# design 1

**config.mk**
```make
export PLATFORM = sky130hd
export DESIGN_NAME = muldiv_seq
export DESIGN_NICKNAME = d
export VERILOG_FILES = /design/src/rtl/muldiv_seq.sv
export SDC_FILE = /design/constraint.sdc
export NUM_CORES = 1
export LEC_CHECK = 0
export ABC_CLOCK_PERIOD_IN_PS = 2520
export CORE_ASPECT_RATIO = 0.5
export CORE_MARGIN = 5
export CORE_UTILIZATION = 45
export CTS_CLUSTER_DIAMETER = 30
export DETAILED_ROUTE_END_ITERATION = 12
export MAX_ROUTING_LAYER = met4
export PLACE_DENSITY = 0.72
export SLEW_MARGIN = 20
export SYNTH_ARGS = -nofsm -noshare
export SYNTH_HDL_FRONTEND = slang
export SYNTH_SLANG_ARGS = --single-unit
```
**constraint.sdc**
```tcl
create_clock -name clk -period 2.52 [get_ports clk]
set_input_delay 0.252 -clock clk [delete_from_list [all_inputs] [get_ports clk]]
set_output_delay 0.252 -clock clk [all_outputs]
set_load 0.05 [all_outputs]
```
**src/rtl/muldiv_seq.sv**
```systemverilog
// Sequential 32-bit MUL / DIVU / REMU engine that borrows an external add/sub ALU.
// Latency: 33 cycles for MUL and non-zero divides, 1 cycle for divide-by-zero and reserved op.
// Backpressure: one operation in flight; req_ready only in IDLE, result held until resp_ready.
module muldiv_seq #(
  parameter int XLEN = 32
) (
  input  logic            clk,
  input  logic            rst,
  input  logic            req_valid,
  output logic            req_ready,
  input  logic [1:0]      req_op,
  input  logic [XLEN-1:0] req_a,
  input  logic [XLEN-1:0] req_b,
  output logic            resp_valid,
  input  logic            resp_ready,
  output logic [XLEN-1:0] resp_data,
  output logic            busy,
  output logic [XLEN-1:0] alu_a,
  output logic [XLEN-1:0] alu_b,
  output logic [3:0]      alu_s,
  input  logic [XLEN-1:0] alu_f
);

  localparam logic [1:0] OP_MUL  = 2'b00;
  localparam logic [1:0] OP_DIVU = 2'b01;
  localparam logic [1:0] OP_REMU = 2'b10;

  localparam logic [3:0] ALU_ADD = 4'b0000;
  localparam logic [3:0] ALU_SUB = 4'b0001;

  typedef enum logic [1:0] {
    S_IDLE = 2'b00,
    S_BUSY = 2'b01,
    S_DONE = 2'b10
  } state_t;

  state_t          state_q, state_d;
  logic [4:0]      cnt_q, cnt_d;
  logic [1:0]      op_q, op_d;
  logic [XLEN-1:0] b_q, b_d;
  logic [XLEN-1:0] acc_q, acc_d;
  logic [XLEN-1:0] mcand_q, mcand_d;
  logic [XLEN-1:0] mplier_q, mplier_d;
  logic [XLEN-1:0] rem_q, rem_d;
  logic [XLEN-1:0] quo_q, quo_d;
  logic [XLEN-1:0] resp_data_q, resp_data_d;

  // Restoring-divide step: shift the next dividend bit into R and decide whether b fits.
  // The bit shifted out of R (div_c) means the partial remainder is >= 2^32 and so b always fits;
  // the ALU difference then wraps back to the correct 32-bit remainder.
  logic            div_c;
  logic [XLEN-1:0] div_t;
  logic            div_take;
  logic [XLEN-1:0] rem_next;
  logic [XLEN-1:0] quo_next;

  // Per-iteration divide datapath, derived purely from current state.
  always_comb begin
    div_c    = rem_q[XLEN-1];
    div_t    = {rem_q[XLEN-2:0], quo_q[XLEN-1]};
    div_take = div_c | (div_t >= b_q);
    rem_next = div_take ? alu_f : div_t;
    quo_next = {quo_q[XLEN-2:0], div_take};
  end

  // Drive the shared ALU only while iterating; park it at ADD 0+0 otherwise.
  always_comb begin
    alu_a = '0;
    alu_b = '0;
    alu_s = ALU_ADD;
    if (state_q == S_BUSY) begin
      if (op_q == OP_MUL) begin
        alu_s = ALU_ADD;
        alu_a = acc_q;
        alu_b = mplier_q[0] ? mcand_q : '0;
      end else begin
        alu_s = ALU_SUB;
        alu_a = div_t;
        alu_b = b_q;
      end
    end
  end

  // Next-state and datapath updates for the IDLE/BUSY/DONE controller.
  always_comb begin
    state_d     = state_q;
    cnt_d       = cnt_q;
    op_d        = op_q;
    b_d         = b_q;
    acc_d       = acc_q;
    mcand_d     = mcand_q;
    mplier_d    = mplier_q;
    rem_d       = rem_q;
    quo_d       = quo_q;
    resp_data_d = resp_data_q;

    case (state_q)
      S_IDLE: begin
        if (req_valid) begin
          op_d = req_op;
          b_d  = req_b;
          case (req_op)
            OP_MUL: begin
              acc_d    = '0;
              mcand_d  = req_a;
              mplier_d = req_b;
              cnt_d    = '0;
              state_d  = S_BUSY;
            end
            OP_DIVU, OP_REMU: begin
              if (req_b == '0) begin
                // Divide by zero: quotient saturates to all ones, remainder is the dividend.
                resp_data_d = (req_op == OP_DIVU) ? '1 : req_a;
                state_d     = S_DONE;
              end else begin
                rem_d   = '0;
                quo_d   = req_a;
                cnt_d   = '0;
                state_d = S_BUSY;
              end
            end
            default: begin
              resp_data_d = '0;
              state_d     = S_DONE;
            end
          endcase
        end
      end

      S_BUSY: begin
        cnt_d = cnt_q + 5'd1;
        if (op_q == OP_MUL) begin
          acc_d    = alu_f;
          mcand_d  = mcand_q << 1;
          mplier_d = mplier_q >> 1;
        end else begin
          rem_d = rem_next;
          quo_d = quo_next;
        end
        if (cnt_q == 5'd31) begin
          state_d = S_DONE;
          if (op_q == OP_MUL) begin
            resp_data_d = alu_f;
          end else if (op_q == OP_DIVU) begin
            resp_data_d = quo_next;
          end else begin
            resp_data_d = rem_next;
          end
        end
      end

      S_DONE: begin
        if (resp_ready) begin
          state_d = S_IDLE;
        end
      end

      default: begin
        state_d = S_IDLE;
      end
    endcase
  end

  // State registers with synchronous reset; reset abandons any operation in flight.
  always_ff @(posedge clk) begin
    if (rst) begin
      state_q     <= S_IDLE;
      cnt_q       <= '0;
      op_q        <= '0;
      b_q         <= '0;
      acc_q       <= '0;
      mcand_q     <= '0;
      mplier_q    <= '0;
      rem_q       <= '0;
      quo_q       <= '0;
      resp_data_q <= '0;
    end else begin
      state_q     <= state_d;
      cnt_q       <= cnt_d;
      op_q        <= op_d;
      b_q         <= b_d;
      acc_q       <= acc_d;
      mcand_q     <= mcand_d;
      mplier_q    <= mplier_d;
      rem_q       <= rem_d;
      quo_q       <= quo_d;
      resp_data_q <= resp_data_d;
    end
  end

  // Handshake and status outputs decode directly from the state register.
  always_comb begin
    req_ready  = (state_q == S_IDLE);
    resp_valid = (state_q == S_DONE);
    busy       = (state_q != S_IDLE);
    resp_data  = resp_data_q;
  end

endmodule
```
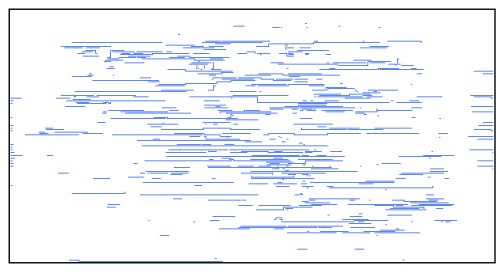
**Above:** design 1 (the metal 3 layer).
(2 px per um)
The longest straight run is 92.9 um. The layer carries 5,100 um of wire. The wires run mostly horizontal. 256 nets have wire on it.
count of vias placed by the detailed router: 13.3k
WL final: 47,400 um
met3 track demand over resource: 7.11%

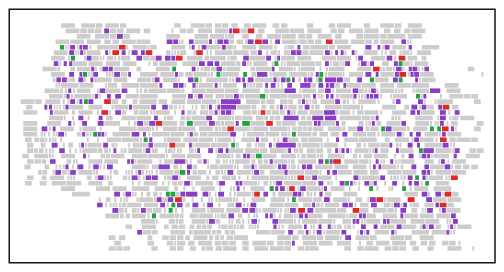
**Above:** design 1 (gate families picked out).
(2 px per um)
Key: red = AND-OR and OR-AND gates [cells 34, where widely spread]; green = AND and OR gates [cells 42]; purple = inverting AOI/OAI gates [cells 394, where widely spread]
final cell count without fillers: 2,171
proportion of cell area occupied by multi-input gates: 40.4%
most numerous logic cell after layout: sky130_fd_sc_hd__nand2_1

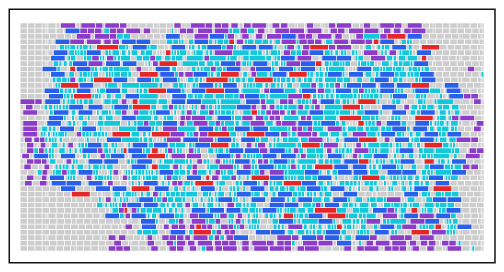
**Above:** design 1 (cell classes on the final placement).
(2 px per um) Fill, decap, tap and diode cells in gray.
Key: blue = flops [cells 233, share of their area 27%]; purple = other buffers and delay cells [cells 350, share of their area 23%]; cyan = combinational and other logic [cells 1,171, share of their area 43%]; red = clock drivers and dummy loads [cells 64, share of their area 7.2%]

==> run summary <==
Observations from the implementation run.

Final layout:
- The run gives the area added between synthesis and finish as 48.5%.
- The run gives the total of plain and repair buffers excluding clock buffers as roughly 350.
- The run puts the post-route core utilization at between 60 and 70%.

Power:
- The run gives the net switching component of the power as between 3 and 4 mW.
- In this run, flip-flops and latches consume between 30% and 40% of the power.
- The flow reports power dissipated in combinational cells as 2.96 mW.
- The run gives the sum of internal, switching and leakage power as 12.5 mW.

Placed design:
- The congestion estimate from routability-driven global placement came to 0.926.
- The run puts the worst-case setup slack after placement at -0.334 ns.

Synth:
- The run puts the area share of the largest cell type after synthesis at roughly two fifths.
- The run gives the number of standard cells reported by yosys as approximately 1.5k.

Status:
- The flow ran to the end, but the final reports show violations.
- The checks that failed: negative setup slack.

Timing:
- The run puts the final count of negative-setup-slack endpoints at 59.
- Setup repair after global routing could not meet its margin everywhere.
- The run gives the final count of hold timing violations as 0.
- Subtracting the final worst setup slack from the clock period gives 2.67 ns.
- The critical path in the final layout is reported with a setup slack of -0.155 ns.

Global route:
- The run puts the initial antenna violation count at 1.
- In the global route stage, met1 resource usage came out at between 30% and 40%.

Routing:
- The routed design shows a via density per instance of around 6.1.

Worst setup path:
- The run gives the critical path depth as 10.

Floorplanning:
- Measured along the y axis, the die boundary spans 126 um.

# design 2

File: config.mk
export PLATFORM = sky130hd
export DESIGN_NAME = imem_loader
export DESIGN_NICKNAME = d
export VERILOG_FILES = /design/src/rtl/imem_loader.sv
export SDC_FILE = /design/constraint.sdc
export NUM_CORES = 1
export LEC_CHECK = 0
export CELL_PAD_IN_SITES_DETAIL_PLACEMENT = 2
export CELL_PAD_IN_SITES_GLOBAL_PLACEMENT = 2
export CORE_MARGIN = 1
export CORE_UTILIZATION = 32
export CTS_CLUSTER_SIZE = 24
export DETAILED_ROUTE_END_ITERATION = 7
export GPL_TIMING_DRIVEN = 0
export PLACE_DENSITY = 0.85
export SLEW_MARGIN = 10
export SYNTH_ARGS = -nofsm -noshare
export SYNTH_HDL_FRONTEND = slang
export SYNTH_SLANG_ARGS = --single-unit
File: constraint.sdc
create_clock -name clk -period 4.4 [get_ports clk]
set_clock_uncertainty 0.1 [all_clocks]
set_input_delay 0.66 -clock clk [delete_from_list [all_inputs] [get_ports clk]]
set_output_delay 0.66 -clock clk [all_outputs]
set_load 0.01 [all_outputs]
File: src/rtl/imem_loader.sv
// Boot-time loader: turns a length-prefixed big-endian byte stream into 32-bit
// instruction-memory writes from address 0, holding the CPU in reset until done.
//
// state  | meaning
// IDLE   | post-reset, waiting for start, CPU held in reset
// LEN_HI | waiting for length byte [15:8]
// LEN_LO | waiting for length byte [7:0], length range check
// DATA   | assembling and writing words
// DONE   | load complete, CPU released, reload allowed
// ERR    | length exceeded memory depth, CPU held in reset
module imem_loader #(
    parameter int ADDR_WIDTH = 9,
    parameter int DATA_WIDTH = 32
) (
    input  logic                  clk,
    input  logic                  rst,
    input  logic                  start,
    input  logic                  in_valid,
    input  logic [7:0]            in_data,
    output logic                  in_ready,
    output logic                  mem_we,
    output logic [ADDR_WIDTH-1:0] mem_addr,
    output logic [DATA_WIDTH-1:0] mem_wdata,
    output logic                  cpu_rst,
    output logic                  busy,
    output logic                  done,
    output logic                  err
);

    typedef enum logic [2:0] {
        S_IDLE, S_LEN_HI, S_LEN_LO, S_DATA, S_DONE, S_ERR
    } state_t;

    localparam logic [16:0] DEPTH = 17'(2 ** ADDR_WIDTH);

    state_t                  state, state_nx;
    logic [15:0]             len;
    logic [15:0]             len_new;
    logic [ADDR_WIDTH-1:0]   word_idx;
    logic [1:0]              byte_cnt;
    logic [23:0]             shift;
    logic                    xfer;
    logic                    start_ok;
    logic                    last_word;
    logic                    word_done;

    assign xfer      = in_valid && in_ready;
    assign start_ok  = start && (state == S_IDLE || state == S_DONE || state == S_ERR);
    assign len_new   = {len[15:8], in_data};
    assign last_word = (16'(word_idx) == len - 16'd1);
    assign word_done = xfer && (state == S_DATA) && (byte_cnt == 2'd3);

    always_comb begin
        state_nx = state;
        case (state)
            S_IDLE:   if (start) state_nx = S_LEN_HI;
            S_LEN_HI: if (xfer) state_nx = S_LEN_LO;
            S_LEN_LO: begin
                if (xfer) begin
                    if (len_new == 16'd0)
                        state_nx = S_DONE;
                    else if ({1'b0, len_new} > DEPTH)
                        state_nx = S_ERR;
                    else
                        state_nx = S_DATA;
                end
            end
            S_DATA:   if (word_done && last_word) state_nx = S_DONE;
            S_DONE:   if (start) state_nx = S_LEN_HI;
            S_ERR:    if (start) state_nx = S_LEN_HI;
            default:  state_nx = S_IDLE;
        endcase
    end

    // Status outputs are decoded from the next state so they line up with the state register.
    always_ff @(posedge clk) begin
        if (rst) begin
            state    <= S_IDLE;
            in_ready <= 1'b0;
            busy     <= 1'b0;
            done     <= 1'b0;
            err      <= 1'b0;
            cpu_rst  <= 1'b1;
        end else begin
            state    <= state_nx;
            in_ready <= (state_nx == S_LEN_HI) || (state_nx == S_LEN_LO) || (state_nx == S_DATA);
            busy     <= (state_nx == S_LEN_HI) || (state_nx == S_LEN_LO) || (state_nx == S_DATA);
            done     <= (state_nx == S_DONE);
            err      <= (state_nx == S_ERR);
            cpu_rst  <= (state_nx != S_DONE);
        end
    end

    always_ff @(posedge clk) begin
        if (rst) begin
            len       <= '0;
            word_idx  <= '0;
            byte_cnt  <= '0;
            shift     <= '0;
            mem_we    <= 1'b0;
            mem_addr  <= '0;
            mem_wdata <= '0;
        end else begin
            mem_we <= 1'b0;
            if (start_ok) begin
                word_idx <= '0;
                byte_cnt <= '0;
            end
            if (xfer) begin
                case (state)
                    S_LEN_HI: len[15:8] <= in_data;
                    S_LEN_LO: len[7:0]  <= in_data;
                    S_DATA: begin
                        shift    <= {shift[15:0], in_data};
                        byte_cnt <= byte_cnt + 2'd1;
                        if (byte_cnt == 2'd3) begin
                            mem_we    <= 1'b1;
                            mem_addr  <= word_idx;
                            mem_wdata <= DATA_WIDTH'({shift, in_data});
                            // Holding on the last word keeps the index from wrapping at full depth.
                            if (!last_word)
                                word_idx <= word_idx + 1'b1;
                        end
                    end
                    default: ;
                endcase
            end
        end
    end

endmodule

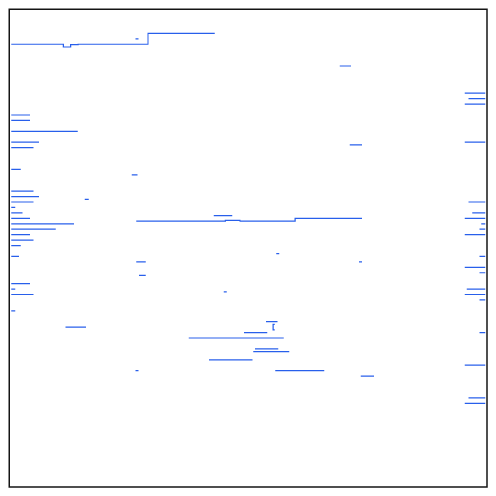
**Above:** design 2 (the metal 3 layer).
(4 px per um)
The wires run mostly horizontal. The layer holds 2.7% of the routed length. 54 nets have wire on it. The longest straight run is 23.5 um. The layer carries 389 um of wire.
met3 track demand over resource: 2.92%
WL final: 14,500 um
count of vias placed by the detailed router: 4,119

==> run summary <==
Observations from the implementation run.

Synth:
- The run gives the synthesized area divided by synthesized cell count as a little over 8 um^2.
- The run gives the area share of xor/xnor cells in the synthesized design as approximately 3.5%.
- Ranked by total cell area, the synthesized netlist is headed by sky130_fd_sc_hd__dfxtp_1 46%, sky130_fd_sc_hd__nand2_1 12%, sky130_fd_sc_hd__a21oi_1 8.2%.
- The run puts the cell count after synthesis at 539.
- The run gives the dominant combinational cell family by area after synthesis as simple AND/OR/NAND/NOR gates.
- The run puts the fraction of the mapped netlist area in compound gates at ~15%.

Floorplanning:
- The run gives the full die area as 0.0142 mm^2.
- The run gives the total number of placement rows as 42.
- Per the OpenROAD floorplan log, the height of the die is around 120 um.
- The initial utilization of the core area, before any placement, comes to around 33%.
- The run gives the total number of tap cells as approximately 180.
- For this design the top-level I/O count stands at around 60.

Final layout:
- Cells fill ~41% of the core in the end.
- In the final layout, excluding clock buffers the buffer count is 100.
- The run puts the number of ordinary inverters in the final layout at 5.
- The run gives the tally of clock buffers in the finished layout as 12.
- The run puts the clock-cell share of area at approximately 5.5%.
- The run gives the non-clock buffer contribution to total cell area as between 10% and 20%.
- The run puts the proportion of layout cells with a drive suffix above 1 at under 10%.

Worst hold path:
- The path class of the tightest hold or removal check is register to register.

Routing:
- The run gives the DRC violation count after routing as 0.
- The run gives the number of iterations in the first detailed-routing pass as 4.
- The script logs the ratio of routed vias to standard cells as ~5.2.
- After detailed routing, the met3 layer carries 389 um of wire.
- Per the log, the first TritonRoute iteration ended with a DRC count of approximately 190.

Power:
- The run puts the sum of internal, switching and leakage power at approximately 1.8 mW.
- The script computed the net switching share of total power as 23.3%.
- The run puts the fraction of power consumed by combinational cells at roughly 5.4%.
- Internal power comes to 1.41 mW.
- The run puts the leakage power of the design at around 1.9 nW.
- The flow reported a cell area power density of around 330 mW/mm^2.

Clocking:
- The run puts the clock edge transition at the registers on the reported setup and hold paths at ~0.07 ns.
- The run gives the total CTS buffers as 9.
- TritonCTS built the clock tree.

Timing:
- OpenROAD reports that the post-layout worst path occupies between 80% and 90% of the period.

Global route:
- The run gives the initial antenna violation count as 0.
- The run puts the routing usage on met1 at approximately a quarter.

Worst setup path:
- The run puts the delay contributed by the slowest stage of the critical path at roughly 0.55 ns.
- The run gives the end of the worst register-to-register path as err.
- According to the timing report, the critical path is launched from len[0].
- The run gives the kind of cell adding the most delay to the critical path as simple AND/OR/NAND/NOR gates.
- The run gives the worst reg-to-reg path cell count as 11.
- The critical path crosses 11 cells after its start point.

Status:
- The run finished with clean final reports.

Placed design:
- The run gives the placer congestion estimate as roughly 0.9.

# design 3

**src/rtl/vga_pkg.sv**
```systemverilog
// vga_pkg: shared defaults and the reader state type for the VGA memory port.
package vga_pkg;

  localparam int VGA_ADDR_W = 15;
  localparam int VGA_DATA_W = 16;

  typedef enum logic [1:0] {
    IDLE  = 2'd0,
    FETCH = 2'd1,
    DRAIN = 2'd2
  } vga_state_e;

endpackage

```
**src/rtl/sync_fifo.sv**
```systemverilog
// sync_fifo: single-clock FIFO, power-of-two depth, with a synchronous clear.
// Pushes are refused when full unless a pop happens in the same cycle; pops are
// refused when empty. Head data is presented combinationally from storage.
module sync_fifo #(
  parameter int WIDTH = 16,
  parameter int DEPTH = 4,
  parameter int CNT_W = $clog2(DEPTH) + 1
) (
  input  logic             clk,
  input  logic             rst_n,
  input  logic             clr,
  input  logic             push,
  input  logic [WIDTH-1:0] push_data,
  input  logic             pop,
  output logic [WIDTH-1:0] pop_data,
  output logic [CNT_W-1:0] count,
  output logic             empty,
  output logic             full
);

  localparam int PTR_W = $clog2(DEPTH);

  logic [WIDTH-1:0] mem_r [DEPTH];
  logic [PTR_W-1:0] wr_ptr_r;
  logic [PTR_W-1:0] rd_ptr_r;
  logic [CNT_W-1:0] count_r;
  logic             push_ok_s;
  logic             pop_ok_s;

  assign empty    = (count_r == {CNT_W{1'b0}});
  assign full     = (count_r == CNT_W'(DEPTH));
  assign count    = count_r;
  assign pop_data = mem_r[rd_ptr_r];

  // Qualify push/pop against the current fill level.
  always_comb begin
    pop_ok_s  = pop & ~empty;
    push_ok_s = push & (~full | pop_ok_s);
  end

  // Storage, pointers and fill count.
  always_ff @(posedge clk or negedge rst_n) begin
    if (!rst_n) begin
      for (int i = 0; i < DEPTH; i++) begin
        mem_r[i] <= {WIDTH{1'b0}};
      end
      wr_ptr_r <= {PTR_W{1'b0}};
      rd_ptr_r <= {PTR_W{1'b0}};
      count_r  <= {CNT_W{1'b0}};
    end else if (clr) begin
      wr_ptr_r <= {PTR_W{1'b0}};
      rd_ptr_r <= {PTR_W{1'b0}};
      count_r  <= {CNT_W{1'b0}};
    end else begin
      if (push_ok_s) begin
        mem_r[wr_ptr_r] <= push_data;
        wr_ptr_r        <= wr_ptr_r + PTR_W'(1);
      end
      if (pop_ok_s) begin
        rd_ptr_r <= rd_ptr_r + PTR_W'(1);
      end
      case ({push_ok_s, pop_ok_s})
        2'b10:   count_r <= count_r + CNT_W'(1);
        2'b01:   count_r <= count_r - CNT_W'(1);
        default: count_r <= count_r;
      endcase
    end
  end

endmodule

```
**src/rtl/vga_mem_reader.sv**
```systemverilog
// vga_mem_reader: scans a block of words out of the VGA frame memory and
// streams them over a valid/ready interface.
// Build option: define VGA_READER_WRAP_EN for continuous frame mode (the block
// is re-read forever, done pulsing at each frame end, until abort).
//
// Credit: a read is issued only if every word already owed to the consumer
// (FIFO contents + word returning this edge + read the memory is sampling now),
// less any word popped this edge, leaves room in the FIFO. This is what lets the
// memory's one-cycle read latency be absorbed without ever overflowing.
module vga_mem_reader
  import vga_pkg::*;
#(
  parameter int ADDR_W     = VGA_ADDR_W,
  parameter int DATA_W     = VGA_DATA_W,
  parameter int FIFO_DEPTH = 4
) (
  input  logic              clk,
  input  logic              rst_n,
  input  logic              start,
  input  logic [ADDR_W-1:0] base,
  input  logic [ADDR_W:0]   len,
  input  logic              abort,
  output logic              mem_en,
  output logic [ADDR_W-1:0] mem_addr,
  input  logic [DATA_W-1:0] mem_dout,
  output logic [DATA_W-1:0] out_data,
  output logic              out_valid,
  input  logic              out_ready,
  output logic              busy,
  output logic              done
);

  localparam int CNT_W = $clog2(FIFO_DEPTH) + 1;
  localparam int OCC_W = CNT_W + 1;
  localparam logic [ADDR_W:0]   LEN_ZERO = {(ADDR_W + 1){1'b0}};
  localparam logic [ADDR_W:0]   LEN_ONE  = {{ADDR_W{1'b0}}, 1'b1};
  localparam logic [ADDR_W-1:0] ADDR_ONE = {{(ADDR_W - 1){1'b0}}, 1'b1};

`ifdef VGA_READER_WRAP_EN
  localparam logic WRAP_EN = 1'b1;
`else
  localparam logic WRAP_EN = 1'b0;
`endif

  vga_state_e        state_r;
  logic [ADDR_W-1:0] addr_r;
  logic [ADDR_W-1:0] base_r;
  logic [ADDR_W:0]   len_r;
  logic [ADDR_W:0]   remaining_r;
  logic [ADDR_W:0]   acc_cnt_r;
  logic              inflight_r;
  logic              mem_en_r;
  logic [ADDR_W-1:0] mem_addr_r;
  logic              busy_r;
  logic              done_r;

  logic [CNT_W-1:0]  fifo_count_s;
  logic              fifo_empty_s;
  logic              fifo_full_s;
  logic [DATA_W-1:0] fifo_data_s;
  logic              pop_s;
  logic [OCC_W-1:0]  occ_s;
  logic              issue_s;

  assign mem_en    = mem_en_r;
  assign mem_addr  = mem_addr_r;
  assign out_valid = ~fifo_empty_s;
  assign out_data  = fifo_data_s;
  assign busy      = busy_r;
  assign done      = done_r;

  // Output word buffer; returning read data is always pushed unless aborting.
  sync_fifo #(
    .WIDTH (DATA_W),
    .DEPTH (FIFO_DEPTH),
    .CNT_W (CNT_W)
  ) u_fifo (
    .clk       (clk),
    .rst_n     (rst_n),
    .clr       (abort),
    .push      (inflight_r),
    .push_data (mem_dout),
    .pop       (pop_s),
    .pop_data  (fifo_data_s),
    .count     (fifo_count_s),
    .empty     (fifo_empty_s),
    .full      (fifo_full_s)
  );

  // Downstream handshake and read-issue credit decision.
  always_comb begin
    pop_s = out_valid & out_ready;
    occ_s = OCC_W'(fifo_count_s) + OCC_W'(inflight_r) + OCC_W'(mem_en_r);
    if (pop_s) begin
      occ_s = occ_s - OCC_W'(1);
    end else begin
      occ_s = occ_s;
    end
    if ((state_r == FETCH) && (occ_s < OCC_W'(FIFO_DEPTH))) begin
      issue_s = 1'b1;
    end else begin
      issue_s = 1'b0;
    end
  end

  // Transfer FSM: address/remaining counters, read issue, busy/done flags.
  always_ff @(posedge clk or negedge rst_n) begin
    if (!rst_n) begin
      state_r     <= IDLE;
      addr_r      <= {ADDR_W{1'b0}};
      base_r      <= {ADDR_W{1'b0}};
      len_r       <= LEN_ZERO;
      remaining_r <= LEN_ZERO;
      acc_cnt_r   <= LEN_ZERO;
      inflight_r  <= 1'b0;
      mem_en_r    <= 1'b0;
      mem_addr_r  <= {ADDR_W{1'b0}};
      busy_r      <= 1'b0;
      done_r      <= 1'b0;
    end else if (abort) begin
      state_r    <= IDLE;
      inflight_r <= 1'b0;
      mem_en_r   <= 1'b0;
      acc_cnt_r  <= LEN_ZERO;
      busy_r     <= 1'b0;
      done_r     <= 1'b0;
    end else begin
      inflight_r <= mem_en_r;
      mem_en_r   <= 1'b0;
      done_r     <= 1'b0;
      case (state_r)
        IDLE: begin
          if (start) begin
            if (len == LEN_ZERO) begin
              done_r <= 1'b1;
            end else begin
              // First read goes out immediately; nothing is owed in IDLE.
              base_r     <= base;
              len_r      <= len;
              acc_cnt_r  <= LEN_ZERO;
              busy_r     <= 1'b1;
              mem_en_r   <= 1'b1;
              mem_addr_r <= base;
              if ((len == LEN_ONE) && WRAP_EN) begin
                addr_r      <= base;
                remaining_r <= len;
                state_r     <= FETCH;
              end else if (len == LEN_ONE) begin
                addr_r      <= base + ADDR_ONE;
                remaining_r <= LEN_ZERO;
                state_r     <= DRAIN;
              end else begin
                addr_r      <= base + ADDR_ONE;
                remaining_r <= len - LEN_ONE;
                state_r     <= FETCH;
              end
            end
          end
        end
        FETCH: begin
          if (issue_s) begin
            mem_en_r   <= 1'b1;
            mem_addr_r <= addr_r;
            if ((remaining_r == LEN_ONE) && WRAP_EN) begin
              addr_r      <= base_r;
              remaining_r <= len_r;
            end else if (remaining_r == LEN_ONE) begin
              addr_r      <= addr_r + ADDR_ONE;
              remaining_r <= LEN_ZERO;
              state_r     <= DRAIN;
            end else begin
              addr_r      <= addr_r + ADDR_ONE;
              remaining_r <= remaining_r - LEN_ONE;
            end
          end
        end
        DRAIN: begin
          state_r <= DRAIN;
        end
        default: begin
          state_r <= IDLE;
          busy_r  <= 1'b0;
        end
      endcase
      // Count accepted words; the len-th acceptance ends the frame.
      if ((state_r != IDLE) && pop_s) begin
        if (acc_cnt_r == (len_r - LEN_ONE)) begin
          acc_cnt_r <= LEN_ZERO;
          done_r    <= 1'b1;
          if (!WRAP_EN) begin
            state_r <= IDLE;
            busy_r  <= 1'b0;
          end
        end else begin
          acc_cnt_r <= acc_cnt_r + LEN_ONE;
        end
      end
    end
  end

endmodule

```
**config.mk**
```make
export PLATFORM = sky130hd
export DESIGN_NAME = vga_mem_reader
export DESIGN_NICKNAME = d
export VERILOG_FILES = /design/src/rtl/vga_pkg.sv /design/src/rtl/sync_fifo.sv /design/src/rtl/vga_mem_reader.sv
export SDC_FILE = /design/constraint.sdc
export NUM_CORES = 1
export LEC_CHECK = 0
export CAP_MARGIN = 20
export CORE_MARGIN = 8
export CORE_UTILIZATION = 31
export CTS_CLUSTER_DIAMETER = 100
export CTS_CLUSTER_SIZE = 28
export DETAILED_ROUTE_END_ITERATION = 7
export GPL_ROUTABILITY_DRIVEN = 0
export HOLD_SLACK_MARGIN = 0.15
export PLACE_DENSITY = 0.49
export SLEW_MARGIN = 25
export SYNTH_ARGS = -nofsm -noshare
export SYNTH_HDL_FRONTEND = slang
export SYNTH_SLANG_ARGS = --single-unit
export TNS_END_PERCENT = 10
```
**constraint.sdc**
```tcl
create_clock -name clk -period 7.4 [get_ports clk]
set_input_delay 0.74 -clock clk [delete_from_list [all_inputs] [get_ports clk]]
set_output_delay 0.74 -clock clk [all_outputs]
set_load 0.05 [all_outputs]
```
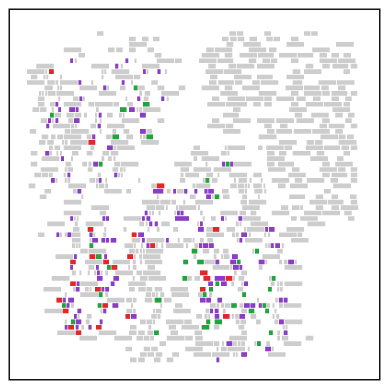
**Above:** design 3 (gate families picked out).
(2 px per um)
Key: red = AND-OR and OR-AND gates [cells 26]; green = AND and OR gates [cells 40]; purple = inverting AOI/OAI gates [cells 132]

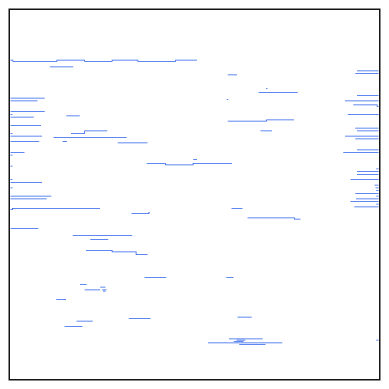
**Above:** design 3 (the metal 3 layer).
(2 px per um)
The wires run mostly horizontal. The layer carries 1,020 um of wire. The longest straight run is 43.7 um. The layer holds 4.6% of the routed length. 71 nets have wire on it.

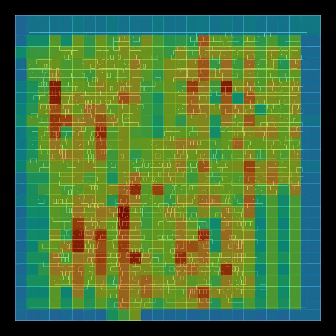
**Above:** design 3 (routing congestion map).
Tot GR Track Use: 13.6%
final cell utilization of the core: 37.9%
mean routed wirelength per cell: 17.2 um
met2 demand-to-capacity share in global routing: 22.0%

==> run summary <==
Observations from the implementation run.

Final layout:
- The run gives the number of logic gates as slightly above 600.
- The run puts the fraction of standard cell area in multi-input logic at a little over two fifths.
- The run puts the number of ordinary inverters in the final layout at 22.
- The run gives the tally of non-filler cells in the final layout as between 1k and 1.5k.
- The run gives the layout net count as between 900 and 1k.

Routing:
- The run gives the uppermost metal layer occupied by signal nets as met4.
- The count of nets left with antenna violations once routing finished came out at 0.

Worst setup path:
- The run puts the setup slack of the most critical reg-to-reg path at about 3.6 ns.
- In this run the critical register-to-register path is launched from state_r[1].
- STA classifies the critical path startpoint as an input pin.
- By startpoint and endpoint, the worst setup path is classified as input pin to register.
- The run gives the required time of the worst setup path as a little under 8 ns.

Timing:
- The run puts the clock tree skew after final layout at about 0.0073 ns.
- Setup total negative slack on the finished layout was measured at 0 ns.
- The final report lists the setup-violating endpoint count as 0.
- Hold timing on the final database bottoms out at a slack of approximately 0.39 ns.

Power:
- The run gives the cell-internal power as around 2.2 mW.
- The run gives the switching power share of the total as about two fifths.

Global route:
- Global route summary, busiest routing layer listed as met2.
- The run gives the met3 track demand over resource in global routing as about 3.3%.

Synth:
- After Yosys synthesis, and, or, nand and nor cells account for approximately 17% of the synthesized area.
- The main area contributors are sky130_fd_sc_hd__dfrtp_1 44%, sky130_fd_sc_hd__mux2_2 10%, sky130_fd_sc_hd__mux4_2 4.1%.
- The portion of synthesized area spent on multiplexers is about 16%.
- The run gives the area share of the largest cell type after synthesis as roughly 44%.
- The run puts the area share of xor/xnor cells in the synthesized design at about 4.8%.

Worst hold path:
- In this run the worst hold path is classified as input pin to async pin.

Placed design:
- The run gives the post-detailed-placement cell area as roughly 0.01 mm^2.
- Detailed placement ended at an HPWL of around 15,000 um.

Floorplanning:
- The run gives the core utilization before placement as between 30% and 40%.

Status:
- The flow ran to the end, and the final reports show no timing, DRC or antenna violations.

# design 4

**Design 4: cell sizes after repair**

(6 px per um)
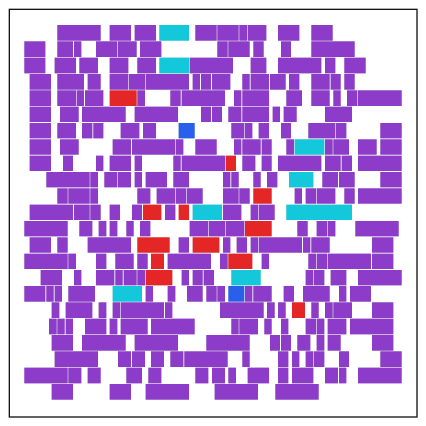
===== config.mk =====
export PLATFORM = sky130hd
export DESIGN_NAME = mole_game_ctrl_flat
export DESIGN_NICKNAME = d
export VERILOG_FILES = /design/src/rtl/mole_pkg.sv /design/src/rtl/mole_game_ctrl_if.sv /design/src/rtl/mole_game_ctrl_sync_edge.sv /design/src/rtl/mole_game_ctrl.sv /design/src/flat_wrapper.sv
export SDC_FILE = /design/constraint.sdc
export NUM_CORES = 1
export LEC_CHECK = 0
export CORE_MARGIN = 2
export CORE_UTILIZATION = 53
export CTS_BUF_LIST = sky130_fd_sc_hd__clkbuf_4 sky130_fd_sc_hd__clkbuf_8
export DETAILED_ROUTE_END_ITERATION = 6
export GPL_TIMING_DRIVEN = 0
export PLACE_DENSITY_LB_ADDON = 0.05
export SLEW_MARGIN = 30
export SYNTH_ARGS = -nofsm -noshare
export SYNTH_HDL_FRONTEND = slang
export SYNTH_SLANG_ARGS = --single-unit

===== constraint.sdc =====
create_clock -name clk -period 3 [get_ports clk]
set_clock_uncertainty 0.1 [all_clocks]
set_input_delay 0.3 -clock clk [delete_from_list [all_inputs] [get_ports clk]]
set_output_delay 0.3 -clock clk [all_outputs]
set_load 0.01 [all_outputs]

===== src/rtl/mole_pkg.sv =====
`default_nettype none
// ============================================================================
// mole_pkg : shared types, constants and helpers for the whack-a-mole controller
// Revision : 1.0
// ============================================================================
package mole_pkg;

    typedef enum logic [2:0] {
        IDLE      = 3'd0,
        SPAWN     = 3'd1,
        UP        = 3'd2,
        HIT_SHOW  = 3'd3,
        MISS_SHOW = 3'd4,
        GAME_OVER = 3'd5
    } state_t;

    localparam int         POS_W   = 4;
    localparam logic [3:0] BCD_MAX = 4'd9;

    typedef struct packed {
        logic [3:0] tens;
        logic [3:0] ones;
    } bcd2_t;

    // Two-digit BCD increment that holds at 99.
    function automatic bcd2_t bcd_inc_sat(input bcd2_t s);
        bcd2_t r;
        r = s;
        if (s.ones == BCD_MAX) begin
            if (s.tens != BCD_MAX) begin
                r.ones = 4'd0;
                r.tens = s.tens + 4'd1;
            end
        end else begin
            r.ones = s.ones + 4'd1;
        end
        return r;
    endfunction

    // A respawn never lands on the hole the mole just left.
    function automatic logic [POS_W-1:0] next_pos(input logic [POS_W-1:0] rnd,
                                                  input logic [POS_W-1:0] old);
        return (rnd == old) ? rnd + POS_W'(1) : rnd;
    endfunction

endpackage
`default_nettype wire


===== src/rtl/mole_game_ctrl_if.sv =====
`default_nettype none
// ============================================================================
// mole_game_ctrl_if : game inputs (switch, tick, keypad, random) and display outputs
// Revision : 1.0
// ============================================================================
interface mole_game_ctrl_if #(
    parameter int MISS_W = 8
);
    logic              inGame;
    logic              tick_lvl;
    logic              key_down;
    logic [3:0]        key_code;
    logic [3:0]        rnd_pos;
    logic [3:0]        mole_pos;
    logic              mole_vis;
    logic              hit_pulse;
    logic              hit_flash;
    logic [3:0]        score_ones;
    logic [3:0]        score_tens;
    logic [MISS_W-1:0] miss_cnt;

    modport master (
        output inGame, tick_lvl, key_down, key_code, rnd_pos,
        input  mole_pos, mole_vis, hit_pulse, hit_flash,
        input  score_ones, score_tens, miss_cnt
    );

    modport slave (
        input  inGame, tick_lvl, key_down, key_code, rnd_pos,
        output mole_pos, mole_vis, hit_pulse, hit_flash,
        output score_ones, score_tens, miss_cnt
    );
endinterface
`default_nettype wire


===== src/rtl/mole_game_ctrl_sync_edge.sv =====
`default_nettype none
// ============================================================================
// sync_edge : two-flop synchroniser followed by a registered rising-edge pulse
// Revision : 1.0
// ============================================================================
module sync_edge (
    input  wire  clk,
    input  wire  rst,
    input  wire  d,
    output logic pulse
);
    logic meta;
    logic sync;
    logic sync_q;

    always_ff @(posedge clk) begin
        if (rst) begin
            meta   <= 1'b0;
            sync   <= 1'b0;
            sync_q <= 1'b0;
            pulse  <= 1'b0;
        end else begin
            meta   <= d;
            sync   <= meta;
            sync_q <= sync;
            pulse  <= sync & ~sync_q;
        end
    end
endmodule
`default_nettype wire


===== src/rtl/mole_game_ctrl.sv =====
`default_nettype none
// ============================================================================
// mole_game_ctrl : whack-a-mole round FSM, visibility timer, BCD score, misses
// Revision : 1.0
// ============================================================================
module mole_game_ctrl
    import mole_pkg::*;
#(
    parameter int UP_TICKS   = 4,
    parameter int SHOW_TICKS = 2,
    parameter int MISS_W     = 8
) (
    input  wire             clk,
    input  wire             rst,
    mole_game_ctrl_if.slave bus
);
    localparam int TCNT_MAX = (UP_TICKS > SHOW_TICKS) ? UP_TICKS : SHOW_TICKS;
    localparam int TCNT_W   = $clog2(TCNT_MAX + 1);
    localparam logic [TCNT_W-1:0] UP_LAST   = TCNT_W'(UP_TICKS - 1);
    localparam logic [TCNT_W-1:0] SHOW_LAST = TCNT_W'(SHOW_TICKS - 1);

    logic key_ev;
    logic tick_ev;

    sync_edge u_key_sync (
        .clk   (clk),
        .rst   (rst),
        .d     (bus.key_down),
        .pulse (key_ev)
    );

    sync_edge u_tick_sync (
        .clk   (clk),
        .rst   (rst),
        .d     (bus.tick_lvl),
        .pulse (tick_ev)
    );

    state_t            state;
    logic [TCNT_W-1:0] tcnt;
    logic [POS_W-1:0]  mole_pos;
    logic              mole_vis;
    logic              hit_pulse;
    logic              hit_flash;
    bcd2_t             score;
    logic [MISS_W-1:0] miss_cnt;

    logic              key_hit;
    logic              key_wrong;
    logic              escape;
    logic [1:0]        miss_add;
    logic [MISS_W:0]   miss_sum;
    logic [MISS_W-1:0] miss_next;

    // key_code is stable on the key_ev cycle, so it is compared directly here.
    always_comb begin
        key_hit   = key_ev && (bus.key_code == mole_pos);
        key_wrong = key_ev && !key_hit;
        escape    = tick_ev && (tcnt == UP_LAST);
        miss_add  = {1'b0, key_wrong} + {1'b0, escape};
        miss_sum  = {1'b0, miss_cnt} + (MISS_W + 1)'(miss_add);
        miss_next = miss_sum[MISS_W] ? {MISS_W{1'b1}} : miss_sum[MISS_W-1:0];
    end

    always_ff @(posedge clk) begin
        if (rst) begin
            state     <= IDLE;
            tcnt      <= '0;
            mole_pos  <= '0;
            mole_vis  <= 1'b0;
            hit_pulse <= 1'b0;
            hit_flash <= 1'b0;
            score     <= '0;
            miss_cnt  <= '0;
        end else begin
            hit_pulse <= 1'b0;
            case (state)
                IDLE, GAME_OVER: begin
                    mole_vis  <= 1'b0;
                    hit_flash <= 1'b0;
                    if (bus.inGame) begin
                        score    <= '0;
                        miss_cnt <= '0;
                        state    <= SPAWN;
                    end
                end

                SPAWN: begin
                    if (!bus.inGame) begin
                        state <= GAME_OVER;
                    end else begin
                        mole_pos <= next_pos(bus.rnd_pos, mole_pos);
                        tcnt     <= '0;
                        mole_vis <= 1'b1;
                        state    <= UP;
                    end
                end

                UP: begin
                    if (!bus.inGame) begin
                        mole_vis <= 1'b0;
                        state    <= GAME_OVER;
                    end else if (key_hit) begin
                        // A hit outranks an escape arriving on the same cycle.
                        hit_pulse <= 1'b1;
                        score     <= bcd_inc_sat(score);
                        mole_vis  <= 1'b0;
                        hit_flash <= 1'b1;
                        tcnt      <= '0;
                        state     <= HIT_SHOW;
                    end else begin
                        miss_cnt <= miss_next;
                        if (escape) begin
                            mole_vis <= 1'b0;
                            tcnt     <= '0;
                            state    <= MISS_SHOW;
                        end else if (tick_ev) begin
                            tcnt <= tcnt + TCNT_W'(1);
                        end
                    end
                end

                HIT_SHOW, MISS_SHOW: begin
                    if (!bus.inGame) begin
                        hit_flash <= 1'b0;
                        state     <= GAME_OVER;
                    end else if (tick_ev) begin
                        if (tcnt == SHOW_LAST) begin
                            hit_flash <= 1'b0;
                            state     <= SPAWN;
                        end else begin
                            tcnt <= tcnt + TCNT_W'(1);
                        end
                    end
                end

                default: begin
                    mole_vis  <= 1'b0;
                    hit_flash <= 1'b0;
                    state     <= IDLE;
                end
            endcase
        end
    end

    assign bus.mole_pos   = mole_pos;
    assign bus.mole_vis   = mole_vis;
    assign bus.hit_pulse  = hit_pulse;
    assign bus.hit_flash  = hit_flash;
    assign bus.score_ones = score.ones;
    assign bus.score_tens = score.tens;
    assign bus.miss_cnt   = miss_cnt;

endmodule
`default_nettype wire


===== src/flat_wrapper.sv =====
// flat-port wrapper written by rule: the top's interface ports become plain ports
module mole_game_ctrl_flat import mole_pkg::*;
#(
    parameter int UP_TICKS   = 4,
    parameter int SHOW_TICKS = 2,
    parameter int MISS_W     = 8
)
  (clk, rst, bus_inGame, bus_tick_lvl, bus_key_down, bus_key_code, bus_rnd_pos, bus_mole_pos, bus_mole_vis, bus_hit_pulse, bus_hit_flash, bus_score_ones, bus_score_tens, bus_miss_cnt);
  mole_game_ctrl_if #(.MISS_W(MISS_W)) bus_i ();
  input  wire clk;
  input  wire rst;
  input wire logic [$bits(bus_i.inGame)-1:0] bus_inGame;
  input wire logic [$bits(bus_i.tick_lvl)-1:0] bus_tick_lvl;
  input wire logic [$bits(bus_i.key_down)-1:0] bus_key_down;
  input wire logic [$bits(bus_i.key_code)-1:0] bus_key_code;
  input wire logic [$bits(bus_i.rnd_pos)-1:0] bus_rnd_pos;
  output wire logic [$bits(bus_i.mole_pos)-1:0] bus_mole_pos;
  output wire logic [$bits(bus_i.mole_vis)-1:0] bus_mole_vis;
  output wire logic [$bits(bus_i.hit_pulse)-1:0] bus_hit_pulse;
  output wire logic [$bits(bus_i.hit_flash)-1:0] bus_hit_flash;
  output wire logic [$bits(bus_i.score_ones)-1:0] bus_score_ones;
  output wire logic [$bits(bus_i.score_tens)-1:0] bus_score_tens;
  output wire logic [$bits(bus_i.miss_cnt)-1:0] bus_miss_cnt;
  assign bus_i.inGame = bus_inGame;
  assign bus_i.tick_lvl = bus_tick_lvl;
  assign bus_i.key_down = bus_key_down;
  assign bus_i.key_code = bus_key_code;
  assign bus_i.rnd_pos = bus_rnd_pos;
  assign bus_mole_pos = bus_i.mole_pos;
  assign bus_mole_vis = bus_i.mole_vis;
  assign bus_hit_pulse = bus_i.hit_pulse;
  assign bus_hit_flash = bus_i.hit_flash;
  assign bus_score_ones = bus_i.score_ones;
  assign bus_score_tens = bus_i.score_tens;
  assign bus_miss_cnt = bus_i.miss_cnt;
  mole_game_ctrl #(.UP_TICKS(UP_TICKS), .SHOW_TICKS(SHOW_TICKS), .MISS_W(MISS_W)) u_core (.clk(clk), .rst(rst), .bus(bus_i));
endmodule

==> run summary <==
Observations from the implementation run.

Status:
- The flow ran to the end, and the final reports show no timing, DRC or antenna violations.

Synth:
- The most used flip-flop cell after synthesis is sky130_fd_sc_hd__dfxtp_1.
- The synthesized design devotes to its leading area cell type 34.4% of total area.
- The run puts the fraction of the mapped netlist area in simple logic gates at between 20% and 30%.

Placed design:
- The run gives the post-detailed-placement cell area as around 0.0026 mm^2.
- The run gives the sum of net half-perimeters after detailed placement as between 3000 and 4000 um.
- The run puts the worst-case setup slack after placement at approximately 0.087 ns.

Floorplanning:
- During tapcell insertion the tool placed around 50 well taps.
- The run puts the full die area at 0.00459 mm^2.

Routing:
- The run puts the DRC violation count after routing at 0.

Final layout:
- The run gives the number of logic gates as about 200.
- The run gives the post-route core utilization as around 68%.
- There are 37 flip-flops and latches.

Clocking:
- In this run the deepest clock path goes through 2 buffers.
- The run gives the clock edge transition at the registers on the reported setup and hold paths as roughly 0.07 ns.
- The report lists the number of cells resized after CTS as 0.

Global route:
- Entering global routing, the biggest net connects 12 pins.
- The run puts the initial antenna violation count at 0.

Worst setup path:
- For this run, the slowest stage of the critical path takes 0.46 ns.

Timing:
- The most critical hold endpoint after final layout shows a slack of approximately 0.28 ns.
- The run puts the final count of negative-setup-slack endpoints at 0.
## Picture notes: 'cell sizes after repair' of design 4
Key: red = _2 cells [cells 12, share 3.9%]; blue = _3 and _4 cells [cells 2, share 0.66%]; cyan = _6 and larger [cells 8, share 2.6%]; purple = _0 and _1 cells [cells 282, share 93%]
finished layout cell area: 0.00268 mm^2
Signal buffers: 46
area growth from synthesis to layout: 24.3%
crit path setup slack, layout: 0.377 ns


# design 5

[config.mk]
export PLATFORM = sky130hd
export DESIGN_NAME = addsub_rr_arbiter
export DESIGN_NICKNAME = d
export VERILOG_FILES = /design/src/rtl/addsub_rr_arbiter.sv
export SDC_FILE = /design/constraint.sdc
export NUM_CORES = 1
export LEC_CHECK = 0
export CORE_MARGIN = 1.5
export CORE_UTILIZATION = 48
export CTS_BUF_LIST = sky130_fd_sc_hd__clkbuf_4 sky130_fd_sc_hd__clkbuf_8
export DETAILED_ROUTE_END_ITERATION = 8
export GPL_TIMING_DRIVEN = 0
export PLACE_DENSITY = 0.83
export SETUP_SLACK_MARGIN = 0.2
export SLEW_MARGIN = 20
export SYNTH_ARGS = -nofsm -noshare
export SYNTH_HDL_FRONTEND = slang
export SYNTH_SLANG_ARGS = --single-unit
[constraint.sdc]
create_clock -name clk -period 2.8 [get_ports clk]
set_input_delay 0.56 -clock clk [delete_from_list [all_inputs] [get_ports clk]]
set_output_delay 0.56 -clock clk [all_outputs]
set_load 0.05 [all_outputs]
[src/rtl/addsub_rr_arbiter.sv]
// Four-way round-robin arbiter in front of a shared ripple adder/subtracter.
// Each operation is one capture cycle, one execute cycle and a held response.
module addsub_rr_arbiter #(
  parameter int unsigned WIDTH = 4
) (
  input  logic               clk,
  input  logic               rst,
  input  logic [3:0]         req,
  input  logic [4*WIDTH-1:0] a_in,
  input  logic [4*WIDTH-1:0] b_in,
  input  logic [3:0]         s_in,
  output logic [3:0]         gnt,
  output logic               rsp_valid,
  output logic [1:0]         rsp_id,
  output logic [WIDTH-1:0]   rsp_sum,
  output logic               rsp_v,
  output logic               rsp_cout,
  output logic               rsp_zero,
  input  logic               rsp_ready
);

  localparam int unsigned N_REQ = 4;

  typedef enum logic [1:0] {IDLE, EXEC, RESP} state_e;

  state_e             state_q;
  logic [1:0]         ptr_q;
  logic [1:0]         id_q;
  logic [WIDTH-1:0]   a_q;
  logic [WIDTH-1:0]   b_q;
  logic               s_q;
  logic [3:0]         gnt_q;
  logic               valid_q;
  logic [1:0]         rsp_id_q;
  logic [WIDTH-1:0]   sum_q;
  logic               v_q;
  logic               cout_q;
  logic               zero_q;

  logic [1:0]         win_id;
  logic [1:0]         cand;
  logic               win_found;
  logic [WIDTH-1:0]   bx;
  logic [WIDTH-1:0]   sum_c;
  logic [WIDTH:0]     carry;

  // First active request at or after the pointer, wrapping modulo 4.
  always_comb begin
    win_id    = ptr_q;
    win_found = 1'b0;
    cand      = ptr_q;
    for (int unsigned k = 0; k < N_REQ; k++) begin
      cand = ptr_q + 2'(k);
      if (!win_found && req[cand]) begin
        win_found = 1'b1;
        win_id    = cand;
      end
    end
  end

  // Ripple a + (b ^ s) + s; the carry chain also feeds the overflow flag.
  always_comb begin
    bx       = b_q ^ {WIDTH{s_q}};
    carry    = '0;
    carry[0] = s_q;
    sum_c    = '0;
    for (int unsigned i = 0; i < WIDTH; i++) begin
      sum_c[i]   = a_q[i] ^ bx[i] ^ carry[i];
      carry[i+1] = (a_q[i] & bx[i]) | (carry[i] & (a_q[i] ^ bx[i]));
    end
  end

  always_ff @(posedge clk or posedge rst) begin
    if (rst) begin
      state_q  <= IDLE;
      ptr_q    <= '0;
      id_q     <= '0;
      a_q      <= '0;
      b_q      <= '0;
      s_q      <= 1'b0;
      gnt_q    <= '0;
      valid_q  <= 1'b0;
      rsp_id_q <= '0;
      sum_q    <= '0;
      v_q      <= 1'b0;
      cout_q   <= 1'b0;
      zero_q   <= 1'b0;
    end else begin
      case (state_q)
        IDLE: begin
          if (win_found) begin
            id_q    <= win_id;
            a_q     <= a_in[win_id*WIDTH +: WIDTH];
            b_q     <= b_in[win_id*WIDTH +: WIDTH];
            s_q     <= s_in[win_id];
            gnt_q   <= 4'b0001 << win_id;
            state_q <= EXEC;
          end
        end
        EXEC: begin
          gnt_q    <= '0;
          rsp_id_q <= id_q;
          sum_q    <= sum_c;
          v_q      <= carry[WIDTH-1] ^ carry[WIDTH];
          cout_q   <= carry[WIDTH];
          zero_q   <= (sum_c == '0);
          valid_q  <= 1'b1;
          state_q  <= RESP;
        end
        RESP: begin
          // The served requester drops to lowest priority once its result is taken.
          if (rsp_ready) begin
            valid_q <= 1'b0;
            ptr_q   <= id_q + 2'd1;
            state_q <= IDLE;
          end
        end
        default: state_q <= IDLE;
      endcase
    end
  end

  assign gnt       = gnt_q;
  assign rsp_valid = valid_q;
  assign rsp_id    = rsp_id_q;
  assign rsp_sum   = sum_q;
  assign rsp_v     = v_q;
  assign rsp_cout  = cout_q;
  assign rsp_zero  = zero_q;

endmodule

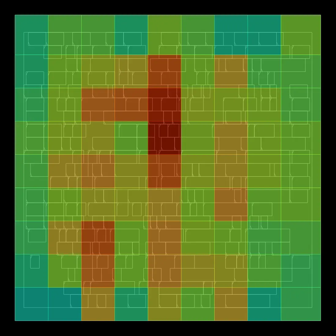
**Above:** design 5 (routing congestion map).
Tot GR Track Use: 21.9%
final cell utilization of the core: 71.2%
met2 demand-to-capacity share in global routing: 33.4%
met3 track demand over resource: 4.11%

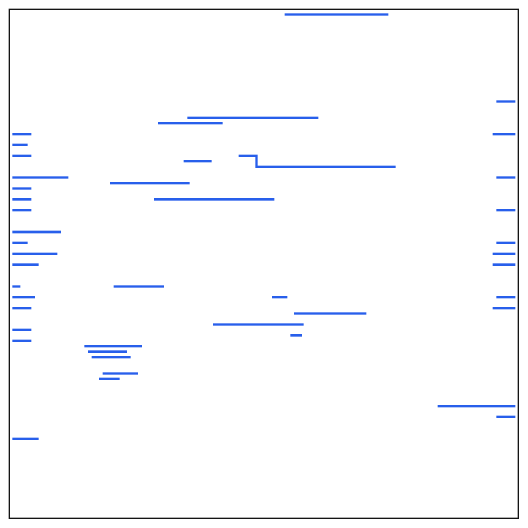
**Above:** design 5 (the metal 3 layer).
(8 px per um)
The layer holds 5.2% of the routed length. The wires run mostly horizontal. The layer carries 215 um of wire. The longest straight run is 17.2 um. 42 nets have wire on it.
WL final: 4130 um
count of vias placed by the detailed router: 1,590

==> run summary <==
Observations from the implementation run.

Synth:
- Of the post-synthesis cell area, the dominant cell type holds about two fifths.
- The run gives the proportion of synthesized area in mux cells as about 9.0%.
- The synthesized netlist occupies a cell area of roughly 0.0018 mm^2.
- The run puts the register area share after synthesis at 41.4%.
- The run puts the adder and majority cell fraction of the synthesized area at 3.42%.
- By area, the combinational part of the netlist is dominated by AND-OR/OR-AND gates.
- The run gives the total cell area reported by yosys after synthesis as 0.00175 mm^2.
- The synthesis stats list as the most numerous cell sky130_fd_sc_hd__dfrtp_1.
- After synthesis, the design contains 180 cells according to Yosys.
- sky130_fd_sc_hd__dfrtp_1 takes more of the synthesized area than any other cell.
- For reference, the top cells by area after synthesis are sky130_fd_sc_hd__dfrtp_1 41%, sky130_fd_sc_hd__o21ai_0 7.7%, sky130_fd_sc_hd__mux2i_1 5.1%.

Placed design:
- The run gives the post-detailed-placement cell area as between 0.002 and 0.0025 mm^2.

Routing:
- The run gives the number of iterations in the first detailed-routing pass as 6.
- The run gives the average wire length per cell after detail routing as 14.3 um.
- Once detail routing completed, the nets flagged for antenna violations numbered 0.
- The run gives the number of DRC markers in iteration 0 as around 91.
- The routed layout reports a DRC error count of 0.

Global route:
- The run gives the total congestion overflow as 0.
- The run gives the initial antenna violation count as 0.
- The run puts the global-route wire length before repair at 6800 um.

Final layout:
- After the flow finishes, the layout carries non-filler instances totaling 289.
- The run gives the proportion of layout cells with a drive suffix above 1 as 14.0%.
- The run gives the most frequently placed logic cell in the final layout as sky130_fd_sc_hd__clkdlybuf4s50_1.
- Looking at the area split, the leading class of cells is combinational gates.
- Multi-input combinational cells in the finished layout were counted as between 100 and 150.
- Leaving out fill and tap cells, the most frequent cells in the layout are 55 x sky130_fd_sc_hd__clkdlybuf4s50_1, 29 x sky130_fd_sc_hd__dfrtp_1, 27 x sky130_fd_sc_hd__o21ai_0.
- Per the layout area report, the sequential fraction of cell area is between 20 and 30%.
- The run puts the filler cell count at approximately 270.
- Summing all non-filler instances in the final layout gives an area of 0.00243 mm^2.

Worst setup path:
- The arrival time of data at the worst endpoint is listed as roughly 2.7 ns.
- The capture point of the worst register-to-register path is recorded as rsp_zero.
- Per the STA report, the cell with the highest stage delay on the worst path is sky130_fd_sc_hd__fa_1.

Floorplanning:
- The run puts the I/O pin count at 57.
- In this run the core area contains 21 standard-cell rows.
- The run gives the die width as roughly 63 um.

Worst hold path:
- The most critical min-delay path falls under register to register.

Power:
- The run gives the fraction of power consumed by combinational cells as 62.2%.
- The run gives the maximum VDD drop as ~470 uV.
- The run puts the leakage power of the design at roughly 1 nW.
- The run gives the power in sequential cells as around 800 uW.

Clocking:
- The run gives the TritonCTS clock tree as done.

Timing:
- The run puts the worst slew slack as a fraction of its limit at 46.7%.
- The routed design could run at a clock period as short as 2.40 ns.
- On the final layout, the worst hold slack is about 0.49 ns.

Status:
- The flow ran to the end, and the final reports show no timing, DRC or antenna violations.

# design 6

**Design 6: gate families picked out**

(4 px per um)
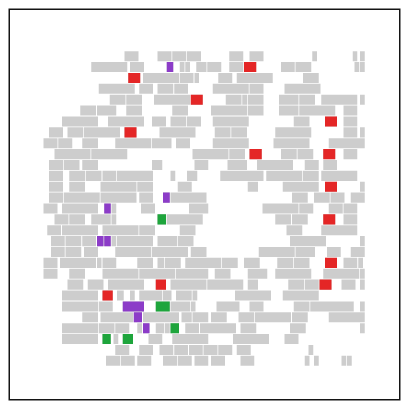
**Design 6: cell classes on the final placement**

(4 px per um) Fill, decap, tap and diode cells in gray.
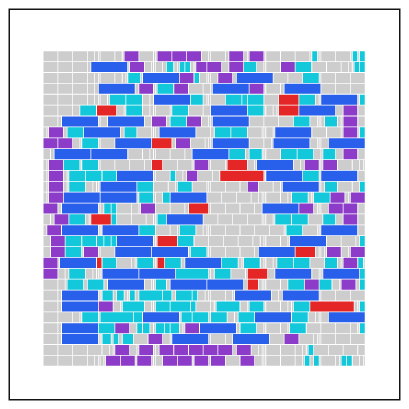
**Design 6: the metal 3 layer**

(4 px per um)
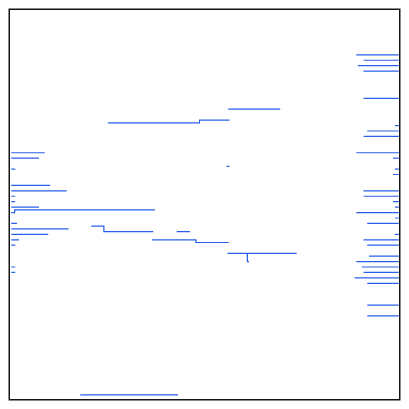
**src/rtl/preproc_regs_pkg.sv**
```systemverilog
// preproc_regs_pkg: register map, reset values and bus constants shared by the
// preprocessing control/status register block.
package preproc_regs_pkg;

    localparam logic [1:0] A_OFFSET     = 2'd0;
    localparam logic [1:0] A_SEL_SOURCE = 2'd1;
    localparam logic [1:0] A_CTRL       = 2'd2;
    localparam logic [1:0] A_STATUS     = 2'd3;

    localparam logic [15:0] OFFSET_RST     = 16'h0000;
    localparam logic [4:0]  SEL_SOURCE_RST = 5'b00000;
    localparam logic        ENABLE_RST     = 1'b0;
    localparam logic        SAT_RST        = 1'b0;

    localparam int ENABLE_BIT   = 0;
    localparam int SOFT_RST_BIT = 1;
    localparam int SAT_BIT      = 0;

    localparam logic [1:0] OKAY = 2'b00;

    localparam logic W_IDLE = 1'b0;
    localparam logic W_RESP = 1'b1;
    localparam logic R_IDLE = 1'b0;
    localparam logic R_DATA = 1'b1;

    function automatic logic [31:0] strb_mask(input logic [3:0] strb);
        return {{8{strb[3]}}, {8{strb[2]}}, {8{strb[1]}}, {8{strb[0]}}};
    endfunction

endpackage

```
**src/rtl/preproc_axil_regs.sv**
```systemverilog
// preproc_axil_regs: AXI4-Lite responder for the preprocessing stage's
// configuration (offset, source select, enable, soft reset) and sticky SAT status.
module preproc_axil_regs
    import preproc_regs_pkg::*;
#(
    parameter int DATA_WIDTH  = 32,
    parameter int ADDR_WIDTH  = 4,
    parameter int WSTRB_WIDTH = DATA_WIDTH / 8
) (
    input  logic                   clk,
    input  logic                   rst,
    input  logic [ADDR_WIDTH-1:0]  s_axil_awaddr,
    input  logic                   s_axil_awvalid,
    output logic                   s_axil_awready,
    input  logic [DATA_WIDTH-1:0]  s_axil_wdata,
    input  logic [WSTRB_WIDTH-1:0] s_axil_wstrb,
    input  logic                   s_axil_wvalid,
    output logic                   s_axil_wready,
    output logic [1:0]             s_axil_bresp,
    output logic                   s_axil_bvalid,
    input  logic                   s_axil_bready,
    input  logic [ADDR_WIDTH-1:0]  s_axil_araddr,
    input  logic                   s_axil_arvalid,
    output logic                   s_axil_arready,
    output logic [DATA_WIDTH-1:0]  s_axil_rdata,
    output logic [1:0]             s_axil_rresp,
    output logic                   s_axil_rvalid,
    input  logic                   s_axil_rready,
    output logic [15:0]            offset_o,
    output logic [4:0]             sel_source_o,
    output logic                   enable_o,
    output logic                   soft_rst_o,
    input  logic                   sat_flag_i
);

    logic                   wstate_q, wstate_d;
    logic                   aw_full_q, aw_full_d;
    logic [ADDR_WIDTH-1:0]  aw_addr_q, aw_addr_d;
    logic                   w_full_q, w_full_d;
    logic [DATA_WIDTH-1:0]  w_data_q, w_data_d;
    logic [WSTRB_WIDTH-1:0] w_strb_q, w_strb_d;
    logic                   rstate_q, rstate_d;
    logic [DATA_WIDTH-1:0]  rdata_q, rdata_d;
    logic [15:0]            offset_q, offset_d;
    logic [4:0]             sel_q, sel_d;
    logic                   enable_q, enable_d;
    logic                   soft_rst_q, soft_rst_d;
    logic                   sat_q, sat_d;

    logic                   aw_hs, w_hs, b_hs, ar_hs, r_hs, commit;
    logic                   wr_off, wr_sel, wr_ctrl, wr_stat;
    logic [ADDR_WIDTH-1:0]  cm_addr;
    logic [DATA_WIDTH-1:0]  cm_data;
    logic [WSTRB_WIDTH-1:0] cm_strb;
    logic [31:0]            mask;
    logic [DATA_WIDTH-1:0]  rd_word;
    logic                   unused_bits;

    assign s_axil_awready = (wstate_q == W_IDLE) && !aw_full_q;
    assign s_axil_wready  = (wstate_q == W_IDLE) && !w_full_q;
    assign s_axil_bvalid  = (wstate_q == W_RESP);
    assign s_axil_bresp   = OKAY;
    assign s_axil_arready = (rstate_q == R_IDLE);
    assign s_axil_rvalid  = (rstate_q == R_DATA);
    assign s_axil_rresp   = OKAY;
    assign s_axil_rdata   = rdata_q;
    assign offset_o       = offset_q;
    assign sel_source_o   = sel_q;
    assign enable_o       = enable_q;
    assign soft_rst_o     = soft_rst_q;
    assign unused_bits    = ^{cm_addr[1:0], cm_data[DATA_WIDTH-1:16], mask[31:16], s_axil_araddr[1:0]};

    always_comb begin
        aw_hs   = s_axil_awvalid && s_axil_awready;
        w_hs    = s_axil_wvalid && s_axil_wready;
        b_hs    = s_axil_bvalid && s_axil_bready;
        ar_hs   = s_axil_arvalid && s_axil_arready;
        r_hs    = s_axil_rvalid && s_axil_rready;
        // A channel arriving this cycle bypasses its holding register so a
        // simultaneous AW+W commits on the handshake edge itself.
        cm_addr = aw_full_q ? aw_addr_q : s_axil_awaddr;
        cm_data = w_full_q ? w_data_q : s_axil_wdata;
        cm_strb = w_full_q ? w_strb_q : s_axil_wstrb;
        commit  = (aw_full_q || aw_hs) && (w_full_q || w_hs);
        mask    = strb_mask(cm_strb);
        wr_off  = commit && (cm_addr[3:2] == A_OFFSET);
        wr_sel  = commit && (cm_addr[3:2] == A_SEL_SOURCE);
        wr_ctrl = commit && (cm_addr[3:2] == A_CTRL);
        wr_stat = commit && (cm_addr[3:2] == A_STATUS);
        aw_full_d  = commit ? 1'b0 : (aw_hs ? 1'b1 : aw_full_q);
        aw_addr_d  = aw_hs ? s_axil_awaddr : aw_addr_q;
        w_full_d   = commit ? 1'b0 : (w_hs ? 1'b1 : w_full_q);
        w_data_d   = w_hs ? s_axil_wdata : w_data_q;
        w_strb_d   = w_hs ? s_axil_wstrb : w_strb_q;
        wstate_d   = commit ? W_RESP : (b_hs ? W_IDLE : wstate_q);
        offset_d   = wr_off ? ((offset_q & ~mask[15:0]) | (cm_data[15:0] & mask[15:0])) : offset_q;
        sel_d      = wr_sel ? ((sel_q & ~mask[4:0]) | (cm_data[4:0] & mask[4:0])) : sel_q;
        enable_d   = (wr_ctrl && cm_strb[0]) ? cm_data[ENABLE_BIT] : enable_q;
        soft_rst_d = wr_ctrl && cm_strb[0] && cm_data[SOFT_RST_BIT];
        // A new saturation event overrides a clear committed in the same cycle.
        sat_d      = sat_flag_i || (sat_q && !(wr_stat && cm_strb[0] && cm_data[SAT_BIT]));
        rd_word    = (s_axil_araddr[3:2] == A_OFFSET)     ? {{(DATA_WIDTH-16){1'b0}}, offset_q} :
                     (s_axil_araddr[3:2] == A_SEL_SOURCE) ? {{(DATA_WIDTH-5){1'b0}}, sel_q} :
                     (s_axil_araddr[3:2] == A_CTRL)       ? {{(DATA_WIDTH-1){1'b0}}, enable_q} :
                                                            {{(DATA_WIDTH-1){1'b0}}, sat_q};
        rdata_d    = ar_hs ? rd_word : rdata_q;
        rstate_d   = ar_hs ? R_DATA : (r_hs ? R_IDLE : rstate_q);
    end

    always_ff @(posedge clk or posedge rst) begin
        if (rst) begin
            wstate_q   <= W_IDLE;
            aw_full_q  <= 1'b0;
            aw_addr_q  <= '0;
            w_full_q   <= 1'b0;
            w_data_q   <= '0;
            w_strb_q   <= '0;
            rstate_q   <= R_IDLE;
            rdata_q    <= '0;
            offset_q   <= OFFSET_RST;
            sel_q      <= SEL_SOURCE_RST;
            enable_q   <= ENABLE_RST;
            soft_rst_q <= 1'b0;
            sat_q      <= SAT_RST;
        end else begin
            wstate_q   <= wstate_d;
            aw_full_q  <= aw_full_d;
            aw_addr_q  <= aw_addr_d;
            w_full_q   <= w_full_d;
            w_data_q   <= w_data_d;
            w_strb_q   <= w_strb_d;
            rstate_q   <= rstate_d;
            rdata_q    <= rdata_d;
            offset_q   <= offset_d;
            sel_q      <= sel_d;
            enable_q   <= enable_d;
            soft_rst_q <= soft_rst_d;
            sat_q      <= sat_d;
        end
    end

endmodule

```
**config.mk**
```make
export PLATFORM = sky130hd
export DESIGN_NAME = preproc_axil_regs
export DESIGN_NICKNAME = d
export VERILOG_FILES = /design/src/rtl/preproc_regs_pkg.sv /design/src/rtl/preproc_axil_regs.sv
export SDC_FILE = /design/constraint.sdc
export NUM_CORES = 1
export LEC_CHECK = 0
export CORE_MARGIN = 8
export CORE_UTILIZATION = 44
export DETAILED_ROUTE_END_ITERATION = 12
export PLACE_DENSITY = 0.85
export SLEW_MARGIN = 25
export SYNTH_ARGS = -nofsm -noshare
export SYNTH_HDL_FRONTEND = slang
export SYNTH_SLANG_ARGS = --single-unit
```
**constraint.sdc**
```tcl
create_clock -name clk -period 3.8 [get_ports clk]
set_input_delay 0.76 -clock clk [delete_from_list [all_inputs] [get_ports clk]]
set_output_delay 0.76 -clock clk [all_outputs]
set_load 0.005 [all_outputs]
```
==> run summary <==
Observations from the implementation run.

Power:
- The run gives the fraction of power consumed by combinational cells as 35.4%.
- The run puts the clock-net power at between 600 and 700 uW.
- The run puts the maximum VDD drop at between 400 and 500 uV.
- The run gives the group drawing the most power as sequential cells.

Final layout:
- The run gives the number of ordinary inverters in the final layout as 3.

Routing:
- After detailed routing, the number of remaining DRC violations is 0.

Synth:
- The cell-mix breakdown from Yosys lists the adder-cell area share as 0%.
- The run gives the register bit total from synthesis as around 64.
- Ranked by instance count, the synthesized netlist is headed by 64 x sky130_fd_sc_hd__dfrtp_1, 61 x sky130_fd_sc_hd__mux2_2, 20 x sky130_fd_sc_hd__buf_4, 11 x sky130_fd_sc_hd__a22o_1.
- In the synthesized netlist, the dominant kind of combinational cell is multiplexers.

Timing:
- The transition time recorded at the tightest slew-check pin is around 1.0 ns.
- The run puts the post-route worst hold slack at ~0.48 ns.
- The run gives the peak clock frequency supported by timing as between 300 and 400 MHz.

Clocking:
- The tree is rooted in a sky130_fd_sc_hd__clkbuf_8.
- The run puts the number of H-tree branching levels at 3.
- Gates resized during post-CTS repair numbered 0.

Global route:
- The run gives the global-route wire length before repair as 10,200 um.

Status:
- The run finished with clean final reports.

Worst setup path:
- The worst setup path is launched from a register.
- The signal on the critical path passes through nor2_1 > clkdlybuf4s50_1.

Floorplanning:
- The run puts the die width at 97.2 um.
Notes on 'gate families picked out' of design 6 above:
Key: purple = inverting AOI/OAI gates [cells 8]; green = AND and OR gates [cells 5, where bottom middle]; red = AND-OR and OR-AND gates [cells 13]
most numerous logic cell after layout: sky130_fd_sc_hd__clkdlybuf4s50_1
proportion of cell area occupied by multi-input gates: 30.4%
final cell count without fillers: 368

Notes on 'cell classes on the final placement' of design 6 above:
Key: blue = flops [cells 64, share of their area 43%]; cyan = combinational and other logic [cells 135, share of their area 32%]; red = clock drivers and dummy loads [cells 16, share of their area 5.9%]; purple = other buffers and delay cells [cells 76, share of their area 20%]

Notes on 'the metal 3 layer' of design 6 above:
The longest straight run is 35.0 um. 48 nets have wire on it. The layer holds 7.0% of the routed length.
count of vias placed by the detailed router: 1,841
WL final: 6260 um
met3 track demand over resource: 6.76%


# design 7

**Design 7: routing congestion map**

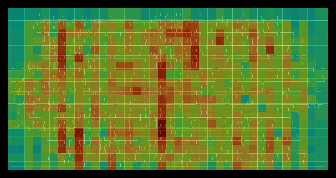
**Design 7: the metal 3 layer**

(2 px per um)
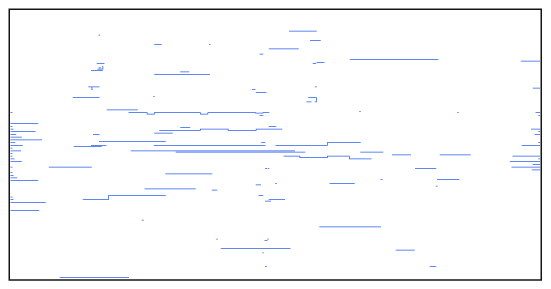
<file path="src/rtl/fetch_queue.sv">
// fetch_queue: instruction-fetch front end with a DEPTH-entry, PC-tagged prefetch queue.
// Decode redirects flush the queue, restart fetch, and drop any response still in flight.
`default_nettype none

module fetch_queue #(
   parameter int              XLEN     = 32,
   parameter int              DEPTH    = 4,
   parameter logic [XLEN-1:0] RESET_PC = '0
) (
   input  logic                     clk,
   input  logic                     rst,
   output logic                     imem_en,
   output logic [XLEN-1:0]          imem_addr,
   input  logic [XLEN-1:0]          imem_rdata,
   input  logic                     redirect_valid,
   input  logic [XLEN-1:0]          redirect_pc,
   output logic                     instr_valid,
   input  logic                     instr_ready,
   output logic [XLEN-1:0]          instrF,
   output logic [XLEN-1:0]          pcF,
   output logic [XLEN-1:0]          pc_plus4F,
   output logic [$clog2(DEPTH):0]   occupancy
);

   localparam int             PW   = $clog2(DEPTH);
   localparam int             CW   = PW + 1;
   localparam logic [CW-1:0]  FULL = CW'(DEPTH);

   logic [XLEN-1:0] pc_q;
   logic [XLEN-1:0] pc_resp_q;
   logic            inflight_q;
   logic [CW-1:0]   count;
   logic [PW-1:0]   rd_ptr;
   logic [PW-1:0]   wr_ptr;
   logic [XLEN-1:0] instr_mem [DEPTH];
   logic [XLEN-1:0] tag_mem   [DEPTH];

   logic issue;
   logic push;
   logic pop;

   // An outstanding request reserves a slot; a same-cycle pop earns no credit.
   always_comb begin
      issue = rst & (redirect_valid | ((count + CW'(inflight_q)) < FULL));
      push  = inflight_q & ~redirect_valid;
      pop   = instr_valid & instr_ready & ~redirect_valid;
   end

   assign imem_en     = issue;
   assign imem_addr   = redirect_valid ? redirect_pc : pc_q;
   assign instr_valid = (count != '0);
   assign occupancy   = count;
   assign instrF      = instr_valid ? instr_mem[rd_ptr] : '0;
   assign pcF         = instr_valid ? tag_mem[rd_ptr]   : '0;
   assign pc_plus4F   = instr_valid ? (pcF + XLEN'(4))  : '0;

   always_ff @(posedge clk or negedge rst) begin
      if (!rst) begin
         pc_q       <= RESET_PC;
         pc_resp_q  <= '0;
         inflight_q <= 1'b0;
         count      <= '0;
         rd_ptr     <= '0;
         wr_ptr     <= '0;
      end else begin
         inflight_q <= issue;
         if (issue) begin
            pc_q      <= imem_addr + XLEN'(4);
            pc_resp_q <= imem_addr;
         end
         if (redirect_valid) begin
            count  <= '0;
            rd_ptr <= '0;
            wr_ptr <= '0;
         end else begin
            if (push) wr_ptr <= wr_ptr + PW'(1);
            if (pop)  rd_ptr <= rd_ptr + PW'(1);
            if (push && !pop)
               count <= count + CW'(1);
            else if (!push && pop)
               count <= count - CW'(1);
         end
      end
   end

   // Payload storage needs no reset: entries are only read while counted valid.
   always_ff @(posedge clk) begin
      if (push) begin
         instr_mem[wr_ptr] <= imem_rdata;
         tag_mem[wr_ptr]   <= pc_resp_q;
      end
   end

endmodule

`default_nettype wire
</file>
<file path="config.mk">
export PLATFORM = sky130hd
export DESIGN_NAME = fetch_queue
export DESIGN_NICKNAME = d
export VERILOG_FILES = /design/src/rtl/fetch_queue.sv
export SDC_FILE = /design/constraint.sdc
export NUM_CORES = 1
export LEC_CHECK = 0
export CORE_ASPECT_RATIO = 0.5
export CORE_MARGIN = 2
export CORE_UTILIZATION = 42
export CTS_CLUSTER_SIZE = 14
export DETAILED_ROUTE_END_ITERATION = 8
export SYNTH_ARGS = -nofsm -noshare
export SYNTH_HDL_FRONTEND = slang
export SYNTH_SLANG_ARGS = --single-unit
</file>
<file path="constraint.sdc">
create_clock -name clk -period 4.55 [get_ports clk]
set_input_delay 0.91 -clock clk [delete_from_list [all_inputs] [get_ports clk]]
set_output_delay 0.91 -clock clk [all_outputs]
set_load 0.02 [all_outputs]
</file>
==> run summary <==
Observations from the implementation run.

Routing:
- Per the detail_route report, vias per standard cell equal ~5.2.
- The run puts the routed metal-1 wire length at between 10,000 and 15,000 um.
- The run gives the routed wire length on met2 as 16,200 um.

Worst setup path:
- The worst setup path is captured at a primary output.
- Walking the critical path from launch to capture passes 8 cell instances.
- In this run the critical register-to-register path is captured at pc_q[30].

Timing:
- The run gives the post-route minimum period as between 4 and 5 ns.
- The run gives the final count of pins violating max slew as 0.
- Based on the critical path, the design can be clocked at up to 227 MHz.
- The run gives the final count of negative-setup-slack endpoints as 0.
- The run gives the worst slew slack as a fraction of its limit as between 20% and 30%.

Synth:
- Sequential cells were found to cover between 60% and 70% of the synthesized design area.
- The run puts the number of unique standard cell types used by synthesis at 52.
- After Yosys synthesis, XOR and XNOR cells account for roughly 3.1% of the synthesized area.
- The run puts the proportion of synthesized area in mux cells at 13.9%.
- The run gives the net count entering floorplan as 1,024.
- The run gives the number of synthesis warnings as 0.

Final layout:
- The largest registers in the layout are instr_mem (128), tag_mem (128), pc_q (32).
- The run puts the fraction of standard cell area in multi-input logic at around 25%.
- In the final layout, the multi-input gates occupy 0.00453 mm^2.
- The biggest slice of the area belongs to registers.
- The run puts the filler cell count at about 2.7k.
- The run puts the layout net count at ~1.2k.
- The run gives the number of logic gates as between 500 and 600.

Power:
- The run gives the maximum VDD drop as 270 uV.
- The run gives the cell-internal power as 7.11 mW.
- The analysis attributes to net switching a power of about 3.8 mW.
- The run puts the power in sequential cells at 4.08 mW.

Clocking:
- Looking at the clock tree report, the H-tree level count equals 1.
- The run gives the buffer depth of the longest clock path as 3.
- The run gives the TritonCTS sink count as about 330.
- The run gives the TritonCTS clock tree as done.
- The run gives the count of cells resized by post-cts repair as 12.
- The run gives the total CTS buffers as 31.

Placed design:
- Per the detailed placement report, the placed cell area equals 0.0168 mm^2.
- During placement, the flow inserted port buffers numbering approximately 200.

Global route:
- For met1 alone, demand over resource in global routing was 25.2%.

Worst hold path:
- Hold analysis lists the worst path endpoint as pc_q[30].

Status:
- The flow ran to the end, and the final reports show no timing, DRC or antenna violations.
About 'routing congestion map' of design 7:
met2 demand-to-capacity share in global routing: 31.1%
final cell utilization of the core: 53.5%
busiest layer in global routing: met2
Tot GR Track Use: 18.5%

About 'the metal 3 layer' of design 7:
The longest straight run is 81.9 um. The layer carries 1,220 um of wire. 79 nets have wire on it.
met3 track demand over resource: 3.36%
WL final: 32,800 um
count of vias placed by the detailed router: 8,480


# design 8

--- config.mk ---
export PLATFORM = sky130hd
export DESIGN_NAME = pc_seq_unit
export DESIGN_NICKNAME = d
export VERILOG_FILES = /design/src/rtl/pc_pkg.sv /design/src/rtl/pc_ras.sv /design/src/rtl/pc_seq_unit.sv
export SDC_FILE = /design/constraint.sdc
export NUM_CORES = 1
export LEC_CHECK = 0
export ABC_CLOCK_PERIOD_IN_PS = 3070
export CAP_MARGIN = 20
export CORE_MARGIN = 2
export CORE_UTILIZATION = 35
export CTS_BUF_LIST = sky130_fd_sc_hd__clkbuf_16
export DETAILED_ROUTE_END_ITERATION = 7
export GPL_TIMING_DRIVEN = 1
export PLACE_DENSITY = 0.62
export SYNTH_ARGS = -nofsm -noshare
export SYNTH_HDL_FRONTEND = slang
export SYNTH_SLANG_ARGS = --single-unit
--- constraint.sdc ---
create_clock -name clk -period 3.07 [get_ports clk]
set_input_delay 0.4605 -clock clk [delete_from_list [all_inputs] [get_ports clk]]
set_output_delay 0.4605 -clock clk [all_outputs]
set_load 0.005 [all_outputs]
--- src/rtl/pc_pkg.sv ---
// Shared types for the MINI-RISC fetch-stage PC sequencer: FSM states,
// resolved per-cycle actions and the command priority resolver.
package pc_pkg;

   typedef enum logic {
      ST_RUN    = 1'b0,
      ST_HALTED = 1'b1
   } state_e;

   typedef enum logic [2:0] {
      ACT_HOLD = 3'd0,
      ACT_INC  = 3'd1,
      ACT_BR   = 3'd2,
      ACT_REL  = 3'd3,
      ACT_CALL = 3'd4,
      ACT_RET  = 3'd5
   } act_e;

   // One action per cycle; anything lower in the chain is dropped, never queued.
   function automatic act_e resolve_action(input logic stall,
                                           input logic ret_en,
                                           input logic call_en,
                                           input logic branch_en,
                                           input logic rel_en,
                                           input logic inc);
      act_e act;
      if (stall) begin
         act = ACT_HOLD;
      end else if (ret_en) begin
         act = ACT_RET;
      end else if (call_en) begin
         act = ACT_CALL;
      end else if (branch_en) begin
         act = ACT_BR;
      end else if (rel_en) begin
         act = ACT_REL;
      end else if (inc) begin
         act = ACT_INC;
      end else begin
         act = ACT_HOLD;
      end
      return act;
   endfunction

endpackage

--- src/rtl/pc_ras.sv ---
// Circular return-address stack: a push while full overwrites the oldest entry,
// a pop while empty only raises an underflow event.
module pc_ras
   import pc_pkg::*;
#(
   parameter int ADDR_W    = 11,
   parameter int RAS_DEPTH = 8
) (
   input  logic              clk,
   input  logic              rst,
   input  logic              push,
   input  logic              pop,
   input  logic [ADDR_W-1:0] din,
   output logic [ADDR_W-1:0] top,
   output logic              empty,
   output logic              full,
   output logic              ovf_evt,
   output logic              unf_evt
);

   localparam int IDX_W = $clog2(RAS_DEPTH);
   localparam int PTR_W = IDX_W + 1;

   logic [ADDR_W-1:0] mem_q [RAS_DEPTH];
   logic [PTR_W-1:0]  ptr_q, ptr_d;
   logic [PTR_W-1:0]  cnt_q, cnt_d;
   logic              empty_q, empty_d;
   logic              full_q, full_d;
   logic              wr_en_s;
   logic [IDX_W-1:0]  wr_idx_s;
   logic [IDX_W-1:0]  top_idx_s;

   assign wr_idx_s  = ptr_q[IDX_W-1:0];
   assign top_idx_s = ptr_q[IDX_W-1:0] - IDX_W'(1);

   // Next pointer/count; pop takes precedence so a stray push+pop never pushes.
   always_comb begin
      ptr_d   = ptr_q;
      cnt_d   = cnt_q;
      wr_en_s = 1'b0;
      if (pop) begin
         if (cnt_q != PTR_W'(0)) begin
            ptr_d = ptr_q - PTR_W'(1);
            cnt_d = cnt_q - PTR_W'(1);
         end else begin
            cnt_d = cnt_q;
         end
      end else if (push) begin
         wr_en_s = 1'b1;
         ptr_d   = ptr_q + PTR_W'(1);
         if (cnt_q != PTR_W'(RAS_DEPTH)) begin
            cnt_d = cnt_q + PTR_W'(1);
         end else begin
            cnt_d = cnt_q;
         end
      end else begin
         wr_en_s = 1'b0;
      end
      empty_d = (cnt_d == PTR_W'(0));
      full_d  = (cnt_d == PTR_W'(RAS_DEPTH));
   end

   // Pointer, count and status flags.
   always_ff @(posedge clk or posedge rst) begin
      if (rst) begin
         ptr_q   <= '0;
         cnt_q   <= '0;
         empty_q <= 1'b1;
         full_q  <= 1'b0;
      end else begin
         ptr_q   <= ptr_d;
         cnt_q   <= cnt_d;
         empty_q <= empty_d;
         full_q  <= full_d;
      end
   end

   // Storage array; contents are meaningless once the count is reset.
   always_ff @(posedge clk) begin
      if (wr_en_s) begin
         mem_q[wr_idx_s] <= din;
      end
   end

   assign top     = mem_q[top_idx_s];
   assign empty   = empty_q;
   assign full    = full_q;
   assign ovf_evt = push & ~pop & full_q;
   assign unf_evt = pop & empty_q;

endmodule

--- src/rtl/pc_seq_unit.sv ---
// Fetch-stage program-counter sequencer: RUN/HALTED FSM, command priority
// decode, next-PC mux, return-address stack and sticky RAS error flags.
module pc_seq_unit
   import pc_pkg::*;
#(
   parameter int                ADDR_W     = 11,
   parameter int                OFF_W      = 8,
   parameter int                RAS_DEPTH  = 8,
   parameter logic [ADDR_W-1:0] RESET_ADDR = '0
) (
   input  logic              clk,
   input  logic              rst,
   input  logic              halt,
   input  logic              resume,
   input  logic              stall,
   input  logic              inc,
   input  logic              branch_en,
   input  logic [ADDR_W-1:0] branch_addr,
   input  logic              rel_en,
   input  logic [OFF_W-1:0]  rel_off,
   input  logic              call_en,
   input  logic              ret_en,
   input  logic              clr_err,
   output logic [ADDR_W-1:0] current_addr,
   output logic              halted,
   output logic              ras_empty,
   output logic              ras_full,
   output logic              ras_ovf,
   output logic              ras_unf
);

   state_e            state_q, state_d;
   logic [ADDR_W-1:0] pc_q, pc_d;
   logic              halted_q, halted_d;
   logic              ovf_q, ovf_d;
   logic              unf_q, unf_d;

   act_e              act_s;
   logic              push_s, pop_s;
   logic [ADDR_W-1:0] pc_inc_s;
   logic [ADDR_W-1:0] rel_ext_s;
   logic [ADDR_W-1:0] ras_top_s;
   logic              ras_empty_s, ras_full_s;
   logic              ovf_evt_s, unf_evt_s;

   assign act_s     = resolve_action(stall, ret_en, call_en, branch_en, rel_en, inc);
   assign pc_inc_s  = pc_q + ADDR_W'(1);
   assign rel_ext_s = ADDR_W'($signed(rel_off));

   pc_ras #(
      .ADDR_W    (ADDR_W),
      .RAS_DEPTH (RAS_DEPTH)
   ) u_ras (
      .clk     (clk),
      .rst     (rst),
      .push    (push_s),
      .pop     (pop_s),
      .din     (pc_inc_s),
      .top     (ras_top_s),
      .empty   (ras_empty_s),
      .full    (ras_full_s),
      .ovf_evt (ovf_evt_s),
      .unf_evt (unf_evt_s)
   );

   // FSM transitions and next-PC mux; the PC holds on every state-change cycle.
   always_comb begin
      state_d = state_q;
      pc_d    = pc_q;
      push_s  = 1'b0;
      pop_s   = 1'b0;
      case (state_q)
         ST_RUN: begin
            if (halt) begin
               state_d = ST_HALTED;
            end else begin
               state_d = ST_RUN;
               case (act_s)
                  ACT_INC:  pc_d = pc_inc_s;
                  ACT_BR:   pc_d = branch_addr;
                  ACT_REL:  pc_d = pc_q + rel_ext_s;
                  ACT_CALL: begin
                     push_s = 1'b1;
                     pc_d   = branch_addr;
                  end
                  ACT_RET: begin
                     pop_s = 1'b1;
                     pc_d  = ras_empty_s ? pc_inc_s : ras_top_s;
                  end
                  default:  pc_d = pc_q;
               endcase
            end
         end
         ST_HALTED: begin
            if (resume && !halt) begin
               state_d = ST_RUN;
            end else begin
               state_d = ST_HALTED;
            end
         end
         default: state_d = ST_RUN;
      endcase
      halted_d = (state_d == ST_HALTED);
      // A set event in the same cycle beats clr_err.
      ovf_d = ovf_evt_s | (ovf_q & ~clr_err);
      unf_d = unf_evt_s | (unf_q & ~clr_err);
   end

   // Architectural state and registered outputs.
   always_ff @(posedge clk or posedge rst) begin
      if (rst) begin
         state_q  <= ST_RUN;
         pc_q     <= RESET_ADDR;
         halted_q <= 1'b0;
         ovf_q    <= 1'b0;
         unf_q    <= 1'b0;
      end else begin
         state_q  <= state_d;
         pc_q     <= pc_d;
         halted_q <= halted_d;
         ovf_q    <= ovf_d;
         unf_q    <= unf_d;
      end
   end

   assign current_addr = pc_q;
   assign halted       = halted_q;
   assign ras_empty    = ras_empty_s;
   assign ras_full     = ras_full_s;
   assign ras_ovf      = ovf_q;
   assign ras_unf      = unf_q;

endmodule

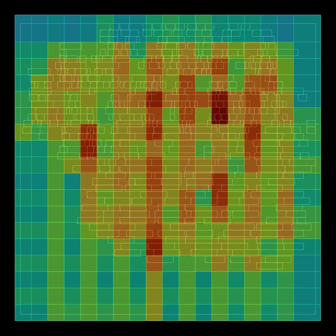
**Above:** design 8 (routing congestion map).
Tot GR Track Use: 15.6%
met3 track demand over resource: 3.16%
mean routed wirelength per cell: 19.3 um
final cell utilization of the core: 43.0%
met2 demand-to-capacity share in global routing: 25.3%

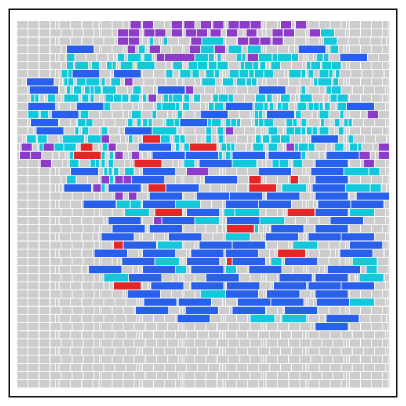
**Above:** design 8 (cell classes on the final placement).
(3 px per um) Fill, decap, tap and diode cells in gray.
Key: cyan = combinational and other logic [cells 264, share of their area 34%]; red = clock drivers and dummy loads [cells 16, share of their area 4.8%]; blue = flops [cells 111, share of their area 51%]; purple = other buffers and delay cells [cells 65, share of their area 10%]
finished layout cell area: 0.00654 mm^2
core area: 0.0152 mm^2
number of rows created at floorplan: 45
flop share of the area: 49.2%

==> run summary <==
Observations from the implementation run.

Status:
- The run finished with clean final reports.

Floorplanning:
- The run gives the die width as approximately 130 um.
- The run puts the I/O pin count at roughly 46.

Worst setup path:
- The worst setup path is captured at a register.
- For the worst reg-to-reg path, the startpoint reported by OpenROAD is u_ras.ptr_q[1].
- The run puts the maximum fanout count along the critical path at 12.
- The run gives the required time of the worst setup path as 3.30 ns.

Routing:
- The run puts the post-detailed-route via-to-cell ratio at approximately 5.5.
- After detailed routing, the met2 layer carries ~6100 um of wire.
- The run puts the total number of vias at roughly 3.5k.
- The run puts the routed metal-1 wire length at 5670 um.

Power:
- The leakage component of the power was reported as approximately 2.3 nW.
- The run puts the fraction of power consumed by combinational cells at between 40% and 50%.
- The net switching power in the latest report is 1.98 mW.

Global route:
- The run puts the total congestion overflow at 0.
- Looking at the global route congestion table, the highest-usage layer is met2.
- The number of global-route vias before repair came to roughly 3.6k.

Final layout:
- The run puts the number of inserted diodes at 0.
- The run puts the non-clock buffer contribution to total cell area at under 10%.
- By area, registers come first.
- The run gives the total of plain and repair buffers excluding clock buffers as 65.
- The run gives the number of ordinary inverters in the final layout as 12.
- The sequential cells in the finished layout cover a total of approximately 0.0032 mm^2.
- Among logic cells in the layout, the one with the most instances is sky130_fd_sc_hd__edfxtp_1.

Synth:
- The most common cell in the synthesized netlist is sky130_fd_sc_hd__edfxtp_1.
- The run puts the fraction of synthesis flops using an asynchronous set or reset pin at 20.7%.
- The run gives the dominant combinational cell family by area after synthesis as multiplexers.
- The run puts the cell count after synthesis at 391.
- For this run, the leading register cell type out of synthesis is sky130_fd_sc_hd__edfxtp_1.
- The run puts the number of synthesis warnings at 0.

Placed design:
- The run puts the tally of buffers added on design ports at 45.
- The run gives the worst-case setup slack after placement as ~0.33 ns.

Timing:
- The run puts the final worst slack at around 0.47 ns.
- The run gives the post-route minimum period as approximately 2.6 ns.
- Hold is met by ~0.3 ns.

Worst hold path:
- The min-delay analysis places its worst path in the category input pin to async pin.

Clocking:
- The run gives the number of buffers inserted for hold repair after clock tree synthesis as 0.

# design 9

**Design 9: gate families picked out**

(3 px per um)
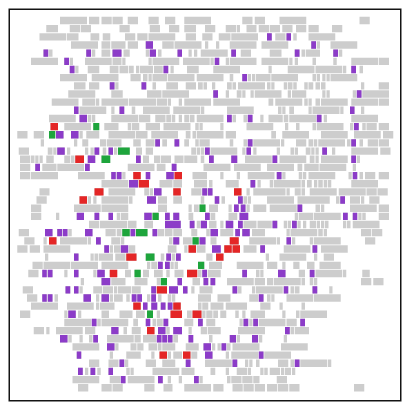
**Design 9: routing congestion map**

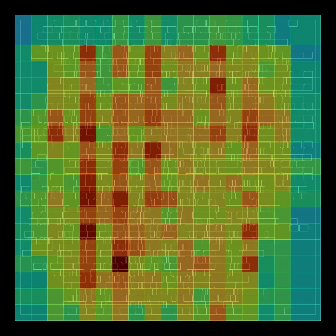
===== config.mk =====
export PLATFORM = sky130hd
export DESIGN_NAME = fdiv_p2_flat
export DESIGN_NICKNAME = d
export VERILOG_FILES = /design/src/rtl/fdiv_p2_pkg.sv /design/src/rtl/fdiv_p2_if.sv /design/src/rtl/fdiv_p2_step.sv /design/src/rtl/fdiv_p2.sv /design/src/flat_wrapper.sv
export SDC_FILE = /design/constraint.sdc
export NUM_CORES = 1
export LEC_CHECK = 0
export CORE_MARGIN = 2
export CORE_UTILIZATION = 45
export CTS_BUF_LIST = sky130_fd_sc_hd__clkbuf_8
export CTS_CLUSTER_SIZE = 40
export DETAILED_ROUTE_END_ITERATION = 10
export PLACE_DENSITY = 0.68
export SETUP_SLACK_MARGIN = 0.5
export SYNTH_ARGS = -nofsm -noshare
export SYNTH_HDL_FRONTEND = slang
export SYNTH_SLANG_ARGS = --single-unit

===== constraint.sdc =====
create_clock -name clk -period 4.9 [get_ports clk]
set_input_delay 0.98 -clock clk [delete_from_list [all_inputs] [get_ports clk]]
set_output_delay 0.98 -clock clk [all_outputs]
set_load 0.005 [all_outputs]

===== src/rtl/fdiv_p2_pkg.sv =====
// Shared definitions for the FP divide pipeline stages: widths, bias,
// the iterative divider state encoding and the exponent type.
package fdiv_p2_pkg;

  localparam int FP_MANT_W = 24;
  localparam int FP_QUOT_W = 26;
  localparam int FP_BIAS   = 127;
  localparam int FP_EXP_W  = 10;
  localparam int FP_CNT_W  = $clog2(FP_QUOT_W);

  // Exponent as carried between the fmul/fdiv stages: 10-bit two's complement.
  typedef logic signed [FP_EXP_W-1:0] exp_t;

  typedef enum logic [1:0] {
    IDLE = 2'd0,
    BUSY = 2'd1,
    DONE = 2'd2
  } fdiv_state_e;

endpackage


===== src/rtl/fdiv_p2_if.sv =====
// Operand and result handshake bundle between fdiv stage 1, this stage and stage 3.
interface fdiv_p2_if
  import fdiv_p2_pkg::*;
#(
  parameter int MANT_W = FP_MANT_W,
  parameter int QUOT_W = FP_QUOT_W
);

  // Operand side (from stage 1)
  logic              in_valid;
  logic              in_ready;
  logic              sign_in;
  exp_t              exp_diff_in;
  logic [MANT_W-1:0] mant_a_in;
  logic [MANT_W-1:0] mant_b_in;

  // Result side (to stage 3)
  logic              out_valid;
  logic              out_ready;
  logic              sign_out;
  exp_t              exp_out;
  logic [QUOT_W-1:0] quot_out;
  logic              sticky_out;
  logic              dbz_out;

  // Divider end of the bundle
  modport slave (
    input  in_valid, sign_in, exp_diff_in, mant_a_in, mant_b_in, out_ready,
    output in_ready, out_valid, sign_out, exp_out, quot_out, sticky_out, dbz_out
  );

  // Producer/consumer end of the bundle
  modport master (
    output in_valid, sign_in, exp_diff_in, mant_a_in, mant_b_in, out_ready,
    input  in_ready, out_valid, sign_out, exp_out, quot_out, sticky_out, dbz_out
  );

endinterface


===== src/rtl/fdiv_p2_step.sv =====
// One radix-2 restoring division iteration: compare, conditionally subtract,
// then shift the partial remainder left for the next quotient bit.
module fdiv_step #(
  parameter int MANT_W = 24
) (
  input  logic [MANT_W:0]   rem_i,
  input  logic [MANT_W-1:0] div_i,
  output logic [MANT_W:0]   next_rem_o,
  output logic              q_bit_o
);

  logic [MANT_W:0] div_ext;
  logic [MANT_W:0] diff;
  logic [MANT_W:0] sel;

  // Restoring step: keep the difference only when it does not go negative.
  always_comb begin
    div_ext    = {1'b0, div_i};
    diff       = rem_i - div_ext;
    q_bit_o    = (rem_i >= div_ext);
    sel        = q_bit_o ? diff : rem_i;
    next_rem_o = sel << 1;
  end

endmodule


===== src/rtl/fdiv_p2.sv =====
// fdiv stage 2: iterative restoring mantissa divider producing one quotient
// bit per cycle, plus re-biased exponent, sticky and divide-by-zero flags.
module fdiv_p2
  import fdiv_p2_pkg::*;
#(
  parameter int MANT_W = FP_MANT_W,
  parameter int QUOT_W = FP_QUOT_W,
  parameter int BIAS   = FP_BIAS
) (
  input  logic      clk,
  input  logic      rst,
  input  logic      flush,
  fdiv_p2_if.slave  bus
);

  localparam int CNT_W = $clog2(QUOT_W);

  fdiv_state_e       state_q, state_d;
  logic [MANT_W:0]   rem_q, rem_d;
  logic [MANT_W-1:0] div_q, div_d;
  logic [CNT_W-1:0]  cnt_q, cnt_d;
  // Holds the QUOT_W-1 bits already produced; the last bit joins on the final step.
  logic [QUOT_W-2:0] acc_q, acc_d;
  logic              sign_q, sign_d;
  exp_t              exp_q, exp_d;
  logic              dbz_q, dbz_d;

  logic              sign_out_q, sign_out_d;
  exp_t              exp_out_q, exp_out_d;
  logic [QUOT_W-1:0] quot_out_q, quot_out_d;
  logic              sticky_out_q, sticky_out_d;
  logic              dbz_out_q, dbz_out_d;

  logic              in_ready, out_valid;
  logic [MANT_W:0]   step_rem;
  logic              step_q;

  fdiv_step #(.MANT_W(MANT_W)) u_step (
    .rem_i      (rem_q),
    .div_i      (div_q),
    .next_rem_o (step_rem),
    .q_bit_o    (step_q)
  );

  // State register.
  always_ff @(posedge clk or posedge rst) begin
    if (rst) state_q <= IDLE;
    else     state_q <= state_d;
  end

  // Next-state, handshake outputs and datapath next values.
  always_comb begin
    state_d      = state_q;
    rem_d        = rem_q;
    div_d        = div_q;
    cnt_d        = cnt_q;
    acc_d        = acc_q;
    sign_d       = sign_q;
    exp_d        = exp_q;
    dbz_d        = dbz_q;
    sign_out_d   = sign_out_q;
    exp_out_d    = exp_out_q;
    quot_out_d   = quot_out_q;
    sticky_out_d = sticky_out_q;
    dbz_out_d    = dbz_out_q;
    in_ready     = 1'b0;
    out_valid    = 1'b0;

    if (flush) begin
      // Abort wins over everything but reset; no accept in the same cycle.
      state_d = IDLE;
      cnt_d   = '0;
    end else begin
      unique case (state_q)
        IDLE: begin
          in_ready = 1'b1;
          if (bus.in_valid) begin
            rem_d   = {1'b0, bus.mant_a_in};
            div_d   = bus.mant_b_in;
            cnt_d   = CNT_W'(QUOT_W - 1);
            acc_d   = '0;
            sign_d  = bus.sign_in;
            exp_d   = exp_t'(bus.exp_diff_in + exp_t'(BIAS));
            dbz_d   = (bus.mant_b_in == '0);
            state_d = BUSY;
          end
        end
        BUSY: begin
          rem_d = step_rem;
          acc_d = {acc_q[QUOT_W-3:0], step_q};
          if (cnt_q == '0) begin
            // Result registers change only here, on entry to DONE.
            quot_out_d   = dbz_q ? '1 : {acc_q, step_q};
            sticky_out_d = dbz_q | (step_rem != '0);
            sign_out_d   = sign_q;
            exp_out_d    = exp_q;
            dbz_out_d    = dbz_q;
            state_d      = DONE;
          end else begin
            cnt_d = cnt_q - 1'b1;
          end
        end
        DONE: begin
          out_valid = 1'b1;
          if (bus.out_ready) state_d = IDLE;
        end
        default: state_d = IDLE;
      endcase
    end
  end

  // Datapath and result registers; all cleared by reset so no stale result leaks.
  always_ff @(posedge clk or posedge rst) begin
    if (rst) begin
      rem_q        <= '0;
      div_q        <= '0;
      cnt_q        <= '0;
      acc_q        <= '0;
      sign_q       <= 1'b0;
      exp_q        <= '0;
      dbz_q        <= 1'b0;
      sign_out_q   <= 1'b0;
      exp_out_q    <= '0;
      quot_out_q   <= '0;
      sticky_out_q <= 1'b0;
      dbz_out_q    <= 1'b0;
    end else begin
      rem_q        <= rem_d;
      div_q        <= div_d;
      cnt_q        <= cnt_d;
      acc_q        <= acc_d;
      sign_q       <= sign_d;
      exp_q        <= exp_d;
      dbz_q        <= dbz_d;
      sign_out_q   <= sign_out_d;
      exp_out_q    <= exp_out_d;
      quot_out_q   <= quot_out_d;
      sticky_out_q <= sticky_out_d;
      dbz_out_q    <= dbz_out_d;
    end
  end

  assign bus.in_ready   = in_ready;
  assign bus.out_valid  = out_valid;
  assign bus.sign_out   = sign_out_q;
  assign bus.exp_out    = exp_out_q;
  assign bus.quot_out   = quot_out_q;
  assign bus.sticky_out = sticky_out_q;
  assign bus.dbz_out    = dbz_out_q;

endmodule


===== src/flat_wrapper.sv =====
// flat-port wrapper written by rule: the top's interface ports become plain ports
module fdiv_p2_flat import fdiv_p2_pkg::*;
#(
  parameter int MANT_W = FP_MANT_W,
  parameter int QUOT_W = FP_QUOT_W,
  parameter int BIAS   = FP_BIAS
)
  (clk, rst, flush, bus_in_valid, bus_sign_in, bus_exp_diff_in, bus_mant_a_in, bus_mant_b_in, bus_out_ready, bus_in_ready, bus_out_valid, bus_sign_out, bus_exp_out, bus_quot_out, bus_sticky_out, bus_dbz_out);
  fdiv_p2_if #(.MANT_W(MANT_W), .QUOT_W(QUOT_W)) bus_i ();
  input  logic clk;
  input  logic rst;
  input  logic flush;
  input wire logic [$bits(bus_i.in_valid)-1:0] bus_in_valid;
  input wire logic [$bits(bus_i.sign_in)-1:0] bus_sign_in;
  input wire logic [$bits(bus_i.exp_diff_in)-1:0] bus_exp_diff_in;
  input wire logic [$bits(bus_i.mant_a_in)-1:0] bus_mant_a_in;
  input wire logic [$bits(bus_i.mant_b_in)-1:0] bus_mant_b_in;
  input wire logic [$bits(bus_i.out_ready)-1:0] bus_out_ready;
  output wire logic [$bits(bus_i.in_ready)-1:0] bus_in_ready;
  output wire logic [$bits(bus_i.out_valid)-1:0] bus_out_valid;
  output wire logic [$bits(bus_i.sign_out)-1:0] bus_sign_out;
  output wire logic [$bits(bus_i.exp_out)-1:0] bus_exp_out;
  output wire logic [$bits(bus_i.quot_out)-1:0] bus_quot_out;
  output wire logic [$bits(bus_i.sticky_out)-1:0] bus_sticky_out;
  output wire logic [$bits(bus_i.dbz_out)-1:0] bus_dbz_out;
  assign bus_i.in_valid = bus_in_valid;
  assign bus_i.sign_in = bus_sign_in;
  assign bus_i.exp_diff_in = bus_exp_diff_in;
  assign bus_i.mant_a_in = bus_mant_a_in;
  assign bus_i.mant_b_in = bus_mant_b_in;
  assign bus_i.out_ready = bus_out_ready;
  assign bus_in_ready = bus_i.in_ready;
  assign bus_out_valid = bus_i.out_valid;
  assign bus_sign_out = bus_i.sign_out;
  assign bus_exp_out = bus_i.exp_out;
  assign bus_quot_out = bus_i.quot_out;
  assign bus_sticky_out = bus_i.sticky_out;
  assign bus_dbz_out = bus_i.dbz_out;
  fdiv_p2 #(.MANT_W(MANT_W), .QUOT_W(QUOT_W), .BIAS(BIAS)) u_core (.clk(clk), .rst(rst), .flush(flush), .bus(bus_i));
endmodule

==> run summary <==
Observations from the implementation run.

Routing:
- The run gives the DRC violation count after routing as 0.
- The run puts the antenna violation net count after detailed routing at 0.
- For this sky-water flow run, the detailed-routed wirelength per cell is reported as ~16 um.
- The script logs the ratio of routed vias to standard cells as ~5.4.
- In the per-layer breakdown of the detailed-route log, met1 shows 8890 um.

Synth:
- By area, the combinational part of the netlist is dominated by simple AND/OR/NAND/NOR gates.
- The run puts the total cell area reported by yosys after synthesis at about 0.007 mm^2.
- The run puts the proportion of synthesized area in mux cells at under 10%.
- Per the synthesis report, the AND-OR/OR-AND share of the synthesized area is between 10% and 20%.
- After Yosys synthesis, and, or, nand and nor cells account for about a fifth of the synthesized area.

Power:
- The run puts the switching power share of the total at between 40% and 50%.
- The run puts the clock-net power at about 940 uW.
- The run gives the cell-internal power as around 2.9 mW.
- The run gives the net switching component of the power as 2.14 mW.
- The run gives the leakage power of the design as between 3 and 4 nW.

Clocking:
- The number of gates resized after CTS was 0.
- After clock tree synthesis, the flow added hold-fix buffers numbering 0.
- The run gives the buffer depth of the longest clock path as 2.
- In this run, CTS created clock tree buffers numbering 17.
- The skew report gives the latency at the later pin of the worst-skew pair as about 0.46 ns.

Timing:
- The run gives the clock tree skew after final layout as approximately 0.015 ns.
- The run gives the worst slew slack as a fraction of its limit as between 20% and 30%.
- At the pin with the least slew margin, the transition time is approximately 1.1 ns.
- The run puts the peak clock frequency supported by timing at about 280 MHz.

Global route:
- The run gives the global-route wire length before repair as approximately 29,000 um.
- The global router reports that the layer with the highest usage is met1.
- The run gives the overall global routing resource usage as 22.3%.

Worst setup path:
- The worst register-to-register path has a setup slack of 1.42 ns.
- The run puts the data arrival time of the critical path at around 3.8 ns.
- The worst setup path is captured at a register.
- On the critical path, the stage with the largest delay is an instance of sky130_fd_sc_hd__clkdlybuf4s50_1.
- The run puts the maximum fanout count along the critical path at 13.
- Looking at the reg2reg group, the worst path starts from u_core.state_q[0].
- The run puts the critical path depth at 9.
- Looking at the reg2reg group, the worst path ends at u_core.bus.sticky_out.

Final layout:
- The run gives the flip-flop count of the largest register after layout as 26.
- Per the run report, area growth between synthesis and finish was 22.6%.
- In the final layout, flip-flops and latches take up 37.7% of the cell area.
- The run puts the area of all sequential standard cells at between 0.003 and 0.004 mm^2.
- The final antenna diode tally reported by the flow is 0.
- The layout has approximately 1.5k filler cells.
- The run puts the footprint of the multi-input gates at ~0.0035 mm^2.

Job:
- Summing over the stages, the warning tally comes to 27.

Placed design:
- The run puts the tally of buffers added on design ports at 104.

Status:
- The flow ran to the end, and the final reports show no timing, DRC or antenna violations.
About 'gate families picked out' of design 9:
Key: purple = inverting AOI/OAI gates [cells 177]; green = AND and OR gates [cells 14]; red = AND-OR and OR-AND gates [cells 26]
final cell count without fillers: 1,142
most numerous logic cell after layout: sky130_fd_sc_hd__nand2_1
proportion of cell area occupied by multi-input gates: 40.4%

About 'routing congestion map' of design 9:
met3 track demand over resource: 3.36%
met2 demand-to-capacity share in global routing: 32.0%


# design 10

**Design 10: gate families picked out**

(2 px per um)
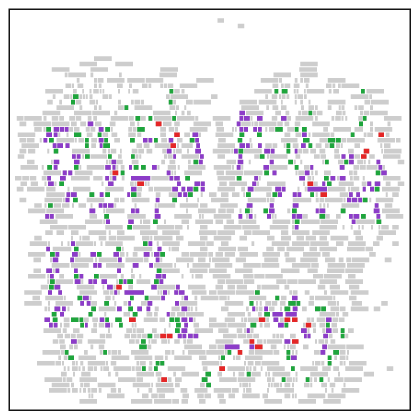
**Design 10: routing congestion map**

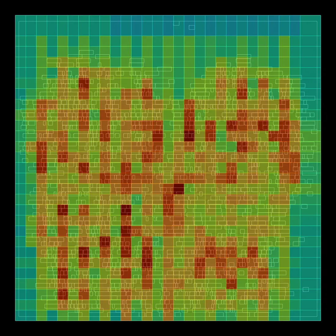
===== src/rtl/clkdiv_pkg.sv =====
// Shared constants for the multi-channel clock divider.
// Half-periods are expressed in clk_100m cycles.
package clkdiv_pkg;

    localparam int CLK_100M_HZ       = 100_000_000;
    localparam int DEFAULT_HALF_50HZ = 1_000_000;
    localparam int DEFAULT_HALF_1KHZ = 50_000;

    // Half-period in clk_100m cycles for a requested output frequency.
    function automatic int half_for_hz(input int hz);
        return CLK_100M_HZ / (2 * hz);
    endfunction

endpackage


===== src/rtl/clkdiv_channel.sv =====
// One divider channel: counter, active/pending half-period, toggle and tick.
// Pending half-periods are applied only on the wrap cycle, or at once when idle or on sync.
module clkdiv_channel
    import clkdiv_pkg::*;
#(
    parameter int CNT_W        = 20,
    parameter int DEFAULT_HALF = DEFAULT_HALF_50HZ
) (
    input  logic             clk_100m,
    input  logic             rst_n,
    input  logic             en,
    input  logic             sync,
    input  logic             wr,
    input  logic [CNT_W-1:0] wr_half,
    output logic             clk_out,
    output logic             tick,
    output logic             pend
);

    localparam logic [CNT_W-1:0] ONE = CNT_W'(1);

    logic [CNT_W-1:0] count, count_nxt;
    logic [CNT_W-1:0] half, half_nxt;
    logic [CNT_W-1:0] pend_half, pend_half_nxt;
    logic             clk_nxt, tick_nxt, pend_nxt;
    logic             apply;
    logic             wrap;

    assign wrap = (half != '0) && (count == half - ONE);

    always_comb begin
        count_nxt = count;
        clk_nxt   = clk_out;
        tick_nxt  = 1'b0;
        apply     = 1'b0;

        // A zero half-period behaves exactly like a disabled channel.
        if (!en || (half == '0)) begin
            count_nxt = '0;
            clk_nxt   = 1'b0;
            apply     = 1'b1;
        end else if (sync) begin
            count_nxt = '0;
            clk_nxt   = 1'b0;
            apply     = 1'b1;
        end else if (wrap) begin
            count_nxt = '0;
            clk_nxt   = ~clk_out;
            tick_nxt  = ~clk_out;
            apply     = 1'b1;
        end else begin
            count_nxt = count + ONE;
        end

        half_nxt      = (apply && pend) ? pend_half : half;
        pend_half_nxt = wr ? wr_half : pend_half;

        // A write in the apply cycle stays pending for the next opportunity.
        if (wr) begin
            pend_nxt = 1'b1;
        end else if (apply) begin
            pend_nxt = 1'b0;
        end else begin
            pend_nxt = pend;
        end
    end

    always_ff @(posedge clk_100m or negedge rst_n) begin
        if (!rst_n) begin
            count     <= '0;
            half      <= CNT_W'(DEFAULT_HALF);
            pend_half <= '0;
            pend      <= 1'b0;
            clk_out   <= 1'b0;
            tick      <= 1'b0;
        end else begin
            count     <= count_nxt;
            half      <= half_nxt;
            pend_half <= pend_half_nxt;
            pend      <= pend_nxt;
            clk_out   <= clk_nxt;
            tick      <= tick_nxt;
        end
    end

endmodule


===== src/rtl/multi_ch_clk_divider.sv =====
// N-channel programmable clock divider: decodes configuration writes and fans
// enable and sync out to one clkdiv_channel per output.
module multi_ch_clk_divider
    import clkdiv_pkg::*;
#(
    parameter int   N_CH         = 4,
    parameter int   CNT_W        = 20,
    parameter int   DEFAULT_HALF = DEFAULT_HALF_50HZ,
    localparam int  CH_W         = (N_CH > 1) ? $clog2(N_CH) : 1
) (
    input  logic             clk_100m,
    input  logic             rst_n,
    input  logic [N_CH-1:0]  en_i,
    input  logic             sync_i,
    input  logic             cfg_we_i,
    input  logic [CH_W-1:0]  cfg_ch_i,
    input  logic [CNT_W-1:0] cfg_half_i,
    output logic [N_CH-1:0]  clk_o,
    output logic [N_CH-1:0]  tick_o,
    output logic [N_CH-1:0]  pend_o
);

    // Channel indices at or above N_CH match no channel, so such writes vanish.
    for (genvar i = 0; i < N_CH; i++) begin : g_ch
        logic wr;

        assign wr = cfg_we_i && (cfg_ch_i == CH_W'(i));

        clkdiv_channel #(
            .CNT_W        (CNT_W),
            .DEFAULT_HALF (DEFAULT_HALF)
        ) u_ch (
            .clk_100m (clk_100m),
            .rst_n    (rst_n),
            .en       (en_i[i]),
            .sync     (sync_i),
            .wr       (wr),
            .wr_half  (cfg_half_i),
            .clk_out  (clk_o[i]),
            .tick     (tick_o[i]),
            .pend     (pend_o[i])
        );
    end

endmodule


===== config.mk =====
export PLATFORM = sky130hd
export DESIGN_NAME = multi_ch_clk_divider
export DESIGN_NICKNAME = d
export VERILOG_FILES = /design/src/rtl/clkdiv_pkg.sv /design/src/rtl/clkdiv_channel.sv /design/src/rtl/multi_ch_clk_divider.sv
export SDC_FILE = /design/constraint.sdc
export NUM_CORES = 1
export LEC_CHECK = 0
export CORE_MARGIN = 2
export CORE_UTILIZATION = 40
export DETAILED_ROUTE_END_ITERATION = 7
export GPL_ROUTABILITY_DRIVEN = 0
export PLACE_DENSITY = 0.6
export SYNTH_ARGS = -nofsm -noshare
export SYNTH_HDL_FRONTEND = slang
export SYNTH_HIERARCHICAL = 1
export SYNTH_SLANG_ARGS = --single-unit

===== constraint.sdc =====
create_clock -name clk_100m -period 3.7 [get_ports clk_100m]
set_clock_uncertainty 0.05 [all_clocks]
set_input_delay 0.37 -clock clk_100m [delete_from_list [all_inputs] [get_ports clk_100m]]
set_output_delay 0.37 -clock clk_100m [all_outputs]
set_load 0.02 [all_outputs]

==> run summary <==
Observations from the implementation run.

Power:
- In this run, power in the clock network comes to approximately 2.8 mW.
- The script extracted a net switching power of around 2.5 mW.
- The run gives the maximum VDD drop as 310 uV.
- The run gives the switching power share of the total as 30.7%.

Synth:
- The run gives the cell count after synthesis as 1,558.
- At floorplan, the net count of the design was reported as between 1.5k and 2k.
- Grouping non-sequential cells by family puts the most area in simple AND/OR/NAND/NOR gates.
- The synth_stat.txt file lists the number of cells as approximately 1.6k.
- In this run, synthesis inferred 0 flip-flops with an integrated enable.

Final layout:
- The run gives the fraction of standard cell area in multi-input logic as 48.2%.
- The run puts the filler cell count at approximately 3.6k.
- The run gives the proportion of cell area occupied by registers as between 30 and 40%.
- The run puts the area added between synthesis and finish at 12.8%.
- The run puts the total non-filler cell area in the finished layout at 0.0173 mm^2.
- The run puts the proportion of layout cells with a drive suffix above 1 at between 10% and 20%.
- The run puts the clock-cell share of area at 5.37%.

Timing:
- Measured against its own limit, the worst slew margin works out to 39.5%.
- Setup repair after global routing left no endpoint under its margin.
- The run puts the slew at the pin closest to its max-slew limit at ~0.91 ns.
- The run gives the final count of hold timing violations as 0.
- The run puts the sum of negative setup slack at 0 ns.
- The run gives the post-route minimum period as about 3.4 ns.

Worst setup path:
- STA classifies the critical path startpoint as a register.
- According to the timing report, the critical path is launched from g_ch[3].u_ch/half[0].
- The critical path endpoint has a required time of between 4 and 5 ns.
- The worst setup path is captured at a register.
- The critical path goes through inv_1 > ha_1 > or3b_1 > nor3_1 > nand3_1 > xnor2_1 > nor4_2 > a21o_1 > nor2_1.
- STA lists the endpoint of the worst register-to-register path as g_ch[3].u_ch/count[13].
- Following the worst setup path forward leads to its endpoint at g_ch[3].u_ch/count[13].

Global route:
- The run gives the most congested layer reported by global routing as met2.

Floorplanning:
- The run gives the core utilization before placement as between 40% and 50%.
- The run puts the height of the chip at 200 um.
- The core region is 0.0377 mm^2.

Job:
- The number of warnings reported in the stage logs is 30.

Routing:
- The run gives the uppermost metal layer occupied by signal nets as met4.
- The run puts the DRC violation count after routing at 0.
- The run gives the total number of vias as roughly 12k.
- The run puts the wire length after detailed routing at between 30,000 and 40,000 um.
- The run puts the number of DRC markers in iteration 0 at ~750.

Clocking:
- Post-CTS repair changed the size of 0 cells.
- The run puts the total CTS buffers at 28.
- The run puts the clock edge transition at the registers on the reported setup and hold paths at about 0.060 ns.

Placed design:
- Including well taps, the total number of placed cells is around 2k.
- The run gives the post-detailed-placement cell area as roughly 0.016 mm^2.

Status:
- The run finished with clean final reports.
## Picture notes: 'gate families picked out' of design 10
Key: green = AND and OR gates [cells 161]; red = AND-OR and OR-AND gates [cells 24]; purple = inverting AOI/OAI gates [cells 243]

## Picture notes: 'routing congestion map' of design 10
met3 track demand over resource: 3.14%
mean routed wirelength per cell: 19.0 um


# design 11

**Design 11: cell sizes after repair**

(3 px per um)
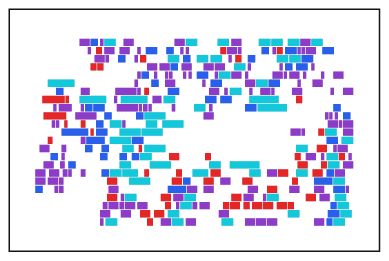
**Design 11: the metal 3 layer**

(4 px per um)
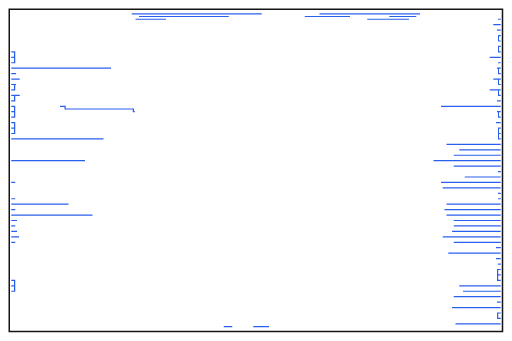
**Design 11: routing congestion map**

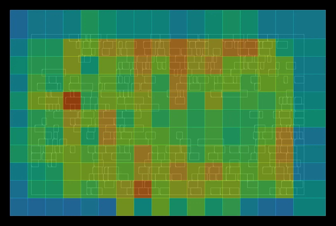
File: src/rtl/mem_arb.sv
// mem_arb: arbitrates one single-port synchronous memory between an instruction
// fetch port and a data port. Data wins by default; a streak counter lets fetch
// through after MAX_D_STREAK consecutive data grants while fetch was waiting.
// Grants are combinational; the read-response owner is tracked one cycle.
module mem_arb #(
  parameter int ADDR_W       = 14,
  parameter int MAX_D_STREAK = 4
) (
  input  logic              CLK,
  input  logic              RST,
  input  logic              I_REQ,
  input  logic [31:0]       I_ADDR,
  output logic              I_GNT,
  output logic              I_RVALID,
  output logic [31:0]       I_RDATA,
  input  logic              D_REQ,
  input  logic              D_WE,
  input  logic [3:0]        D_BE,
  input  logic [31:0]       D_ADDR,
  input  logic [31:0]       D_WDATA,
  output logic              D_GNT,
  output logic              D_RVALID,
  output logic [31:0]       D_RDATA,
  output logic              M_EN,
  output logic              M_WE,
  output logic [3:0]        M_BE,
  output logic [ADDR_W-1:0] M_ADDR,
  output logic [31:0]       M_WDATA,
  input  logic [31:0]       M_RDATA
);

  // A zero-length streak still needs a one-bit counter that simply stays at 0.
  localparam int SW = (MAX_D_STREAK < 1) ? 1 : $clog2(MAX_D_STREAK + 1);
  localparam logic [SW-1:0] STREAK_MAX = SW'(MAX_D_STREAK);

  typedef enum logic [1:0] {
    OWN_NONE   = 2'd0,
    OWN_IFETCH = 2'd1,
    OWN_DREAD  = 2'd2
  } owner_e;

  logic [SW-1:0] streak_q, streak_d;
  owner_e        owner_q, owner_d;
  logic          i_gnt_s, d_gnt_s;

  // Byte-offset bits and the address bits above the memory window are ignored.
  logic unused_addr_s;
  assign unused_addr_s = ^{I_ADDR, D_ADDR};

  // Grant selection: data first, unless fetch has waited out a full streak.
  always_comb begin
    i_gnt_s = 1'b0;
    d_gnt_s = 1'b0;
    if (RST) begin
      i_gnt_s = 1'b0;
      d_gnt_s = 1'b0;
    end else if (I_REQ && (!D_REQ || (streak_q == STREAK_MAX))) begin
      i_gnt_s = 1'b1;
    end else if (D_REQ) begin
      d_gnt_s = 1'b1;
    end else begin
      i_gnt_s = 1'b0;
      d_gnt_s = 1'b0;
    end
  end

  // Next streak count and next response owner.
  always_comb begin
    streak_d = streak_q;
    owner_d  = OWN_NONE;
    if (RST) begin
      streak_d = '0;
      owner_d  = OWN_NONE;
    end else begin
      // The streak only measures data grants taken while fetch is waiting.
      if (!I_REQ || i_gnt_s) begin
        streak_d = '0;
      end else if (d_gnt_s && (streak_q != STREAK_MAX)) begin
        streak_d = streak_q + SW'(1'b1);
      end else begin
        streak_d = streak_q;
      end
      // Writes return nothing, so they leave the response slot empty.
      if (i_gnt_s) begin
        owner_d = OWN_IFETCH;
      end else if (d_gnt_s && !D_WE) begin
        owner_d = OWN_DREAD;
      end else begin
        owner_d = OWN_NONE;
      end
    end
  end

  // State registers with synchronous reset.
  always_ff @(posedge CLK) begin
    if (RST) begin
      streak_q <= '0;
      owner_q  <= OWN_NONE;
    end else begin
      streak_q <= streak_d;
      owner_q  <= owner_d;
    end
  end

  // Memory command mux; an idle cycle drives an all-zero command.
  always_comb begin
    M_WE    = 1'b0;
    M_BE    = 4'h0;
    M_ADDR  = '0;
    M_WDATA = 32'h0000_0000;
    if (i_gnt_s) begin
      M_WE    = 1'b0;
      M_BE    = 4'hF;
      M_ADDR  = I_ADDR[ADDR_W+1:2];
      M_WDATA = 32'h0000_0000;
    end else if (d_gnt_s) begin
      M_WE    = D_WE;
      M_BE    = D_BE;
      M_ADDR  = D_ADDR[ADDR_W+1:2];
      M_WDATA = D_WDATA;
    end else begin
      M_WE    = 1'b0;
      M_BE    = 4'h0;
      M_ADDR  = '0;
      M_WDATA = 32'h0000_0000;
    end
  end

  assign I_GNT = i_gnt_s;
  assign D_GNT = d_gnt_s;
  assign M_EN  = i_gnt_s | d_gnt_s;

  // Reset also masks a response that was already in flight when it rose.
  assign I_RVALID = !RST && (owner_q == OWN_IFETCH);
  assign D_RVALID = !RST && (owner_q == OWN_DREAD);
  assign I_RDATA  = M_RDATA;
  assign D_RDATA  = M_RDATA;

endmodule

File: config.mk
export PLATFORM = sky130hd
export DESIGN_NAME = mem_arb
export DESIGN_NICKNAME = d
export VERILOG_FILES = /design/src/rtl/mem_arb.sv
export SDC_FILE = /design/constraint.sdc
export NUM_CORES = 1
export LEC_CHECK = 0
export ABC_AREA = 1
export CORE_ASPECT_RATIO = 0.6
export CORE_MARGIN = 8
export CORE_UTILIZATION = 20
export CTS_CLUSTER_SIZE = 10
export DETAILED_ROUTE_END_ITERATION = 16
export PLACE_DENSITY_LB_ADDON = 0.08
export SLEW_MARGIN = 20
export SYNTH_ARGS = -nofsm -noshare
export SYNTH_HDL_FRONTEND = slang
export SYNTH_SLANG_ARGS = --single-unit
File: constraint.sdc
create_clock -name CLK -period 1.55 [get_ports CLK]
set_input_delay 0.3875 -clock CLK [delete_from_list [all_inputs] [get_ports CLK]]
set_output_delay 0.3875 -clock CLK [all_outputs]
set_load 0.02 [all_outputs]
==> run summary <==
Observations from the implementation run.

Status:
- The run finished, with violations left.
- The final reports fail on negative setup slack.

Synth:
- The post-synth count of flops with an enable pin is 0.
- The run gives the total cell area reported by yosys after synthesis as approximately 0.0014 mm^2.

Worst setup path:
- The launch point of the critical path was reported as streak_q[1].
- The run gives the nature of the critical path startpoint as a register.
- Per the timing report, the most critical flop-to-flop path finishes at streak_q[0].
- The report shows a maximum critical-path fanout of 8.
- The run gives the cell type of the slowest stage on the worst timing path as sky130_fd_sc_hd__dfxtp_2.

Routing:
- The run gives the uppermost metal layer occupied by signal nets as met4.
- The run puts the routed wire length on met2 at between 2000 and 3000 um.
- The run puts the antenna violation net count after detailed routing at 0.

Clocking:
- Buffers added to address setup during post-CTS repair amount to 6.
- Per the TritonCTS log, the buffer count is 3.
- Looking at the worst setup and hold paths, the clock pins of their registers show a slew of 0.03 ns.

Power:
- The run gives the switching power share of the total as ~31%.
- Per the power-grid run, VDD falls by no more than between 600 and 700 uV.
- The run gives the leakage power of the design as about 1.4 nW.
- The run gives the part of the power in registers as between 10% and 20%.

Floorplanning:
- The run gives the total number of tap cells as 87.

Timing:
- Across all setup checks in the final design, the least slack found is -0.209 ns.
- The run gives the fraction of the cycle the final worst path needs as 113%.
- Summed over all failing endpoints, the final setup total negative slack is -9.17 ns.
- The end-of-flow timing check tallies setup violations at 54.
- The run gives the post-route minimum period as roughly 1.8 ns.

Final layout:
- Per the cell usage report, the commonest logic cell in the layout is sky130_fd_sc_hd__clkdlybuf4s50_1.
- The run puts the number of logic gates at 102.
- The finished design was reported to have a net count of roughly 450.
- Relative to the synthesized area, the layout overhead comes to 112%.

Global route:
- The run gives the met2 usage in global routing as ~18%.
- The initial antenna violation count came to 0.

Placed design:
- The detailed placer reported the number of placed instances as about 380.
- The run gives the post-detailed-placement cell area as between 0.002 and 0.0025 mm^2.
## Picture notes: 'cell sizes after repair' of design 11
Key: purple = _0 and _1 cells [cells 142, share 46%]; cyan = _6 and larger [cells 62, share 20%]; blue = _3 and _4 cells [cells 52, share 17%]; red = _2 cells [cells 51, share 17%]

## Picture notes: 'the metal 3 layer' of design 11
The layer carries 597 um of wire. The layer holds 10% of the routed length.

## Picture notes: 'routing congestion map' of design 11
busiest layer in global routing: met2
met3 track demand over resource: 4.41%



==> layout pictures side by side <==
Routing congestion map.
panel A
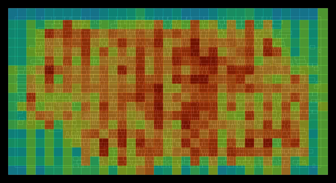
panel B
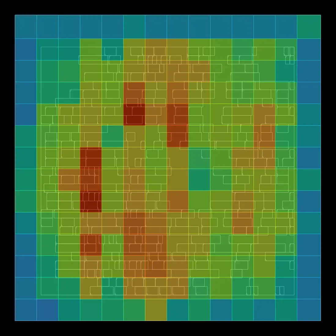
panel C
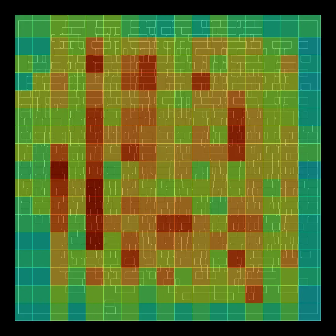
panel D
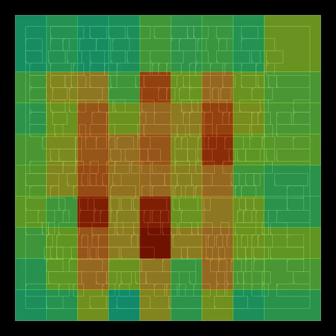
- lowest utilization: panel C
panel C -> design 2
panel A -> design 1
panel D -> design 4
panel B -> design 6


==> notes/layouts.md <==
Pictures saved along the way, in no particular order.

Cell classes on the final placement.
Plate I
(6 px per um) Fill, decap, tap and diode cells in gray.
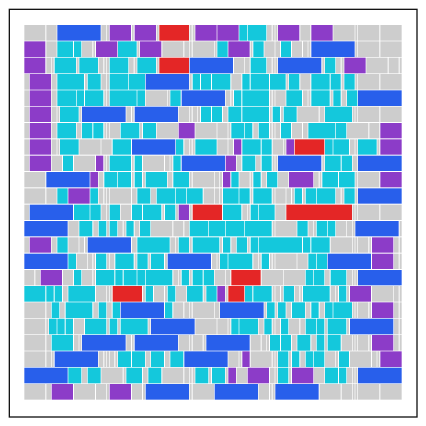
Plate II
(6 px per um) Fill, decap, tap and diode cells in gray.
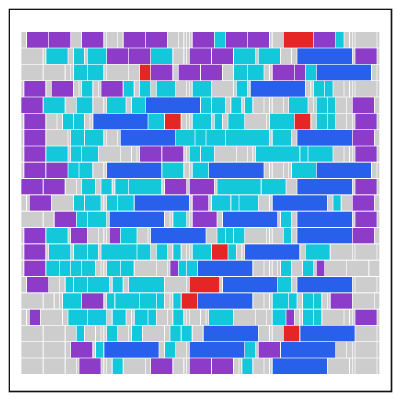
Plate III
(2 px per um) Fill, decap, tap and diode cells in gray.
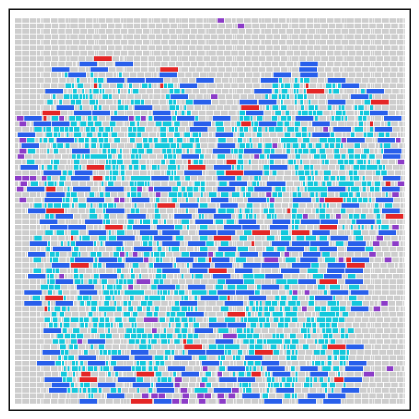
Plate IV
(3 px per um) Fill, decap, tap and diode cells in gray.
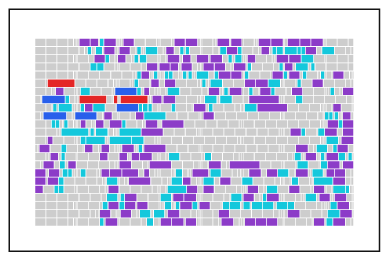
Plate V
(2 px per um) Fill, decap, tap and diode cells in gray.
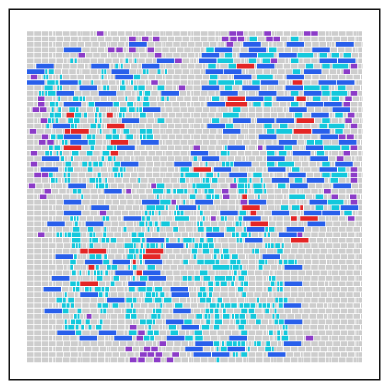
Plate VI
(3 px per um) Fill, decap, tap and diode cells in gray.
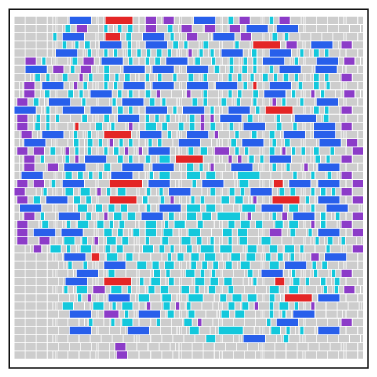
Plate III: design 10
Plate I: design 4
Plate II: design 5
Plate IV: design 11
Plate V: design 3
Plate VI: design 2
Of these, most sequential cells: Plate III
Of these, fewest cells: Plate II

Key to Plate III:
Key: blue = flops [cells 252, share of their area 38%]; cyan = combinational and other logic [cells 1,194, share of their area 52%]; red = clock drivers and dummy loads [cells 52, share of their area 5.6%]; purple = other buffers and delay cells [cells 82, share of their area 4.7%]

Power is estimated from default activity; no workload was simulated.
